# pwd_candidate_gen

**pwd_candidate_gen: the metal 2 layer**

Scale: 2 px per micron.
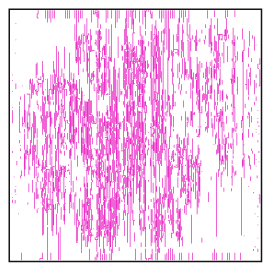

**src/rtl/pwd_candidate_gen.sv**
```systemverilog
// ============================================================================
// pwd_candidate_gen
// ----------------------------------------------------------------------------
// Brute-force password enumerator that feeds the NTLM hash stage. It produces
// one candidate per accepted valid/ready handshake, shortest length first.
// Each length is walked as an odometer where the last character turns fastest.
//
// Candidate packing: byte i sits at instr[8*i +: 8]. Byte 0 occupies
// instr[0:7], which is the most-significant byte of the vector. Bytes at
// index >= length are 8'h00.
//
// Build option:
//   PWD_GEN_DIGITS_EN  When defined, the alphabet is 'a'..'z' followed by
//                      '0'..'9' (36 symbols, last symbol '9'). When it is
//                      undefined, the alphabet is 'a'..'z' (26 symbols).
//
// Parameters:
//   MAX_LEN     longest candidate length (1..15)
//   CNT_W       width of the accepted-candidate counter
//
// Ports:
//   clk         system clock, rising edge
//   n_rst       asynchronous active-low reset
//   start       one-cycle pulse; begin enumeration at start_len (IDLE/DONE)
//   start_len   initial length, legal 1..MAX_LEN; other values are ignored
//   abort       stop enumeration and return to IDLE; wins over start
//   ready       downstream accepts the current candidate
//   valid       instr/length hold a valid candidate (state RUN)
//   instr       packed ASCII candidate
//   length      candidate length in characters
//   busy        high in RUN
//   done        high in DONE: the candidate space is exhausted
//   cand_count  handshakes accepted since the last start (saturating)
// ============================================================================
module pwd_candidate_gen #(
    parameter int MAX_LEN = 8,
    parameter int CNT_W   = 32
) (
    input  logic             clk,
    input  logic             n_rst,
    input  logic             start,
    input  logic [3:0]       start_len,
    input  logic             abort,
    input  logic             ready,
    output logic             valid,
    output logic [0:127]     instr,
    output logic [0:3]       length,
    output logic             busy,
    output logic             done,
    output logic [CNT_W-1:0] cand_count
);

    localparam logic [7:0] FIRST_SYM = 8'h61;          // 'a'
`ifdef PWD_GEN_DIGITS_EN
    localparam logic [7:0] LAST_SYM  = 8'h39;          // '9'
`else
    localparam logic [7:0] LAST_SYM  = 8'h7a;          // 'z'
`endif

    typedef enum logic [1:0] {
        IDLE = 2'd0,
        RUN  = 2'd1,
        DONE = 2'd2
    } state_t;

    state_t           state_q, state_d;
    logic [7:0]       chars_q [MAX_LEN];
    logic [7:0]       chars_d [MAX_LEN];
    logic [3:0]       len_q, len_d;
    logic [CNT_W-1:0] cnt_q, cnt_d;

    logic [7:0]       adv [MAX_LEN];     // candidate advanced by one step
    logic             all_last;          // every in-length byte is LAST_SYM
    logic             start_ok;

    // Successor of a non-last symbol. The wrap from LAST_SYM back to 'a' is
    // handled by the carry chain, so it is never asked for here.
    function automatic logic [7:0] next_sym(input logic [7:0] c);
`ifdef PWD_GEN_DIGITS_EN
        if (c == 8'h7a) return 8'h30;    // 'z' -> '0'
        return c + 8'd1;
`else
        return c + 8'd1;
`endif
    endfunction

    // Odometer step. Bytes beyond the current length hold 8'h00 and pass the
    // carry through untouched. A carry out of byte 0 means the length is used up.
    // NOTE: combinational blocks use blocking '=' so the carry ripples in loop
    // order. Registers below take non-blocking '<=' only.
    always_comb begin
        logic carry;
        carry = 1'b1;
        for (int i = MAX_LEN - 1; i >= 0; i--) begin
            adv[i] = chars_q[i];
            if (i < int'(len_q) && carry) begin
                if (chars_q[i] == LAST_SYM) begin
                    adv[i] = FIRST_SYM;
                end else begin
                    adv[i] = next_sym(chars_q[i]);
                    carry  = 1'b0;
                end
            end
        end
        all_last = carry;
    end

    assign start_ok = start && !abort && (start_len != 4'd0) &&
                      (int'(start_len) <= MAX_LEN);

    // Next-state, datapath and output decode.
    // NOTE: every signal driven here gets a default first. A path that leaves
    // one unassigned would infer a latch.
    always_comb begin
        state_d = state_q;
        chars_d = chars_q;
        len_d   = len_q;
        cnt_d   = cnt_q;
        valid   = 1'b0;
        busy    = 1'b0;
        done    = 1'b0;

        case (state_q)
            IDLE, DONE: begin
                if (abort) begin
                    state_d = IDLE;
                end else if (start_ok) begin
                    state_d = RUN;
                    len_d   = start_len;
                    cnt_d   = '0;
                    for (int i = 0; i < MAX_LEN; i++)
                        chars_d[i] = (i < int'(start_len)) ? FIRST_SYM : 8'h00;
                end
            end

            RUN: begin
                // A handshake in the abort cycle is still counted.
                if (ready && (cnt_q != {CNT_W{1'b1}}))
                    cnt_d = cnt_q + CNT_W'(1);

                if (abort) begin
                    state_d = IDLE;
                    len_d   = 4'd0;
                    for (int i = 0; i < MAX_LEN; i++)
                        chars_d[i] = 8'h00;
                end else if (ready) begin
                    if (!all_last) begin
                        chars_d = adv;
                    end else if (int'(len_q) < MAX_LEN) begin
                        // Roll over into the next length, e.g. "zz" -> "aaa".
                        len_d = len_q + 4'd1;
                        for (int i = 0; i < MAX_LEN; i++)
                            chars_d[i] = (i <= int'(len_q)) ? FIRST_SYM : 8'h00;
                    end else begin
                        // Space exhausted; the last candidate stays visible.
                        state_d = DONE;
                    end
                end
            end

            default: state_d = IDLE;
        endcase

        valid = (state_q == RUN);
        busy  = (state_q == RUN);
        done  = (state_q == DONE);
    end

    // NOTE: the character array is reset together with the other registers.
    // It drives instr directly, and instr must read zero out of reset.
    always_ff @(posedge clk or negedge n_rst) begin
        if (!n_rst) begin
            state_q <= IDLE;
            len_q   <= 4'd0;
            cnt_q   <= '0;
            for (int i = 0; i < MAX_LEN; i++)
                chars_q[i] <= 8'h00;
        end else begin
            state_q <= state_d;
            len_q   <= len_d;
            cnt_q   <= cnt_d;
            chars_q <= chars_d;
        end
    end

    // Output mapping is wiring only. There is no path from ready to instr or valid.
    always_comb begin
        instr = '0;
        for (int i = 0; i < MAX_LEN; i++)
            instr[8*i +: 8] = chars_q[i];
    end

    assign length     = len_q;
    assign cand_count = cnt_q;

endmodule

```
**config.mk**
```make
export PLATFORM = sky130hd
export DESIGN_NAME = pwd_candidate_gen
export DESIGN_NICKNAME = d
export VERILOG_FILES = /design/src/rtl/pwd_candidate_gen.sv
export SDC_FILE = /design/constraint.sdc
export NUM_CORES = 1
export LEC_CHECK = 0
export CAP_MARGIN = 25
export CORE_UTILIZATION = 45
export DETAILED_ROUTE_END_ITERATION = 12
export HOLD_SLACK_MARGIN = 0.05
export PLACE_DENSITY_LB_ADDON = 0.3
export SKIP_CTS_REPAIR_TIMING = 1
export SYNTH_ARGS = -nofsm -noshare
export SYNTH_HDL_FRONTEND = slang
export SYNTH_SLANG_ARGS = --single-unit
```
**constraint.sdc**
```tcl
create_clock -name clk -period 2.8 [get_ports clk]
set_input_delay 0.56 -clock clk [delete_from_list [all_inputs] [get_ports clk]]
set_output_delay 0.56 -clock clk [all_outputs]
set_load 0.01 [all_outputs]
```
# qpsk_demod

--- config.mk ---
export PLATFORM = sky130hd
export DESIGN_NAME = qpsk_demod
export DESIGN_NICKNAME = d
export VERILOG_FILES = /design/src/rtl/qpsk_demod.sv
export SDC_FILE = /design/constraint.sdc
export NUM_CORES = 1
export LEC_CHECK = 0
export CAP_MARGIN = 20
export CORE_MARGIN = 2
export CORE_UTILIZATION = 45
export CTS_CLUSTER_SIZE = 28
export DETAILED_ROUTE_END_ITERATION = 8
export MAX_ROUTING_LAYER = met4
export PLACE_DENSITY = 0.64
export SETUP_SLACK_MARGIN = 0.3
export SYNTH_ARGS = -nofsm -noshare
export SYNTH_HDL_FRONTEND = slang
export SYNTH_SLANG_ARGS = --single-unit
--- constraint.sdc ---
create_clock -name clk -period 12.5 [get_ports clk]
set_input_delay 1.25 -clock clk [delete_from_list [all_inputs] [get_ports clk]]
set_output_delay 1.25 -clock clk [all_outputs]
set_load 0.02 [all_outputs]
--- src/rtl/qpsk_demod.sv ---
// qpsk_demod: recovers the serial bit stream from a 1-bit QPSK square-wave carrier by majority vote on rising-edge phase
module qpsk_demod #(
  parameter int CAR_LEN = 4,
  parameter int SYM_LEN = 8
) (
  input  logic       clk,
  input  logic       rst,
  input  logic       y,
  output logic       x,
  output logic [1:0] dibit,
  output logic       sym_valid,
  output logic       sym_err
);
  localparam int Q  = CAR_LEN / 4;
  localparam int PW = $clog2(CAR_LEN);
  localparam int SW = $clog2(SYM_LEN);
  localparam int VW = $clog2(SYM_LEN / CAR_LEN + 1);
  typedef enum logic {IDLE, RUN} state_t;
  state_t state, state_n;
  logic [PW-1:0] ph;
  logic [SW-1:0] sc;
  logic y_d, bad, bad_n, rise, on_grid, last, err;
  logic [1:0] k, best_k;
  logic [VW-1:0] vote [4];
  logic [VW-1:0] vote_n [4];
  logic [VW-1:0] best;
  logic [2:0] n_best;
  // Edges at the symbol boundary straddle two symbols, so they never vote
  assign rise    = y & ~y_d & (sc != '0);
  assign on_grid = (ph % PW'(Q)) == '0;
  assign k       = 2'(ph / PW'(Q));
  assign last    = sc == SW'(SYM_LEN - 1);
  always_comb begin
    vote_n = vote;
    if (rise && on_grid) vote_n[k] = vote[k] + 1'b1;
    bad_n = bad | (rise & ~on_grid);
    best = '0;
    best_k = '0;
    n_best = '0;
    for (int i = 0; i < 4; i++)
      if (vote_n[i] > best) begin
        best = vote_n[i];
        best_k = 2'(i);
      end
    for (int i = 0; i < 4; i++) n_best = n_best + 3'(vote_n[i] == best);
    err = (best == '0) | (n_best != 3'd1) | bad_n;
    state_n = last ? RUN : state;
    x = (state == RUN) && ((sc < SW'(SYM_LEN / 2)) ? dibit[1] : dibit[0]);
  end
  always_ff @(posedge clk) begin
    if (rst) begin
      ph        <= '0;
      sc        <= '0;
      y_d       <= 1'b0;
      vote      <= '{default: '0};
      bad       <= 1'b0;
      dibit     <= '0;
      sym_valid <= 1'b0;
      sym_err   <= 1'b0;
      state     <= IDLE;
    end else begin
      ph        <= (ph == PW'(CAR_LEN - 1)) ? '0 : ph + 1'b1;
      sc        <= last ? '0 : sc + 1'b1;
      y_d       <= y;
      sym_valid <= last;
      state     <= state_n;
      if (last) begin
        dibit   <= best_k;
        sym_err <= err;
        vote    <= '{default: '0};
        bad     <= 1'b0;
      end else begin
        vote    <= vote_n;
        bad     <= bad_n;
      end
    end
  end
endmodule

**qpsk_demod: the metal 2 layer**

Scale: 4 px per micron.
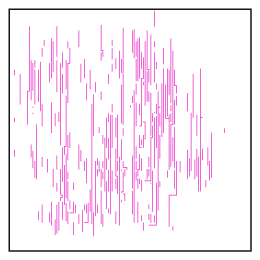
main direction: vertical
longest straight run: 33.0 microns
share of all routed wire: 48%
nets with wire on the layer: 150
wire length on this layer: 1410 microns
vias: 1118
met2 GRT Util: 0.286
drt total wl: 2.93 mm

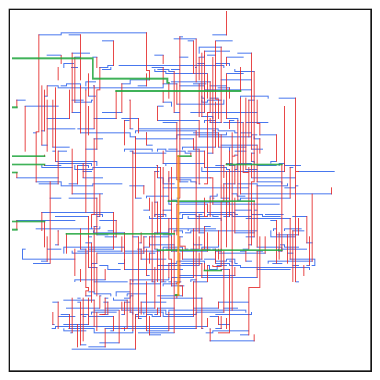
**Above:** qpsk_demod (signal wires by layer).
Scale: 6 px per micron.
| colour | layer | wire length |
|---|---|---|
| blue | M1 | 1370 microns |
| orange | M4 | 23.1 microns |
| green | M3 | 136 microns |
| red | M2 | 1410 microns |
WL per Instance: 14.1 microns
Tot GR Track Use: 0.187

==> impl_metrics.tcl, qpsk_demod <==
# place-and-route summary
set metrics [dict create \
    synthTopLogicFamily "simple AND/OR/NAND/NOR gates" \
    clockRootBuffer "clkbuf_4" \
    cts.path.max_buffers 2 \
    async_flop_share 0 \
    ys_ff 19 \
    area_delta_synth_final_pct 10.2 \
    setup_violations 0 \
    drcViolationCount 0 \
    top_usage_layer "met2" \
    final_layout_size_suffix_gt1_frac 0.0854 \
    hold_class "flip-flop to flip-flop" \
    grt_pass1_vias 1077 \
    num-nonclk-buffers 7 \
    clk_pin_slew_worst_paths_ns 0.11 \
    logic_gate_count 117 \
    hold_slack_ns 0.468 \
    yosysTopAreaCellShare 0.269 \
    nNetsFinal 188 \
    ant_nets 0 \
    cp_num_cells 27 \
    dieArea_sq_um 3610 \
    io_buffers 7 \
    rr_worst_depth 27 \
    power_density_nw_per_um2 171 \
    floorplan.nets 179 \
    edf_count 0 \
    clk-power_uw 32.5 \
    run_status "complete, no violations" \
    slew_violations 0 \
    clock_area_frac 0.0193 \
    diodes 0 \
    common_cells "nor2_1, dfxtp_1, ha_1, inv_1, mux2i_1" \
    rr_startpoint "ph[0]" \
]
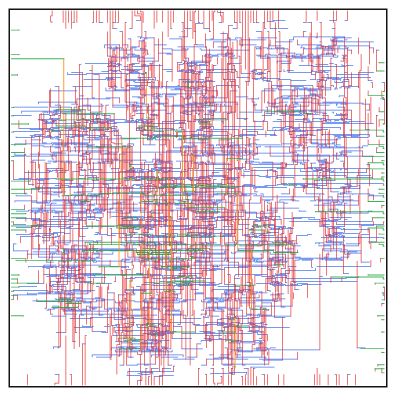
**Above:** pwd_candidate_gen (signal wires by layer).
Scale: 3 px per micron.
| colour | layer | wire length |
|---|---|---|
| orange | M4 | 382 microns |
| red | M2 | 9700 microns |
| blue | M1 | 8550 microns |
| green | M3 | 1160 microns |
drt total wl: 19.8 mm
vias: 6847
Tot GR Track Use: 0.244

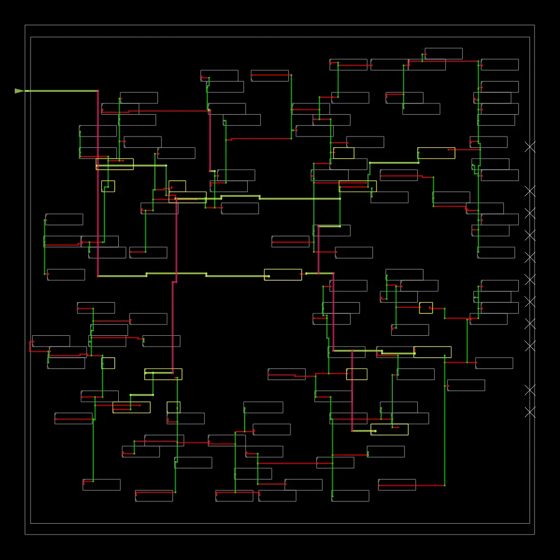
**Above:** pwd_candidate_gen (clock nets).
Worst Clk Skew: 0.0140 ns
Clock group: 1300 uW
# clock sinks: 102

## Picture notes: 'the metal 2 layer' of pwd_candidate_gen
nets with wire on the layer: 911
wire length on this layer: 9700 microns
share of all routed wire: 49%
main direction: vertical
met2 GRT Util: 0.398

==> impl_metrics.tcl, pwd_candidate_gen <==
# place-and-route summary
set metrics [dict create \
    r2r_slack_ns -0.33 \
    nNetsFinal 1046 \
    critical_path.endpoint "instr[38]" \
    yosysTopAreaCellShare 0.373 \
    cp_data_arrival_time_ns 3.39 \
    hold_class "primary input to async pin" \
    fillCellCount 1212 \
    comb_area_sq_um 4150 \
    rr_startpoint "instr[55]" \
    setup_violations 69 \
    top_layer "met4" \
    clk_pin_slew_worst_paths_ns 0.08 \
    top_power_group "combinational logic" \
    antenna_found_initial 0 \
    final_cell_mix "buf_4, clkdlybuf4s50_1, dfrtp_1" \
    grt_pass1_vias 6239 \
    ys_warn_count 0 \
    drcViolationCount 11 \
    rows 44 \
    p_leak_uw 0.00416 \
    ant_nets 0 \
    ff_count 102 \
    run_status "finished, violations left" \
    relSlewSlack 0.585 \
    cp_num_cells 10 \
    route.met2.wl_mm 9.70 \
    fin_ws_ns -0.332 \
    adder_share 0.0365 \
    endpoint_kind "flip-flop" \
    log.warning_count 38 \
    seq-power_uw 1890 \
    async_flop_share 1.00 \
    p_switching_uw 2010 \
    fin_area_sq_um 9510 \
    violations "design-rule violations, negative setup slack" \
    layout_min_cycle_time_ns 3.13 \
    worstPathMaxFanout 7 \
    num-nonclk-buffers 240 \
    slowest_stage "or4_4" \
    rr_endpoint "instr[38]" \
    cp_num_buf_inv 3 \
    vias_per_cell 5.68 \
]

# key_ctrl

**key_ctrl: M3 wires**

Scale: 2 px per micron. Cells faint in the background.
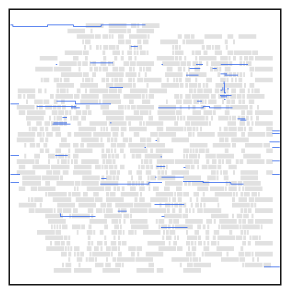

==> src/rtl/key_ctrl_pkg.sv <==
// Shared definitions for the front-panel key sequencer: mode/field encodings
// (RUN=0, SET=1, ALARM=2 as seen by control and the display) and helpers.
package key_ctrl_pkg;

    typedef enum logic [1:0] {
        MODE_RUN   = 2'd0,
        MODE_SET   = 2'd1,
        MODE_ALARM = 2'd2
    } mode_e;

    typedef enum logic {
        FIELD_MIN  = 1'b0,
        FIELD_HOUR = 1'b1
    } field_e;

    // Raw buttons are active-low, so the idle pin level is 1.
    localparam logic        KEY_RELEASED   = 1'b1;
    localparam logic [1:0]  SYNC_WARMUP    = 2'd2;
    localparam logic [1:0]  HOLDOFF_CYCLES = 2'd2;

    function automatic mode_e next_mode(input mode_e m);
        case (m)
            MODE_RUN: return MODE_SET;
            MODE_SET: return MODE_ALARM;
            default:  return MODE_RUN;
        endcase
    endfunction

    function automatic logic is_edit(input mode_e m);
        return (m == MODE_SET) || (m == MODE_ALARM);
    endfunction

endpackage

==> src/rtl/key_debounce.sv <==
// One push-button: 2-flop synchronizer, stability counter, debounced level
// and a one-cycle press event on the accepted released->pressed transition.
module key_debounce
    import key_ctrl_pkg::*;
#(
    parameter logic [15:0] debounce_cnt = 16'd50000
) (
    input  logic clock,
    input  logic reset,
    input  logic i_key,
    output logic o_level,
    output logic o_press
);

    logic        r_sync1;
    logic        r_sync2;
    logic        r_level;
    logic        r_press;
    logic        r_armed;
    logic [1:0]  r_warm;
    logic [15:0] r_cnt;

    logic        w_differs;
    logic        w_done;

    assign w_differs = (r_sync2 != r_level);
    assign w_done    = ({1'b0, r_cnt} + 17'd1) >= {1'b0, debounce_cnt};

    // Events stay disarmed until a genuine released sample follows reset, so a
    // key held through reset must be released before it can fire.
    always_ff @(posedge clock or negedge reset) begin
        if (!reset) begin
            r_sync1 <= KEY_RELEASED;
            r_sync2 <= KEY_RELEASED;
            r_level <= KEY_RELEASED;
            r_press <= 1'b0;
            r_armed <= 1'b0;
            r_warm  <= '0;
            r_cnt   <= '0;
        end else begin
            r_sync1 <= i_key;
            r_sync2 <= r_sync1;
            r_press <= 1'b0;

            if (r_warm != SYNC_WARMUP) begin
                r_warm <= r_warm + 2'd1;
            end else if (r_sync2 == KEY_RELEASED) begin
                r_armed <= 1'b1;
            end

            if (w_differs) begin
                if (w_done) begin
                    r_level <= r_sync2;
                    r_cnt   <= '0;
                    r_press <= r_armed && (r_sync2 != KEY_RELEASED);
                end else begin
                    r_cnt <= r_cnt + 16'd1;
                end
            end else begin
                r_cnt <= '0;
            end
        end
    end

    assign o_level = r_level;
    assign o_press = r_press;

endmodule

==> src/rtl/key_ctrl.sv <==
// Front-panel key sequencer: debounces four buttons and drives control's
// set/alerm levels, increment pulses with auto-repeat and the alarm enable.
module key_ctrl
    import key_ctrl_pkg::*;
#(
    parameter logic [15:0] debounce_cnt = 16'd50000,
    parameter logic [23:0] repeat_delay = 24'd500000,
    parameter logic [23:0] repeat_rate  = 24'd100000,
    parameter logic [31:0] idle_timeout = 32'd10000000
) (
    input  logic       clock,
    input  logic       reset,
    input  logic       key_mode,
    input  logic       key_field,
    input  logic       key_inc,
    input  logic       key_onoff,
    output logic       set,
    output logic       alerm,
    output logic       minute_set,
    output logic       hour_set,
    output logic       alerm_switch,
    output logic [1:0] mode
);

    logic w_ev_mode, w_ev_field, w_ev_inc, w_ev_onoff;
    logic w_lvl_inc;
    logic w_mode_lvl_unused, w_field_lvl_unused, w_onoff_lvl_unused;

    key_debounce #(.debounce_cnt(debounce_cnt)) u_db_mode (
        .clock   (clock),
        .reset   (reset),
        .i_key   (key_mode),
        .o_level (w_mode_lvl_unused),
        .o_press (w_ev_mode)
    );

    key_debounce #(.debounce_cnt(debounce_cnt)) u_db_field (
        .clock   (clock),
        .reset   (reset),
        .i_key   (key_field),
        .o_level (w_field_lvl_unused),
        .o_press (w_ev_field)
    );

    key_debounce #(.debounce_cnt(debounce_cnt)) u_db_inc (
        .clock   (clock),
        .reset   (reset),
        .i_key   (key_inc),
        .o_level (w_lvl_inc),
        .o_press (w_ev_inc)
    );

    key_debounce #(.debounce_cnt(debounce_cnt)) u_db_onoff (
        .clock   (clock),
        .reset   (reset),
        .i_key   (key_onoff),
        .o_level (w_onoff_lvl_unused),
        .o_press (w_ev_onoff)
    );

    mode_e       r_mode;
    field_e      r_field;
    logic        r_set;
    logic        r_alerm;
    logic        r_minute;
    logic        r_hour;
    logic        r_switch;
    logic [1:0]  r_hold;
    logic        r_rpt_active;
    logic        r_rpt_phase;
    logic [23:0] r_rpt_cnt;
    logic [31:0] r_idle;

    mode_e       w_mode_nxt;
    logic        w_mode_chg;
    logic        w_edit;
    logic        w_inc_ok;
    logic        w_held;
    logic        w_any_ev;
    logic        w_timeout;
    logic [23:0] w_rpt_target;
    logic        w_rpt_due;

    assign w_edit       = is_edit(r_mode);
    assign w_inc_ok     = w_edit && (r_hold == 2'd0);
    assign w_held       = (w_lvl_inc != KEY_RELEASED);
    assign w_any_ev     = w_ev_mode || w_ev_field || w_ev_inc || w_ev_onoff;
    assign w_timeout    = w_edit && !w_any_ev && (r_idle >= idle_timeout);
    assign w_rpt_target = r_rpt_phase ? repeat_rate : repeat_delay;
    assign w_rpt_due    = ({1'b0, r_rpt_cnt} + 25'd1) >= {1'b0, w_rpt_target};

    always_comb begin
        w_mode_nxt = r_mode;
        case (r_mode)
            MODE_RUN, MODE_SET, MODE_ALARM: begin
                if (w_ev_mode) begin
                    w_mode_nxt = next_mode(r_mode);
                end else if (w_timeout) begin
                    w_mode_nxt = MODE_RUN;
                end
            end
            default: w_mode_nxt = MODE_RUN;
        endcase
    end

    assign w_mode_chg = (w_mode_nxt != r_mode);

    // A mode change (key, timeout or recovery) pre-empts same-cycle field and
    // increment handling, restarts the hold-off and cancels any repeat.
    always_ff @(posedge clock or negedge reset) begin
        if (!reset) begin
            r_mode       <= MODE_RUN;
            r_field      <= FIELD_MIN;
            r_set        <= 1'b0;
            r_alerm      <= 1'b0;
            r_minute     <= 1'b0;
            r_hour       <= 1'b0;
            r_switch     <= 1'b0;
            r_hold       <= '0;
            r_rpt_active <= 1'b0;
            r_rpt_phase  <= 1'b0;
            r_rpt_cnt    <= '0;
            r_idle       <= '0;
        end else begin
            r_mode   <= w_mode_nxt;
            r_set    <= (w_mode_nxt == MODE_SET);
            r_alerm  <= (w_mode_nxt == MODE_ALARM);
            r_minute <= 1'b0;
            r_hour   <= 1'b0;

            if (w_ev_onoff) begin
                r_switch <= ~r_switch;
            end

            if (w_mode_nxt == MODE_RUN || w_any_ev) begin
                r_idle <= '0;
            end else begin
                r_idle <= r_idle + 32'd1;
            end

            if (w_mode_chg) begin
                r_field      <= FIELD_MIN;
                r_hold       <= HOLDOFF_CYCLES;
                r_rpt_active <= 1'b0;
            end else begin
                if (r_hold != 2'd0) begin
                    r_hold <= r_hold - 2'd1;
                end

                if (w_ev_field && w_edit) begin
                    r_field <= (r_field == FIELD_MIN) ? FIELD_HOUR : FIELD_MIN;
                end

                if (w_ev_inc && w_inc_ok) begin
                    r_minute     <= (r_field == FIELD_MIN);
                    r_hour       <= (r_field == FIELD_HOUR);
                    r_rpt_active <= 1'b1;
                    r_rpt_phase  <= 1'b0;
                    r_rpt_cnt    <= '0;
                end else if (r_rpt_active) begin
                    if (!w_held) begin
                        r_rpt_active <= 1'b0;
                    end else if (w_rpt_due) begin
                        r_minute    <= (r_field == FIELD_MIN);
                        r_hour      <= (r_field == FIELD_HOUR);
                        r_rpt_phase <= 1'b1;
                        r_rpt_cnt   <= '0;
                    end else begin
                        r_rpt_cnt <= r_rpt_cnt + 24'd1;
                    end
                end
            end
        end
    end

    assign set          = r_set;
    assign alerm        = r_alerm;
    assign minute_set   = r_minute;
    assign hour_set     = r_hour;
    assign alerm_switch = r_switch;
    assign mode         = r_mode;

endmodule

==> config.mk <==
export PLATFORM = sky130hd
export DESIGN_NAME = key_ctrl
export DESIGN_NICKNAME = d
export VERILOG_FILES = /design/src/rtl/key_ctrl_pkg.sv /design/src/rtl/key_debounce.sv /design/src/rtl/key_ctrl.sv
export SDC_FILE = /design/constraint.sdc
export NUM_CORES = 1
export LEC_CHECK = 0
export CORE_AREA = 3 3 132 134
export CTS_BUF_LIST = sky130_fd_sc_hd__clkbuf_16
export DETAILED_ROUTE_END_ITERATION = 16
export DIE_AREA = 0 0 135 137
export PLACE_DENSITY = 0.69
export SYNTH_ARGS = -nofsm -noshare
export SYNTH_HDL_FRONTEND = slang
export SYNTH_SLANG_ARGS = --single-unit
==> constraint.sdc <==
create_clock -name clock -period 3.7 [get_ports clock]
set_input_delay 0.74 -clock clock [delete_from_list [all_inputs] [get_ports clock]]
set_output_delay 0.74 -clock clock [all_outputs]
set_load 0.005 [all_outputs]
# card_dealer

## config.mk

```make
export PLATFORM = sky130hd
export DESIGN_NAME = card_dealer
export DESIGN_NICKNAME = d
export VERILOG_FILES = /design/src/rtl/blackjack_pkg.sv /design/src/rtl/card_index_decode.sv /design/src/rtl/card_dealer.sv
export SDC_FILE = /design/constraint.sdc
export NUM_CORES = 1
export LEC_CHECK = 0
export CORE_MARGIN = 2
export CORE_UTILIZATION = 35
export DETAILED_ROUTE_END_ITERATION = 10
export GPL_TIMING_DRIVEN = 1
export PLACE_DENSITY_LB_ADDON = 0.05
export SYNTH_ARGS = -nofsm -noshare
export SYNTH_HDL_FRONTEND = slang
export SYNTH_SLANG_ARGS = --single-unit
export TNS_END_PERCENT = 20
```

## constraint.sdc

```tcl
create_clock -name clk -period 3.2 [get_ports clk]
set_clock_uncertainty 0.2 [all_clocks]
set_input_delay 0.32 -clock clk [delete_from_list [all_inputs] [get_ports clk]]
set_output_delay 0.32 -clock clk [all_outputs]
set_load 0.02 [all_outputs]
```

## src/rtl/blackjack_pkg.sv

```systemverilog
// Shared deck constants, dealer FSM states and the decoded card record.
package blackjack_pkg;

  localparam int DECK_SIZE = 52;
  localparam int RANKS     = 13;

  typedef enum logic {
    IDLE  = 1'b0,
    PROBE = 1'b1
  } dealer_state_t;

  typedef struct packed {
    logic [3:0] rank;
    logic [1:0] suit;
    logic [3:0] points;
  } card_t;

endpackage

```

## src/rtl/card_index_decode.sv

```systemverilog
// Combinational map from deck index (suit*13 + rank-1) to rank, suit and blackjack points.
module card_index_decode
  import blackjack_pkg::*;
#(
  parameter int ACE_POINTS = 1
) (
  input  logic [5:0] i_idx,
  output card_t      o_card
);

  localparam logic [5:0] SUIT1_BASE = 6'(RANKS);
  localparam logic [5:0] SUIT2_BASE = 6'(2 * RANKS);
  localparam logic [5:0] SUIT3_BASE = 6'(3 * RANKS);
  localparam logic [3:0] ACE_PTS    = 4'(ACE_POINTS);

  logic [1:0] w_suit;
  logic [5:0] w_base;
  logic [3:0] w_rank;
  logic [3:0] w_points;

  // Compare chain instead of a divider: only four suit bases exist.
  always_comb begin
    w_suit = 2'd0;
    w_base = 6'd0;
    if (i_idx >= SUIT3_BASE) begin
      w_suit = 2'd3;
      w_base = SUIT3_BASE;
    end else if (i_idx >= SUIT2_BASE) begin
      w_suit = 2'd2;
      w_base = SUIT2_BASE;
    end else if (i_idx >= SUIT1_BASE) begin
      w_suit = 2'd1;
      w_base = SUIT1_BASE;
    end
  end

  assign w_rank = 4'(i_idx - w_base + 6'd1);

  always_comb begin
    w_points = w_rank;
    if (w_rank == 4'd1) begin
      w_points = ACE_PTS;
    end else if (w_rank >= 4'd10) begin
      w_points = 4'd10;
    end
  end

  assign o_card.rank   = w_rank;
  assign o_card.suit   = w_suit;
  assign o_card.points = w_points;

endmodule

```

## src/rtl/card_dealer.sv

```systemverilog
// Deals cards from a 52-card deck without repeats; collisions resolved by linear probe.
module card_dealer
  import blackjack_pkg::*;
#(
  parameter int ACE_POINTS = 1
) (
  input  logic       clk,
  input  logic       reset,
  input  logic       shuffle,
  input  logic       draw_req,
  input  logic [5:0] rand_value,
  output logic       busy,
  output logic       card_valid,
  output logic [3:0] card_rank,
  output logic [1:0] card_suit,
  output logic [3:0] card_points,
  output logic [5:0] cards_left,
  output logic       deck_empty,
  output logic       draw_err
);

  localparam logic [5:0] FULL_DECK = 6'(DECK_SIZE);
  localparam logic [5:0] LAST_IDX  = 6'(DECK_SIZE - 1);

  dealer_state_t r_state;
  dealer_state_t w_next_state;

  logic [DECK_SIZE-1:0] r_used;
  logic [5:0]           r_cards_left;
  logic [5:0]           r_idx;
  logic                 r_card_valid;
  logic                 r_draw_err;
  card_t                r_card;

  logic       w_load_idx;
  logic       w_step_idx;
  logic       w_take;
  logic       w_err;
  logic       w_slot_free;
  logic       w_deck_empty;
  logic [5:0] w_start_idx;
  card_t      w_card;

  card_index_decode #(
    .ACE_POINTS(ACE_POINTS)
  ) u_decode (
    .i_idx (r_idx),
    .o_card(w_card)
  );

  assign w_deck_empty = (r_cards_left == 6'd0);
  assign w_slot_free  = ~r_used[r_idx];
  assign w_start_idx  = (rand_value >= FULL_DECK) ? (rand_value - FULL_DECK) : rand_value;

  always_ff @(posedge clk) begin
    if (reset) begin
      r_state <= IDLE;
    end else begin
      r_state <= w_next_state;
    end
  end

  // Shuffle overrides everything: a pending probe is dropped without a strobe.
  always_comb begin
    w_next_state = r_state;
    w_load_idx   = 1'b0;
    w_step_idx   = 1'b0;
    w_take       = 1'b0;
    w_err        = 1'b0;
    if (shuffle) begin
      w_next_state = IDLE;
    end else begin
      unique case (r_state)
        IDLE: begin
          if (draw_req) begin
            if (w_deck_empty) begin
              w_err = 1'b1;
            end else begin
              w_load_idx   = 1'b1;
              w_next_state = PROBE;
            end
          end
        end
        PROBE: begin
          if (w_slot_free) begin
            w_take       = 1'b1;
            w_next_state = IDLE;
          end else begin
            w_step_idx = 1'b1;
          end
        end
        default: w_next_state = IDLE;
      endcase
    end
  end

  always_ff @(posedge clk) begin
    if (reset) begin
      r_used       <= '0;
      r_cards_left <= FULL_DECK;
      r_idx        <= 6'd0;
      r_card_valid <= 1'b0;
      r_draw_err   <= 1'b0;
      r_card       <= '0;
    end else begin
      r_card_valid <= w_take;
      r_draw_err   <= w_err;

      if (shuffle) begin
        r_used       <= '0;
        r_cards_left <= FULL_DECK;
      end else if (w_take) begin
        r_used[r_idx] <= 1'b1;
        r_cards_left  <= r_cards_left - 6'd1;
        r_card        <= w_card;
      end

      if (w_load_idx) begin
        r_idx <= w_start_idx;
      end else if (w_step_idx) begin
        r_idx <= (r_idx == LAST_IDX) ? 6'd0 : (r_idx + 6'd1);
      end
    end
  end

  assign busy        = (r_state == PROBE);
  assign card_valid  = r_card_valid;
  assign card_rank   = r_card.rank;
  assign card_suit   = r_card.suit;
  assign card_points = r_card.points;
  assign cards_left  = r_cards_left;
  assign deck_empty  = w_deck_empty;
  assign draw_err    = r_draw_err;

  // The probe only terminates if a free card exists when it starts.
  a_probe_has_card : assert property (
    @(posedge clk) disable iff (reset)
    (w_load_idx && !shuffle) |-> (r_cards_left != 6'd0)
  );

endmodule

```

**key_ctrl: signal wires by layer**

Scale: 3 px per micron.
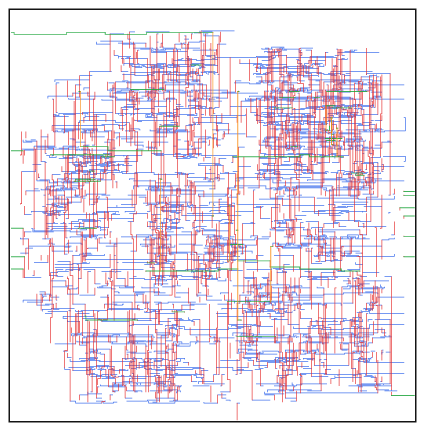
| colour | layer | wire length |
|---|---|---|
| blue | M1 | 7980 microns |
| orange | M4 | 250 microns |
| red | M2 | 7380 microns |
| green | M3 | 447 microns |
drt total wl: 16.1 mm
WL per Instance: 14.0 microns

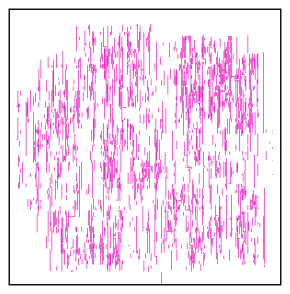
**Above:** key_ctrl (the metal 2 layer).
Scale: 2 px per micron.
main direction: vertical
longest straight run: 40.5 microns
nets with wire on the layer: 747
share of all routed wire: 46%
met2 GRT Util: 0.302
vias: 6352

About 'M3 wires' of key_ctrl:
longest straight run: 24.1 microns
nets with wire on the layer: 42
M3 GR Usage: 0.0430

==> impl_metrics.tcl, key_ctrl <==
# place-and-route summary
set metrics [dict create \
    stdcell_count 1150 \
    yosysTopAreaCellShare 0.425 \
    cp_num_buf_inv 2 \
    nonClkBufAreaFrac 0.0202 \
    ys_sh_simple 0.250 \
    seq-power_uw 1790 \
    ys_seq_frac 0.461 \
    place_ws_ns 0.276 \
    final_hold_viol_count 0 \
    die_height_microns 137 \
    cts_sinks 160 \
    run_status "complete, no violations" \
    num-nonclk-buffers 20 \
    clk-power_uw 1710 \
    core_area_sq_um 16400 \
    final_layout_size_suffix_gt1_frac 0.0968 \
    path_class "flip-flop to flip-flop" \
    swShare 0.226 \
    async_flop_share 1.00 \
    met1_usage 0.261 \
    cts_tree "built" \
    io_buffers 12 \
    ys_top_cells_by_area "dfrtp_1, xor2_1, nor2_1" \
]
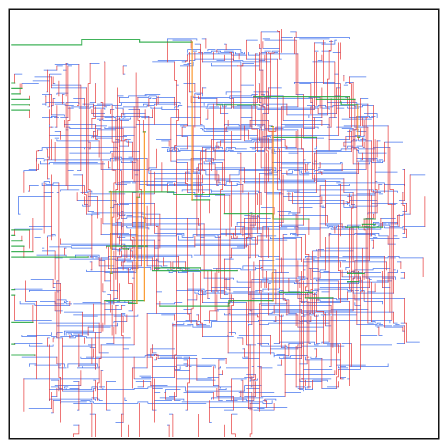
**Above:** card_dealer (signal wires by layer).
Scale: 4 px per micron.
| colour | layer | wire length |
|---|---|---|
| blue | M1 | 4890 microns |
| orange | M4 | 180 microns |
| red | M2 | 4510 microns |
| green | M3 | 354 microns |
Tot GR Track Use: 0.185
WL per Instance: 16.7 microns
drt total wl: 9.93 mm

==> impl_metrics.tcl, card_dealer <==
# place-and-route summary
set metrics [dict create \
    run_status "complete, no violations" \
    diodes 0 \
    fin_area_sq_um 4430 \
    final_util 0.429 \
    swShare 0.268 \
    floorplan.nets 440 \
    dp_cells 579 \
    vias 3133 \
    final_cell_mix "dfxtp_1, nand2_1, o21ai_1" \
    grt_util_met3 0.0389 \
    p_comb_frac 0.114 \
    met1_usage 0.251 \
    rr_endpoint "cards_left[4]" \
    min_to "r_used[3]" \
    cp_data_arrival_time_ns 2.87 \
    p_seq_frac 0.494 \
    tap_cells 136 \
    regMostFlops "r_used" \
    synth_area_leader_cell "dfxtp_1" \
    clock_buffers 10 \
    ys_sh_xor 0.0142 \
    grt_pass1_wl_mm 16.4 \
    grt_max_degree 39 \
    fp_util 0.360 \
    postCtsHoldBufs 0 \
    common_cells "dfxtp_1, nand2_1, o21ai_1, nor2_1, clkbuf_1" \
    route.met2.wl_mm 4.51 \
    cp_num_buf_inv 2 \
    overflow 0 \
    timing.setup.tns_ns 0 \
    first_pass_iters 4 \
    chipWidth_microns 107 \
    power_density_nw_per_um2 445 \
    placed_area_sq_um 4220 \
    seq_area_frac 0.348 \
    clockRootBuffer "clkbuf_8" \
    muxShareOfSynthArea 0.0677 \
    netlist_area_sq_um 3710 \
    syn_inst 420 \
    total_power_uw 1970 \
    ys_seq_frac 0.415 \
    slew_violations 0 \
    slowest_stage "mux4_2" \
    cts_tree "built" \
    dp_hpwl_mm 7.19 \
    antenna_found_initial 0 \
    detail_route.iter0.violations 221 \
    top_usage_layer "met2" \
    drt-met1-wl_mm 4.89 \
    post-route-period-util 0.891 \
    yosys_cells 420 \
]

# tile_renderer_flat

**tile_renderer_flat: clock nets**

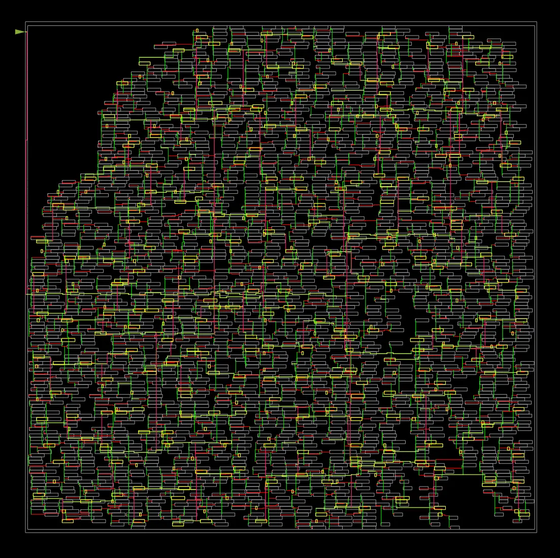

--- config.mk ---
export PLATFORM = sky130hd
export DESIGN_NAME = tile_renderer_flat
export DESIGN_NICKNAME = d
export VERILOG_FILES = /design/src/rtl/vga_pkg.sv /design/src/rtl/tile_renderer_if.sv /design/src/rtl/tile_ram.sv /design/src/rtl/tile_renderer.sv /design/src/flat_wrapper.sv
export SDC_FILE = /design/constraint.sdc
export NUM_CORES = 2
export LEC_CHECK = 0
export CAP_MARGIN = 20
export CORE_MARGIN = 1.5
export CORE_UTILIZATION = 57
export DETAILED_ROUTE_END_ITERATION = 10
export PLACE_DENSITY_LB_ADDON = 0.12
export SETUP_SLACK_MARGIN = 0.1
export SLEW_MARGIN = 20
export SYNTH_ARGS = -nofsm -noshare
export SYNTH_HDL_FRONTEND = slang
export SYNTH_SLANG_ARGS = --single-unit
--- constraint.sdc ---
create_clock -name clk -period 25.5 [get_ports clk]
set_clock_uncertainty 0.05 [all_clocks]
set_input_delay 5.1 -clock clk [delete_from_list [all_inputs] [get_ports clk]]
set_output_delay 5.1 -clock clk [all_outputs]
set_load 0.005 [all_outputs]
--- src/rtl/vga_pkg.sv ---
// Shared VGA timing, tile-code and colour constants for the tile renderer.
// Also holds the tile-code to colour lookup used by the last pipeline stage.
package vga_pkg;

  localparam int H_ACTIVE   = 640;
  localparam int V_ACTIVE   = 480;
  localparam int TILE_SHIFT = 4;
  localparam int GRID_W     = H_ACTIVE >> TILE_SHIFT;
  localparam int GRID_H     = V_ACTIVE >> TILE_SHIFT;
  localparam int TILES      = GRID_W * GRID_H;
  localparam int ADDR_W     = 11;

  typedef logic [1:0]  tile_t;
  typedef logic [11:0] rgb_t;

  localparam tile_t TILE_EMPTY = 2'd0;
  localparam tile_t TILE_BODY  = 2'd1;
  localparam tile_t TILE_HEAD  = 2'd2;
  localparam tile_t TILE_FOOD  = 2'd3;

  localparam rgb_t COL_BLACK = 12'h000;
  localparam rgb_t COL_WALL  = 12'h00F;
  localparam rgb_t COL_BODY  = 12'h0F0;
  localparam rgb_t COL_HEAD  = 12'hFF0;
  localparam rgb_t COL_FOOD  = 12'hF00;

  typedef enum logic {
    ST_CLEAR,
    ST_RUN
  } state_t;

  function automatic rgb_t tile_colour(input tile_t code);
    case (code)
      TILE_BODY: return COL_BODY;
      TILE_HEAD: return COL_HEAD;
      TILE_FOOD: return COL_FOOD;
      default:   return COL_BLACK;
    endcase
  endfunction

endpackage

--- src/rtl/tile_renderer_if.sv ---
// Pixel-side and game-side signals of the tile renderer, grouped for port binding.
// The master drives timing and map writes; the slave is the renderer itself.
interface tile_renderer_if;
  logic        pix_en;
  logic [9:0]  hcount;
  logic [9:0]  vcount;
  logic        hs_in;
  logic        vs_in;
  logic        wr_en;
  logic [10:0] wr_addr;
  logic [1:0]  wr_data;
  logic        wr_ready;
  logic        frame_start;
  logic        HS;
  logic        VS;
  logic [3:0]  R;
  logic [3:0]  G;
  logic [3:0]  B;

  modport master (
    output pix_en, hcount, vcount, hs_in, vs_in, wr_en, wr_addr, wr_data,
    input  wr_ready, frame_start, HS, VS, R, G, B
  );

  modport slave (
    input  pix_en, hcount, vcount, hs_in, vs_in, wr_en, wr_addr, wr_data,
    output wr_ready, frame_start, HS, VS, R, G, B
  );
endinterface

--- src/rtl/tile_ram.sv ---
// Single-port tile map: one access per clk, write has priority over read.
// Read data is registered and held on clks without a read.
module tile_ram
  import vga_pkg::*;
(
  input  logic              clk,
  input  logic              reset,
  input  logic              we,
  input  logic              re,
  input  logic [ADDR_W-1:0] addr,
  input  tile_t             wdata,
  output tile_t             rdata
);

  tile_t mem [TILES];

  // NOTE: the array itself has no reset; the CLEAR sweep initialises it, which keeps it mappable to block RAM.
  always_ff @(posedge clk) begin
    if (we) begin
      mem[addr] <= wdata;
    end
  end

  always_ff @(posedge clk) begin
    if (reset) begin
      rdata <= TILE_EMPTY;
    end else if (re && !we) begin
      rdata <= mem[addr];
    end
  end

endmodule

--- src/rtl/tile_renderer.sv ---
// Colour stage behind the VGA sync generator: maps each visible pixel onto the
// 40x30 tile map and drives RGB with HS/VS delayed by the same 3 pix_en stages.
module tile_renderer
  import vga_pkg::*;
(
  input  logic            clk,
  input  logic            reset,
  tile_renderer_if.slave  bus
);

  state_t              state, state_next;
  logic [ADDR_W-1:0]   clr_idx, clr_idx_next;

  // NOTE: sequential state uses non-blocking assignments so every register samples pre-edge values.
  always_ff @(posedge clk) begin
    if (reset) begin
      state   <= ST_CLEAR;
      clr_idx <= '0;
    end else begin
      state   <= state_next;
      clr_idx <= clr_idx_next;
    end
  end

  // NOTE: every output of this block gets a default first, so no path can infer a latch.
  always_comb begin
    state_next   = state;
    clr_idx_next = clr_idx;
    case (state)
      ST_CLEAR: begin
        if (clr_idx == ADDR_W'(TILES - 1)) begin
          state_next   = ST_RUN;
          clr_idx_next = '0;
        end else begin
          clr_idx_next = clr_idx + 1'b1;
        end
      end
      ST_RUN:  state_next = ST_RUN;
      default: state_next = ST_CLEAR;
    endcase
  end

  logic wr_ready;
  logic ext_wr;
  logic ext_wr_valid;

  assign wr_ready     = (state == ST_RUN) && (bus.vcount >= 10'(V_ACTIVE));
  assign ext_wr       = bus.wr_en && wr_ready;
  assign ext_wr_valid = ext_wr && (bus.wr_addr < ADDR_W'(TILES));

  assign bus.wr_ready    = wr_ready;
  assign bus.frame_start = (state == ST_RUN) && bus.pix_en &&
                           (bus.hcount == '0) && (bus.vcount == 10'(V_ACTIVE));

  // S1 combinational inputs: tile coordinates of the incoming pixel
  logic [5:0]        col, row;
  logic              active_d, border_d;
  logic [ADDR_W-1:0] addr_d;

  assign col      = 6'(bus.hcount >> TILE_SHIFT);
  assign row      = 6'(bus.vcount >> TILE_SHIFT);
  assign active_d = (bus.hcount < 10'(H_ACTIVE)) && (bus.vcount < 10'(V_ACTIVE));
  assign border_d = (col == '0) || (col == 6'(GRID_W - 1)) ||
                    (row == '0) || (row == 6'(GRID_H - 1));
  assign addr_d   = ADDR_W'(row) * ADDR_W'(GRID_W) + ADDR_W'(col);

  logic              s1_active, s1_border, s1_hs, s1_vs;
  logic [ADDR_W-1:0] s1_addr;
  logic              s2_active, s2_border, s2_hs, s2_vs;
  rgb_t              rgb_q;
  logic              hs_q, vs_q;

  logic              ram_we, ram_re;
  logic [ADDR_W-1:0] ram_addr;
  tile_t             ram_wdata, ram_rdata;

  // Port arbitration: clear sweep, then accepted game writes, else pipeline read
  always_comb begin
    ram_addr  = s1_addr;
    ram_we    = 1'b0;
    ram_wdata = TILE_EMPTY;
    ram_re    = 1'b0;
    if (state == ST_CLEAR) begin
      ram_addr = clr_idx;
      ram_we   = 1'b1;
    end else if (ext_wr) begin
      ram_addr  = bus.wr_addr;
      ram_we    = ext_wr_valid;
      ram_wdata = bus.wr_data;
    end else begin
      ram_re = bus.pix_en;
    end
  end

  tile_ram u_tile_ram (
    .clk   (clk),
    .reset (reset),
    .we    (ram_we),
    .re    (ram_re),
    .addr  (ram_addr),
    .wdata (ram_wdata),
    .rdata (ram_rdata)
  );

  rgb_t rgb_d;

  always_comb begin
    rgb_d = COL_BLACK;
    if (state == ST_CLEAR || !s2_active) begin
      rgb_d = COL_BLACK;
    end else if (s2_border) begin
      rgb_d = COL_WALL;
    end else begin
      rgb_d = tile_colour(ram_rdata);
    end
  end

  always_ff @(posedge clk) begin
    if (reset) begin
      s1_active <= 1'b0;
      s1_border <= 1'b0;
      s1_addr   <= '0;
      s1_hs     <= 1'b0;
      s1_vs     <= 1'b0;
      s2_active <= 1'b0;
      s2_border <= 1'b0;
      s2_hs     <= 1'b0;
      s2_vs     <= 1'b0;
      rgb_q     <= COL_BLACK;
      hs_q      <= 1'b0;
      vs_q      <= 1'b0;
    end else if (bus.pix_en) begin
      s1_active <= active_d;
      s1_border <= border_d;
      s1_addr   <= addr_d;
      s1_hs     <= bus.hs_in;
      s1_vs     <= bus.vs_in;
      s2_active <= s1_active;
      s2_border <= s1_border;
      s2_hs     <= s1_hs;
      s2_vs     <= s1_vs;
      rgb_q     <= rgb_d;
      hs_q      <= s2_hs;
      vs_q      <= s2_vs;
    end
  end

  assign bus.R  = rgb_q[11:8];
  assign bus.G  = rgb_q[7:4];
  assign bus.B  = rgb_q[3:0];
  assign bus.HS = hs_q;
  assign bus.VS = vs_q;

endmodule

--- src/flat_wrapper.sv ---
// flat-port wrapper written by rule: the top's interface ports become plain ports
module tile_renderer_flat import vga_pkg::*;
  (clk, reset, bus_pix_en, bus_hcount, bus_vcount, bus_hs_in, bus_vs_in, bus_wr_en, bus_wr_addr, bus_wr_data, bus_wr_ready, bus_frame_start, bus_HS, bus_VS, bus_R, bus_G, bus_B);
  tile_renderer_if bus_i ();
  input  logic clk;
  input  logic reset;
  input wire logic [$bits(bus_i.pix_en)-1:0] bus_pix_en;
  input wire logic [$bits(bus_i.hcount)-1:0] bus_hcount;
  input wire logic [$bits(bus_i.vcount)-1:0] bus_vcount;
  input wire logic [$bits(bus_i.hs_in)-1:0] bus_hs_in;
  input wire logic [$bits(bus_i.vs_in)-1:0] bus_vs_in;
  input wire logic [$bits(bus_i.wr_en)-1:0] bus_wr_en;
  input wire logic [$bits(bus_i.wr_addr)-1:0] bus_wr_addr;
  input wire logic [$bits(bus_i.wr_data)-1:0] bus_wr_data;
  output wire logic [$bits(bus_i.wr_ready)-1:0] bus_wr_ready;
  output wire logic [$bits(bus_i.frame_start)-1:0] bus_frame_start;
  output wire logic [$bits(bus_i.HS)-1:0] bus_HS;
  output wire logic [$bits(bus_i.VS)-1:0] bus_VS;
  output wire logic [$bits(bus_i.R)-1:0] bus_R;
  output wire logic [$bits(bus_i.G)-1:0] bus_G;
  output wire logic [$bits(bus_i.B)-1:0] bus_B;
  assign bus_i.pix_en = bus_pix_en;
  assign bus_i.hcount = bus_hcount;
  assign bus_i.vcount = bus_vcount;
  assign bus_i.hs_in = bus_hs_in;
  assign bus_i.vs_in = bus_vs_in;
  assign bus_i.wr_en = bus_wr_en;
  assign bus_i.wr_addr = bus_wr_addr;
  assign bus_i.wr_data = bus_wr_data;
  assign bus_wr_ready = bus_i.wr_ready;
  assign bus_frame_start = bus_i.frame_start;
  assign bus_HS = bus_i.HS;
  assign bus_VS = bus_i.VS;
  assign bus_R = bus_i.R;
  assign bus_G = bus_i.G;
  assign bus_B = bus_i.B;
  tile_renderer u_core (.clk(clk), .reset(reset), .bus(bus_i));
endmodule
# p_decoder_4to16_acc

==> src/rtl/p_codec_pkg.sv <==
// Shared types for the leading-one codec pair (priority encoder and
// its sequential inverse, the bitmask-rebuilding decoder).
package p_codec_pkg;

    localparam int P_WIDTH = 16;
    localparam int P_IDX_W = 4;

    typedef enum logic [0:0] {
        ACCUM = 1'b0,
        DONE  = 1'b1
    } dec_state_t;

    typedef logic [P_WIDTH-1:0] bitmask_t;
    typedef logic [P_IDX_W-1:0] idx_t;

endpackage

==> src/rtl/p_decoder_4to16.sv <==
// Combinational MSB-first index decoder: index 0 selects the top bit,
// index WIDTH-1 selects bit 0. A zero-flagged beat decodes to no bits.
module p_decoder_4to16
    import p_codec_pkg::*;
#(
    parameter  int WIDTH = P_WIDTH,
    localparam int IDX_W = $clog2(WIDTH)
) (
    input  logic [IDX_W-1:0] idx,
    input  logic             is_zero,
    output logic [WIDTH-1:0] onehot
);

    localparam logic [WIDTH-1:0] MSB_ONE = {1'b1, {(WIDTH-1){1'b0}}};

    // Shifting the top bit right by idx lands on bit WIDTH-1-idx.
    always_comb begin
        onehot = '0;
        if (!is_zero) begin
            onehot = MSB_ONE >> idx;
        end
    end

endmodule

==> src/rtl/p_decoder_4to16_acc.sv <==
// Rebuilds a bitmask from a stream of leading-one index beats. Beats are
// OR-accumulated until a last-flagged beat, then the mask, non-zero beat
// count and repeat flag are presented on a valid/ready output. A new mask
// may start in the same cycle the previous one is taken.
module p_decoder_4to16_acc
    import p_codec_pkg::*;
#(
    parameter  int WIDTH = P_WIDTH,
    localparam int IDX_W = $clog2(WIDTH)
) (
    input  logic             clk,
    input  logic             rst_n,
    input  logic             in_valid,
    output logic             in_ready,
    input  logic [IDX_W-1:0] in_idx,
    input  logic             in_is_zero,
    input  logic             in_last,
    output logic             out_valid,
    input  logic             out_ready,
    output logic [WIDTH-1:0] out_bitmask,
    output logic [IDX_W:0]   out_count,
    output logic             out_dup
);

    localparam logic [IDX_W:0] CNT_MAX = (IDX_W+1)'(WIDTH);

    dec_state_t       state;
    dec_state_t       state_nxt;
    logic [WIDTH-1:0] acc_mask;
    logic [IDX_W:0]   acc_count;
    logic             acc_dup;
    logic [WIDTH-1:0] onehot;
    logic [WIDTH-1:0] mask_nxt;
    logic [IDX_W:0]   count_nxt;
    logic             dup_nxt;
    logic             beat_fire;

    // Count only grows past WIDTH when indices repeat; hold it at WIDTH.
    function automatic logic [IDX_W:0] sat_inc(input logic [IDX_W:0] c);
        if (c == CNT_MAX) begin
            return c;
        end
        return c + 1'b1;
    endfunction

    p_decoder_4to16 #(
        .WIDTH (WIDTH)
    ) u_dec (
        .idx     (in_idx),
        .is_zero (in_is_zero),
        .onehot  (onehot)
    );

    // In DONE the decoder only takes a beat when the held result is being
    // consumed in the same cycle, so the output is never overwritten early.
    assign in_ready  = (state == ACCUM) || out_ready;
    assign out_valid = (state == DONE);
    assign beat_fire = in_valid && in_ready;

    // Next state plus the accumulator values including the current beat.
    always_comb begin
        state_nxt = state;
        mask_nxt  = acc_mask | onehot;
        count_nxt = in_is_zero ? acc_count : sat_inc(acc_count);
        dup_nxt   = acc_dup | (|(acc_mask & onehot));
        case (state)
            ACCUM: begin
                if (beat_fire && in_last) begin
                    state_nxt = DONE;
                end
            end
            DONE: begin
                if (out_ready && !(beat_fire && in_last)) begin
                    state_nxt = ACCUM;
                end
            end
            default: state_nxt = ACCUM;
        endcase
    end

    // State register.
    always_ff @(posedge clk or negedge rst_n) begin
        if (!rst_n) begin
            state <= ACCUM;
        end else begin
            state <= state_nxt;
        end
    end

    // Accumulators clear on the last beat so the next beat starts fresh;
    // output registers load only on the last beat and otherwise hold.
    always_ff @(posedge clk or negedge rst_n) begin
        if (!rst_n) begin
            acc_mask    <= '0;
            acc_count   <= '0;
            acc_dup     <= 1'b0;
            out_bitmask <= '0;
            out_count   <= '0;
            out_dup     <= 1'b0;
        end else if (beat_fire) begin
            if (in_last) begin
                acc_mask    <= '0;
                acc_count   <= '0;
                acc_dup     <= 1'b0;
                out_bitmask <= mask_nxt;
                out_count   <= count_nxt;
                out_dup     <= dup_nxt;
            end else begin
                acc_mask  <= mask_nxt;
                acc_count <= count_nxt;
                acc_dup   <= dup_nxt;
            end
        end
    end

endmodule

==> config.mk <==
export PLATFORM = sky130hd
export DESIGN_NAME = p_decoder_4to16_acc
export DESIGN_NICKNAME = d
export VERILOG_FILES = /design/src/rtl/p_codec_pkg.sv /design/src/rtl/p_decoder_4to16.sv /design/src/rtl/p_decoder_4to16_acc.sv
export SDC_FILE = /design/constraint.sdc
export NUM_CORES = 1
export LEC_CHECK = 0
export CORE_MARGIN = 2
export CORE_UTILIZATION = 50
export DETAILED_ROUTE_END_ITERATION = 10
export PLACE_DENSITY = 0.75
export SYNTH_ARGS = -nofsm -noshare
export SYNTH_HDL_FRONTEND = slang
export SYNTH_SLANG_ARGS = --single-unit
==> constraint.sdc <==
create_clock -name clk -period 2.6 [get_ports clk]
set_input_delay 0.39 -clock clk [delete_from_list [all_inputs] [get_ports clk]]
set_output_delay 0.39 -clock clk [all_outputs]
set_load 0.02 [all_outputs]
# pipe_hazard_ctrl

[config.mk]
export PLATFORM = sky130hd
export DESIGN_NAME = pipe_hazard_ctrl
export DESIGN_NICKNAME = d
export VERILOG_FILES = /design/src/rtl/pipe_hazard_ctrl.sv
export SDC_FILE = /design/constraint.sdc
export NUM_CORES = 1
export LEC_CHECK = 0
export CAP_MARGIN = 20
export CORE_MARGIN = 2
export CORE_UTILIZATION = 29
export DETAILED_ROUTE_END_ITERATION = 16
export GPL_TIMING_DRIVEN = 0
export PLACE_DENSITY = 0.83
export SLEW_MARGIN = 5
export SYNTH_ARGS = -nofsm -noshare
export SYNTH_HDL_FRONTEND = slang
export SYNTH_SLANG_ARGS = --single-unit
[constraint.sdc]
create_clock -name CLOCK -period 2.1 [get_ports CLOCK]
set_input_delay 0.42 -clock CLOCK [delete_from_list [all_inputs] [get_ports CLOCK]]
set_output_delay 0.42 -clock CLOCK [all_outputs]
set_load 0.005 [all_outputs]
[src/rtl/pipe_hazard_ctrl.sv]
`default_nettype none
// ============================================================================
// Module      : pipe_hazard_ctrl
// Description : Load-use stall and taken-branch flush controller for the
//               five-stage pipeline. Optional performance counters are
//               compiled in with HAZARD_PERF_CNT_EN.
// Revision    : 1.0 - initial release
// ============================================================================
module pipe_hazard_ctrl #(
    parameter int STALL_CYCLES = 1,
    parameter int FLUSH_CYCLES = 2
) (
    input  logic        CLOCK,
    input  logic        RESET,
    input  logic [4:0]  ID_RSAddr,
    input  logic [4:0]  ID_RTAddr,
    input  logic        ID_UsesRT,
    input  logic        EX_Mem2RegSEL,
    input  logic        EX_RegWriteEN,
    input  logic [4:0]  EX_DstAddr,
    input  logic        EX_BranchTaken,
    output logic        PCWriteEN,
    output logic        IFIDWriteEN,
    output logic        IFIDFlush,
    output logic        IDEXBubble,
    output logic [1:0]  HazState,
    output logic [31:0] StallCount,
    output logic [31:0] FlushCount
);

    typedef enum logic [1:0] {
        ST_RUN   = 2'd0,
        ST_STALL = 2'd1,
        ST_FLUSH = 2'd2
    } state_t;

    localparam logic [1:0] c_stall_init = 2'(STALL_CYCLES - 1);
    localparam logic [1:0] c_flush_init = 2'(FLUSH_CYCLES - 1);

    state_t     r_state;
    state_t     w_next_state;
    logic [1:0] r_cnt;
    logic [1:0] w_next_cnt;
    logic       w_load_use;

    assign w_load_use = EX_Mem2RegSEL & EX_RegWriteEN & (EX_DstAddr != 5'd0) &
                        ((EX_DstAddr == ID_RSAddr) |
                         (ID_UsesRT & (EX_DstAddr == ID_RTAddr)));

    assign HazState = r_state;

    always_ff @(posedge CLOCK) begin
        if (RESET) begin
            r_state <= ST_RUN;
            r_cnt   <= 2'd0;
        end else begin
            r_state <= w_next_state;
            r_cnt   <= w_next_cnt;
        end
    end

    always_comb begin
        w_next_state = r_state;
        w_next_cnt   = r_cnt;
        PCWriteEN    = 1'b1;
        IFIDWriteEN  = 1'b1;
        IFIDFlush    = 1'b0;
        IDEXBubble   = 1'b0;

        if (RESET) begin
            PCWriteEN    = 1'b0;
            IFIDWriteEN  = 1'b0;
            IFIDFlush    = 1'b1;
            IDEXBubble   = 1'b1;
            w_next_state = ST_RUN;
            w_next_cnt   = 2'd0;
        end else begin
            case (r_state)
                ST_RUN, ST_STALL: begin
                    if (EX_BranchTaken) begin
                        // A taken branch wins over any pending or new stall.
                        IFIDFlush  = 1'b1;
                        IDEXBubble = 1'b1;
                        if (FLUSH_CYCLES > 1) begin
                            w_next_state = ST_FLUSH;
                            w_next_cnt   = c_flush_init;
                        end else begin
                            w_next_state = ST_RUN;
                            w_next_cnt   = 2'd0;
                        end
                    end else if (r_state == ST_STALL) begin
                        PCWriteEN   = 1'b0;
                        IFIDWriteEN = 1'b0;
                        IDEXBubble  = 1'b1;
                        w_next_cnt  = r_cnt - 2'd1;
                        if (r_cnt == 2'd1) begin
                            w_next_state = ST_RUN;
                        end
                    end else if (w_load_use) begin
                        PCWriteEN   = 1'b0;
                        IFIDWriteEN = 1'b0;
                        IDEXBubble  = 1'b1;
                        if (STALL_CYCLES > 1) begin
                            w_next_state = ST_STALL;
                            w_next_cnt   = c_stall_init;
                        end
                    end
                end
                ST_FLUSH: begin
                    // EX holds a bubble, so hazard inputs are meaningless here.
                    IFIDFlush  = 1'b1;
                    IDEXBubble = 1'b1;
                    w_next_cnt = r_cnt - 2'd1;
                    if (r_cnt == 2'd1) begin
                        w_next_state = ST_RUN;
                    end
                end
                default: begin
                    w_next_state = ST_RUN;
                    w_next_cnt   = 2'd0;
                end
            endcase
        end
    end

`ifdef HAZARD_PERF_CNT_EN
    logic [31:0] r_stall_cnt;
    logic [31:0] r_flush_cnt;
    logic        w_stall_evt;
    logic        w_flush_evt;

    assign w_stall_evt = ~RESET & ~PCWriteEN;
    assign w_flush_evt = ~RESET & EX_BranchTaken & (r_state != ST_FLUSH);

    always_ff @(posedge CLOCK) begin
        if (RESET) begin
            r_stall_cnt <= 32'd0;
            r_flush_cnt <= 32'd0;
        end else begin
            if (w_stall_evt && (r_stall_cnt != 32'hFFFF_FFFF)) begin
                r_stall_cnt <= r_stall_cnt + 32'd1;
            end
            if (w_flush_evt && (r_flush_cnt != 32'hFFFF_FFFF)) begin
                r_flush_cnt <= r_flush_cnt + 32'd1;
            end
        end
    end

    assign StallCount = r_stall_cnt;
    assign FlushCount = r_flush_cnt;
`else
    assign StallCount = 32'd0;
    assign FlushCount = 32'd0;
`endif

endmodule
`default_nettype wire

# fifo_stream_reader

--- config.mk ---
export PLATFORM = sky130hd
export DESIGN_NAME = fifo_stream_reader
export DESIGN_NICKNAME = d
export VERILOG_FILES = /design/src/rtl/fifo_rd_pkg.sv /design/src/rtl/fifo_skid_buf.sv /design/src/rtl/fifo_stream_reader.sv
export SDC_FILE = /design/constraint.sdc
export NUM_CORES = 1
export LEC_CHECK = 0
export CORE_MARGIN = 4
export CORE_UTILIZATION = 55
export DETAILED_ROUTE_END_ITERATION = 8
export PLACE_DENSITY = 0.83
export SYNTH_ARGS = -nofsm -noshare
export SYNTH_HDL_FRONTEND = slang
export SYNTH_SLANG_ARGS = --single-unit
--- constraint.sdc ---
create_clock -name clk -period 3.2 [get_ports clk]
set_clock_uncertainty 0.1 [all_clocks]
set_input_delay 0.48 -clock clk [delete_from_list [all_inputs] [get_ports clk]]
set_output_delay 0.48 -clock clk [all_outputs]
set_load 0.01 [all_outputs]
--- src/rtl/fifo_rd_pkg.sv ---
// Shared types and constants for the FIFO read-side stream engine.
package fifo_rd_pkg;

  localparam logic [2:0] SKID_DEPTH = 3'd3;

  typedef logic [1:0]  occ_t;
  typedef logic [15:0] wcnt_t;

  // Circular pointer advance over the three buffer slots.
  function automatic logic [1:0] ptr_inc(input logic [1:0] p);
    return (p == 2'd2) ? 2'd0 : p + 2'd1;
  endfunction

endpackage

--- src/rtl/fifo_skid_buf.sv ---
// Three-entry circular buffer absorbing the FIFO's read latency; storage only.
module fifo_skid_buf
  import fifo_rd_pkg::*;
#(
  parameter int WIDTH = 4
) (
  input  logic             clk,
  input  logic             rst_n,
  input  logic             push,
  input  logic [WIDTH-1:0] push_data,
  input  logic             pop,
  output logic [WIDTH-1:0] head_data,
  output logic [1:0]       occ
);

  logic [WIDTH-1:0] mem [0:SKID_DEPTH-1];
  logic [1:0]       wr_ptr;
  logic [1:0]       rd_ptr;
  occ_t             occ_q;

  // NOTE: sequential state uses non-blocking assignments so every register
  // samples pre-edge values regardless of statement order.
  always_ff @(posedge clk or negedge rst_n) begin
    if (!rst_n) begin
      wr_ptr <= 2'd0;
      rd_ptr <= 2'd0;
      occ_q  <= 2'd0;
    end else begin
      if (push) wr_ptr <= ptr_inc(wr_ptr);
      if (pop)  rd_ptr <= ptr_inc(rd_ptr);
      case ({push, pop})
        2'b10:   occ_q <= occ_q + 2'd1;
        2'b01:   occ_q <= occ_q - 2'd1;
        default: occ_q <= occ_q;
      endcase
    end
  end

  // NOTE: the data array has no reset; occupancy and pointers alone decide
  // which slots are meaningful, so clearing storage would only cost logic.
  always_ff @(posedge clk) begin
    if (push) mem[wr_ptr] <= push_data;
  end

  assign head_data = mem[rd_ptr];
  assign occ       = occ_q;

endmodule

--- src/rtl/fifo_stream_reader.sv ---
// Pops words from a synchronous FIFO and presents them as a packetised
// valid/ready stream at one word per clock.
module fifo_stream_reader
  import fifo_rd_pkg::*;
#(
  parameter int WIDTH   = 4,
  parameter int PKT_LEN = 5
) (
  input  logic             clk,
  input  logic             rst_n,
  input  logic             enable_i,
  output logic             rd_en_o,
  input  logic [WIDTH-1:0] rd_data_i,
  input  logic             empty_i,
  output logic [WIDTH-1:0] data_o,
  output logic             valid_o,
  input  logic             ready_i,
  output logic             last_o,
  output logic [15:0]      word_cnt_o
);

  localparam int BEAT_W = (PKT_LEN > 1) ? $clog2(PKT_LEN) : 1;
  localparam logic [BEAT_W-1:0] BEAT_LAST = BEAT_W'(PKT_LEN - 1);

  logic              en_q;
  logic              infl_q;
  logic [BEAT_W-1:0] beat_q;
  wcnt_t             word_cnt_q;
  occ_t              occ;
  logic [WIDTH-1:0]  head;
  logic [2:0]        credit_used;
  logic              xfer;

  fifo_skid_buf #(.WIDTH(WIDTH)) u_buf (
    .clk       (clk),
    .rst_n     (rst_n),
    .push      (infl_q),
    .push_data (rd_data_i),
    .pop       (xfer),
    .head_data (head),
    .occ       (occ)
  );

  // Credit counts words already buffered plus the one still in flight, so a
  // capture always finds a free slot without looking at ready_i.
  // NOTE: every always_comb output gets a default first so no path can
  // leave it unassigned and infer a latch.
  always_comb begin
    credit_used = 3'd0;
    rd_en_o     = 1'b0;
    credit_used = {1'b0, occ} + {2'b00, infl_q};
    rd_en_o     = en_q & ~empty_i & (credit_used < SKID_DEPTH);
  end

  assign valid_o    = (occ != 2'd0);
  assign data_o     = valid_o ? head : '0;
  assign last_o     = valid_o & (beat_q == BEAT_LAST);
  assign xfer       = valid_o & ready_i;
  assign word_cnt_o = word_cnt_q;

  always_ff @(posedge clk or negedge rst_n) begin
    if (!rst_n) begin
      en_q       <= 1'b0;
      infl_q     <= 1'b0;
      beat_q     <= '0;
      word_cnt_q <= '0;
    end else begin
      en_q   <= enable_i;
      infl_q <= rd_en_o;
      if (xfer) begin
        beat_q     <= (beat_q == BEAT_LAST) ? '0 : beat_q + BEAT_W'(1);
        word_cnt_q <= word_cnt_q + 16'd1;
      end
    end
  end

endmodule

**tile_renderer_flat: PDN straps and rails**

Scale: 1 px per micron. Pins as bars on the die edge. Tap cells in grey.
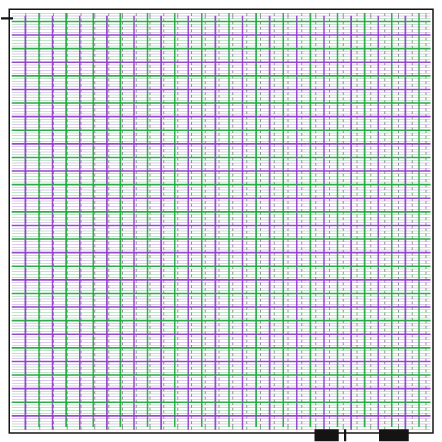
| colour | net |
|---|---|
| green | VDD |
| purple | VSS |
met1 rails: 154
signal pins: 55
met4 straps: 30
chip width: 422 microns
die height: 422 microns

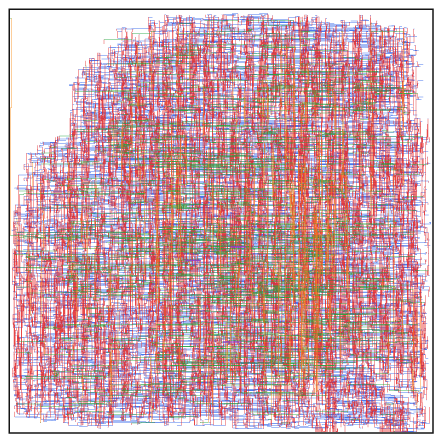
**Above:** tile_renderer_flat (signal wires by layer).
Scale: 1 px per micron.
| colour | layer | wire length |
|---|---|---|
| purple | M5 | 44.2 microns |
| green | M3 | 31.9 mm |
| orange | M4 | 12900 microns |
| red | M2 | 140 mm |
| blue | M1 | 113 mm |
WL per Instance: 33.0 microns
drt total wl: 298 mm
vias: 60.4k
Tot GR Track Use: 0.332

## Picture notes: 'clock nets' of tile_renderer_flat
Clock group: 3430 uW
CTS Buf Count: 235
flop count: 2438

==> impl_metrics.tcl, tile_renderer_flat <==
# place-and-route summary
set metrics [dict create \
    run_status "complete, no violations" \
    fin_ws_ns 13.07 \
    dieArea_sq_um 178000 \
    hold_class "flip-flop to flip-flop" \
    cp_num_buf_inv 2 \
    cp_cell_sequence "clkdlybuf4s50_1, nand4_4, or4_1, nor4_1, clkdlybuf4s50_1" \
    tap_cells 2325 \
    rr_endpoint "u_core.u_tile_ram.rdata[1]" \
    total_power_uw 8070 \
    internal-power_uw 6380 \
    tightest_slew_ns 1.26 \
    nonClkBufAreaFrac 0.0174 \
    muxShareOfSynthArea 0.109 \
    grt_pass1_vias 58500 \
    relSlewSlack 0.158 \
    layout_min_cycle_time_ns 12.43 \
    reg.largest.list "u_core.u_tile_ram.mem x2400, u_core.clr_idx x11, u_core.s1_addr x11" \
    final_layout_size_suffix_gt1_frac 0.119 \
    swShare 0.210 \
    place_congestion 0.863 \
    largest_register_ffs 2400 \
    worst_ep_required_time_ns 20.35 \
    path_class "primary input to output port" \
    fillCellCount 12700 \
    synth-main-ff-cell "edfxtp_1" \
    ys_seq_frac 0.727 \
    netlist-cell-type-count 88 \
    ys_warn_count 0 \
    log.warning_count 68 \
    ys_top_cells_by_area "edfxtp_1, mux2i_1, mux4_2" \
    startpoint_type "primary input" \
    fp_util 0.575 \
    rows 153 \
    antenna_found_initial 13 \
    setup_violations 0 \
    vias_per_cell 6.68 \
    critical_path.endpoint "bus_frame_start" \
    p_comb_frac 0.038 \
    comb_area_sq_um 25000 \
    use_met2 0.521 \
    hold_slack_ns 0.404 \
    seq_area_frac 0.661 \
    p_seq_frac 0.537 \
    cts_tree "built" \
    first_pass_iters 8 \
    drt-met1-wl_mm 113 \
    num-nonclk-buffers 209 \
    dp_cells 8606 \
    common_cells "edfxtp_1, nor2_1, mux2i_1, nand2_1, clkbuf_1" \
    stdcell_count 9036 \
    cp_data_arrival_time_ns 7.28 \
    postCtsSetupBuffers 0 \
    place_ws_ns 12.81 \
    ys_ff 2438 \
    slowest_stage "clkdlybuf4s50_1" \
    min_to "u_core.s1_active" \
    htree_num_levels 4 \
    max_freq_ghz 0.0804 \
]
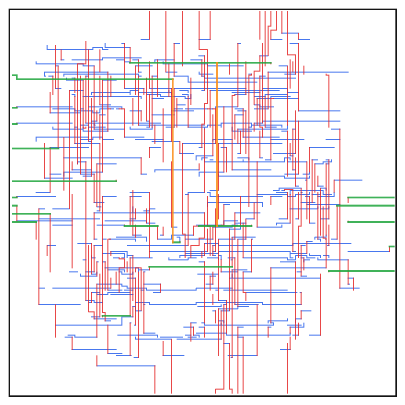
**Above:** fifo_stream_reader (signal wires by layer).
Scale: 6 px per micron.
| colour | layer | wire length |
|---|---|---|
| orange | M4 | 54.4 microns |
| blue | M1 | 1370 microns |
| red | M2 | 1560 microns |
| green | M3 | 159 microns |
WL per Instance: 14.1 microns
vias: 1141
Tot GR Track Use: 0.170

==> impl_metrics.tcl, fifo_stream_reader <==
# place-and-route summary
set metrics [dict create \
    run_status "complete, no violations" \
    cts_tree "built" \
    cp_num_buf_inv 1 \
    cts-buffers-inserted 5 \
    ys_warn_count 0 \
    top_power_group "sequential cells" \
    yosysTopAreaCellShare 0.388 \
    cp_cell_sequence "ha_1, ha_1, a2111oi_2, clkdlybuf4s50_1" \
    clockRootBuffer "clkbuf_4" \
    worstPathMaxFanout 5 \
    clock_area_frac 0.0350 \
    first_pass_iters 4 \
    critical_path.endpoint "rd_en_o" \
    async_flop_share 0.692 \
    placed_area_sq_um 2100 \
    place_ws_ns 0.430 \
    seq-power_uw 782 \
    top_usage_layer "met2" \
    grt_pass1_wl_mm 5.19 \
    p_leak_uw 0.000923 \
    setup_violations 0 \
    rows 20 \
    hold_class "primary input to async pin" \
    synth_area_per_cell_sq_um 12.2 \
    synth-main-ff-cell "dfrtp_1" \
    met1_usage 0.203 \
    rsz0062_at_grt "no" \
    rr_worst_depth 6 \
    detail_route.iter0.violations 21 \
    ys_sh_aoi 0.0532 \
    sh_comb_area 0.303 \
    slowest_stage "clkdlybuf4s50_1" \
    path_common_cell "ha_1" \
    ys_seq_frac 0.596 \
    grt_pass1_vias 1133 \
    synth.most_common_cell "dfrtp_1" \
    htree_num_levels 2 \
    tightest_slew_ns 0.765 \
]
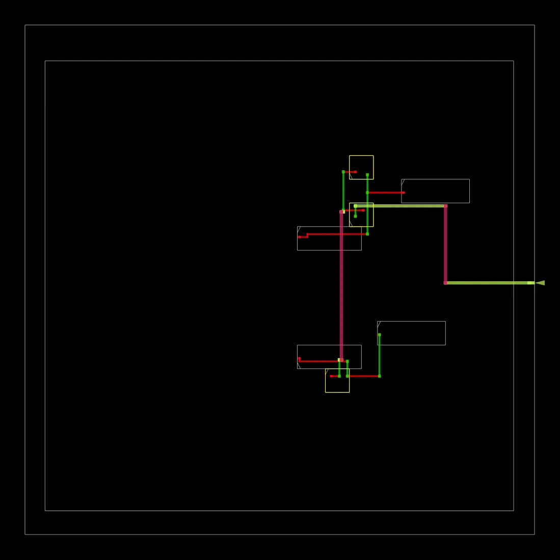
**Above:** pipe_hazard_ctrl (clock nets).
clk ins delay skew pair: 0.23 ns
flop count: 4
# clock sinks: 4
CTS Buf Count: 3

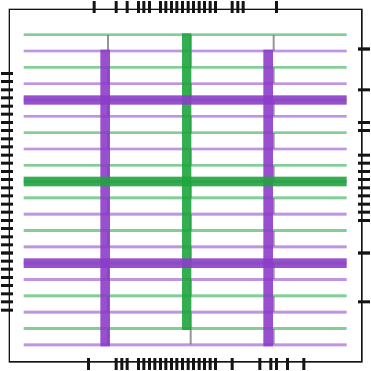
**Above:** pipe_hazard_ctrl (PDN straps and rails).
Scale: 6 px per micron. Pins as bars on the die edge. Tap cells in grey.
| colour | net |
|---|---|
| purple | VSS |
| green | VDD |
met4 straps: 3
signal pins: 91
rows: 19
met5 straps: 3
met1 rails: 20
chip width: 58.5 microns
die height: 58.5 microns
Max rail drop VDD: 0.231 mV
Core Region: 2780 sq um

==> impl_metrics.tcl, pipe_hazard_ctrl <==
# place-and-route summary
set metrics [dict create \
    r2r_slack_ns 1.00 \
    slowest_stage "o41a_1" \
    area_delta_synth_final_pct 61.2 \
    hold_class "flip-flop to flip-flop" \
    run_status "finished, violations left" \
    clockRootBuffer "clkbuf_4" \
    netlist-cell-type-count 25 \
    fp_util 0.310 \
    place_ws_ns -0.853 \
    rsz0062_at_grt "yes" \
    grt_pass1_wl_mm 2.26 \
    grt_util_met3 0.0242 \
    layout_min_cycle_time_ns 2.12 \
    netlist_area_sq_um 862 \
    final_hold_viol_count 0 \
    async_flop_share 0 \
    min_path_cells 2 \
    cp_num_buf_inv 3 \
    worstPathMaxFanout 3 \
    violations "negative setup slack" \
    swShare 0.309 \
    rows 19 \
    vias_per_cell 3.26 \
    grt_usage 0.0867 \
    cp_slowest_stage_delay_ns 0.35 \
    setup_violations 1 \
    syn_inst 114 \
    cap_violations 0 \
    top_usage_layer "met2" \
    final_util 0.500 \
    met1_usage 0.0774 \
    synth-main-ff-cell "dfxtp_1" \
    lay_top_count "buf_4" \
    min_to "HazState[0]" \
    max_freq_ghz 0.472 \
    p_seq_frac 0.219 \
    postCtsHoldBufs 0 \
    fin_area_sq_um 1390 \
    adder_share 0.0145 \
    nNetsFinal 229 \
    fin_ws_ns -0.0180 \
    ys_sh_xor 0.112 \
    detail_route.iter0.violations 5 \
    final_layout_size_suffix_gt1_frac 0.420 \
    synth.most_common_cell "buf_4" \
]
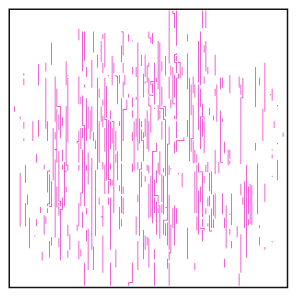
**Above:** p_decoder_4to16_acc (the metal 2 layer).
Scale: 4 px per micron.
wire length on this layer: 1960 microns
nets with wire on the layer: 227
drt total wl: 4.48 mm
vias: 1700
met2 GRT Util: 0.294

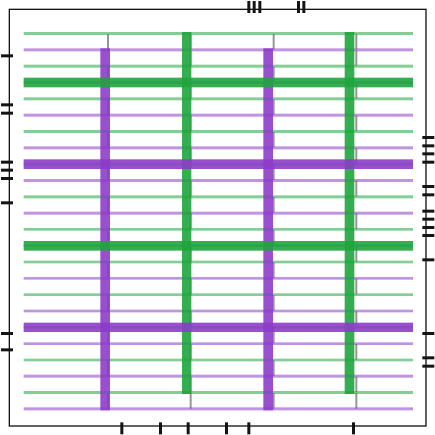
**Above:** p_decoder_4to16_acc (PDN straps and rails).
Scale: 6 px per micron. Pins as bars on the die edge. Tap cells in grey.
| colour | net |
|---|---|
| green | VDD |
| purple | VSS |
met4 straps: 4
met1 rails: 24
chip width: 69.2 microns
die height: 69.2 microns
Max rail drop VDD: 0.441 mV
Core Region: 4060 sq um

==> impl_metrics.tcl, p_decoder_4to16_acc <==
# place-and-route summary
set metrics [dict create \
    clock_skew_ns 0.00400 \
    top_layer "met4" \
    adder_share 0.0118 \
    final_cell_mix "a21oi_1, dfrtp_1, nor2_1" \
    nNetsFinal 266 \
    ys_ff 45 \
    grt_max_degree 46 \
    cts-resized-gates 0 \
    clock_buffers 6 \
    nonClkBufAreaFrac 0.152 \
    seq-power_uw 855 \
    synthTopLogicFamily "AND-OR/OR-AND gates" \
    p_seq_frac 0.494 \
    grt_util_met3 0.0392 \
    synth.most_common_cell "a21oi_1" \
    clockRootBuffer "clkbuf_8" \
    cts-buffers-inserted 5 \
    rr_startpoint "acc_count[0]" \
    clkPwrFrac 0.239 \
    critical_path.endpoint "in_ready" \
    edf_count 0 \
    synth_area_leader_cell "dfrtp_1" \
    relSlewSlack 0.350 \
    diodes 0 \
    tightest_slew_ns 0.975 \
    layout_min_cycle_time_ns 2.16 \
    postCtsSetupBuffers 0 \
    clk-power_uw 414 \
    n_all_inverters 3 \
    run_status "complete, no violations" \
    cts.path.max_buffers 2 \
    swShare 0.312 \
    detail_route.iter0.violations 99 \
    hold_slack_ns 0.243 \
    htree_num_levels 2 \
    netlist-cell-type-count 38 \
    timing.setup.tns_ns 0 \
    fillCellCount 351 \
    grt_usage 0.200 \
    final_layout_size_suffix_gt1_frac 0.102 \
    rr_worst_depth 6 \
    endpoint_kind "output port" \
    sh_comb_area 0.348 \
    first_pass_iters 4 \
    worstPathMaxFanout 8 \
    cp_data_arrival_time_ns 1.77 \
    cp_num_cells 3 \
    cp_cell_sequence "clkdlybuf4s50_1, nand2b_1, clkdlybuf4s50_1" \
    final_hold_viol_count 0 \
    ys_sh_aoi 0.182 \
    yosys_cells 224 \
    grt_pass1_wl_mm 7.68 \
    stdcell_count 305 \
    dp_cells 297 \
    num-nonclk-buffers 40 \
    drt-met1-wl_mm 2.26 \
    io_buffers 33 \
    rows 23 \
    ys_area_sq_um 2130 \
]


## Gallery

The metal 2 layer.
shot_01.png
Scale: 1 px per micron.
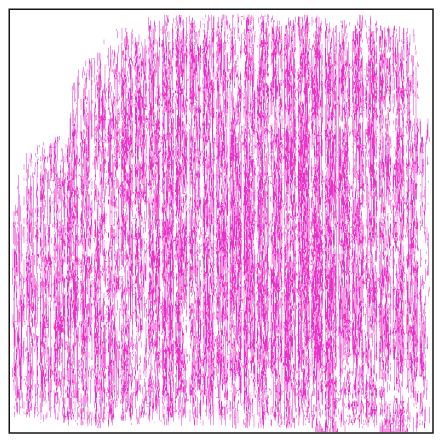
shot_02.png
Scale: 4 px per micron.
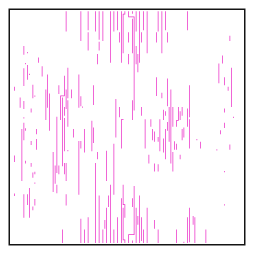
shot_03.png
Scale: 2 px per micron.
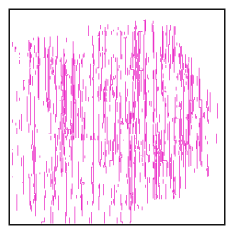
shot_04.png
Scale: 4 px per micron.
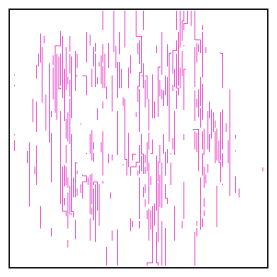
The one with the smallest die is shot_02.png.
The one with the largest die is shot_01.png.
fifo_stream_reader -> shot_04.png
tile_renderer_flat -> shot_01.png
pipe_hazard_ctrl -> shot_02.png
card_dealer -> shot_03.png


==> gallery <==
PDN straps and rails.
image #1
Scale: 3 px per micron. Pins as bars on the die edge. Tap cells in grey.
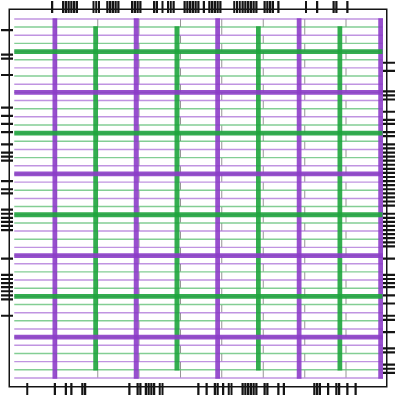
image #2
Scale: 4 px per micron. Pins as bars on the die edge. Tap cells in grey.
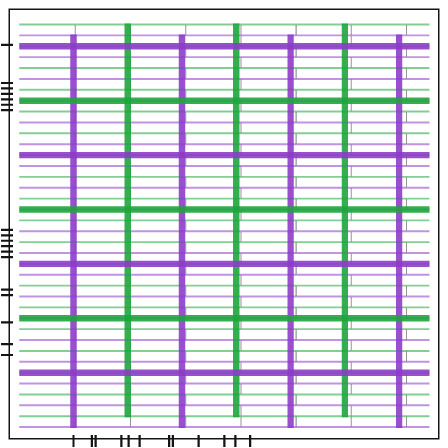
image #3
Scale: 3 px per micron. Pins as bars on the die edge. Tap cells in grey.
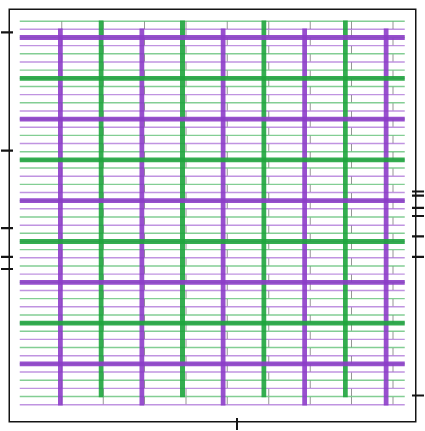
image #4
Scale: 6 px per micron. Pins as bars on the die edge. Tap cells in grey.
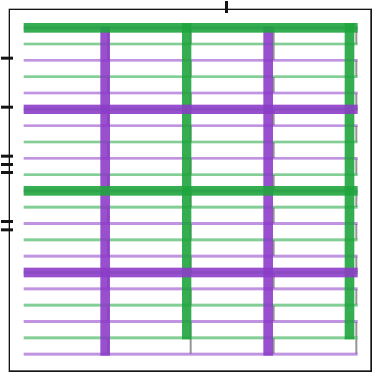
image #5
Scale: 6 px per micron. Pins as bars on the die edge. Tap cells in grey.
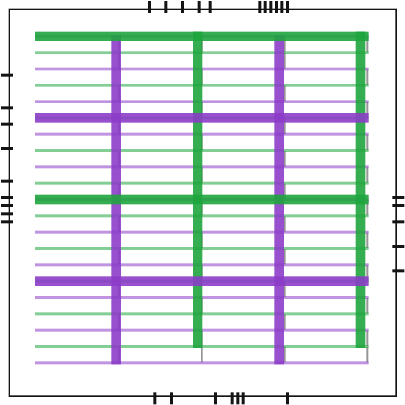
For card_dealer, see image #2.
For fifo_stream_reader, see image #5.
For key_ctrl, see image #3.
For pwd_candidate_gen, see image #1.
For qpsk_demod, see image #4.
The one with the largest die is image #3.
The one with the most pins is image #1.

Key to image #5:
| colour | net |
|---|---|
| purple | VSS |
| green | VDD |
met5 straps: 4
rows: 20
met1 rails: 21

No activity file was given, so power comes from the tool's default toggle rates.
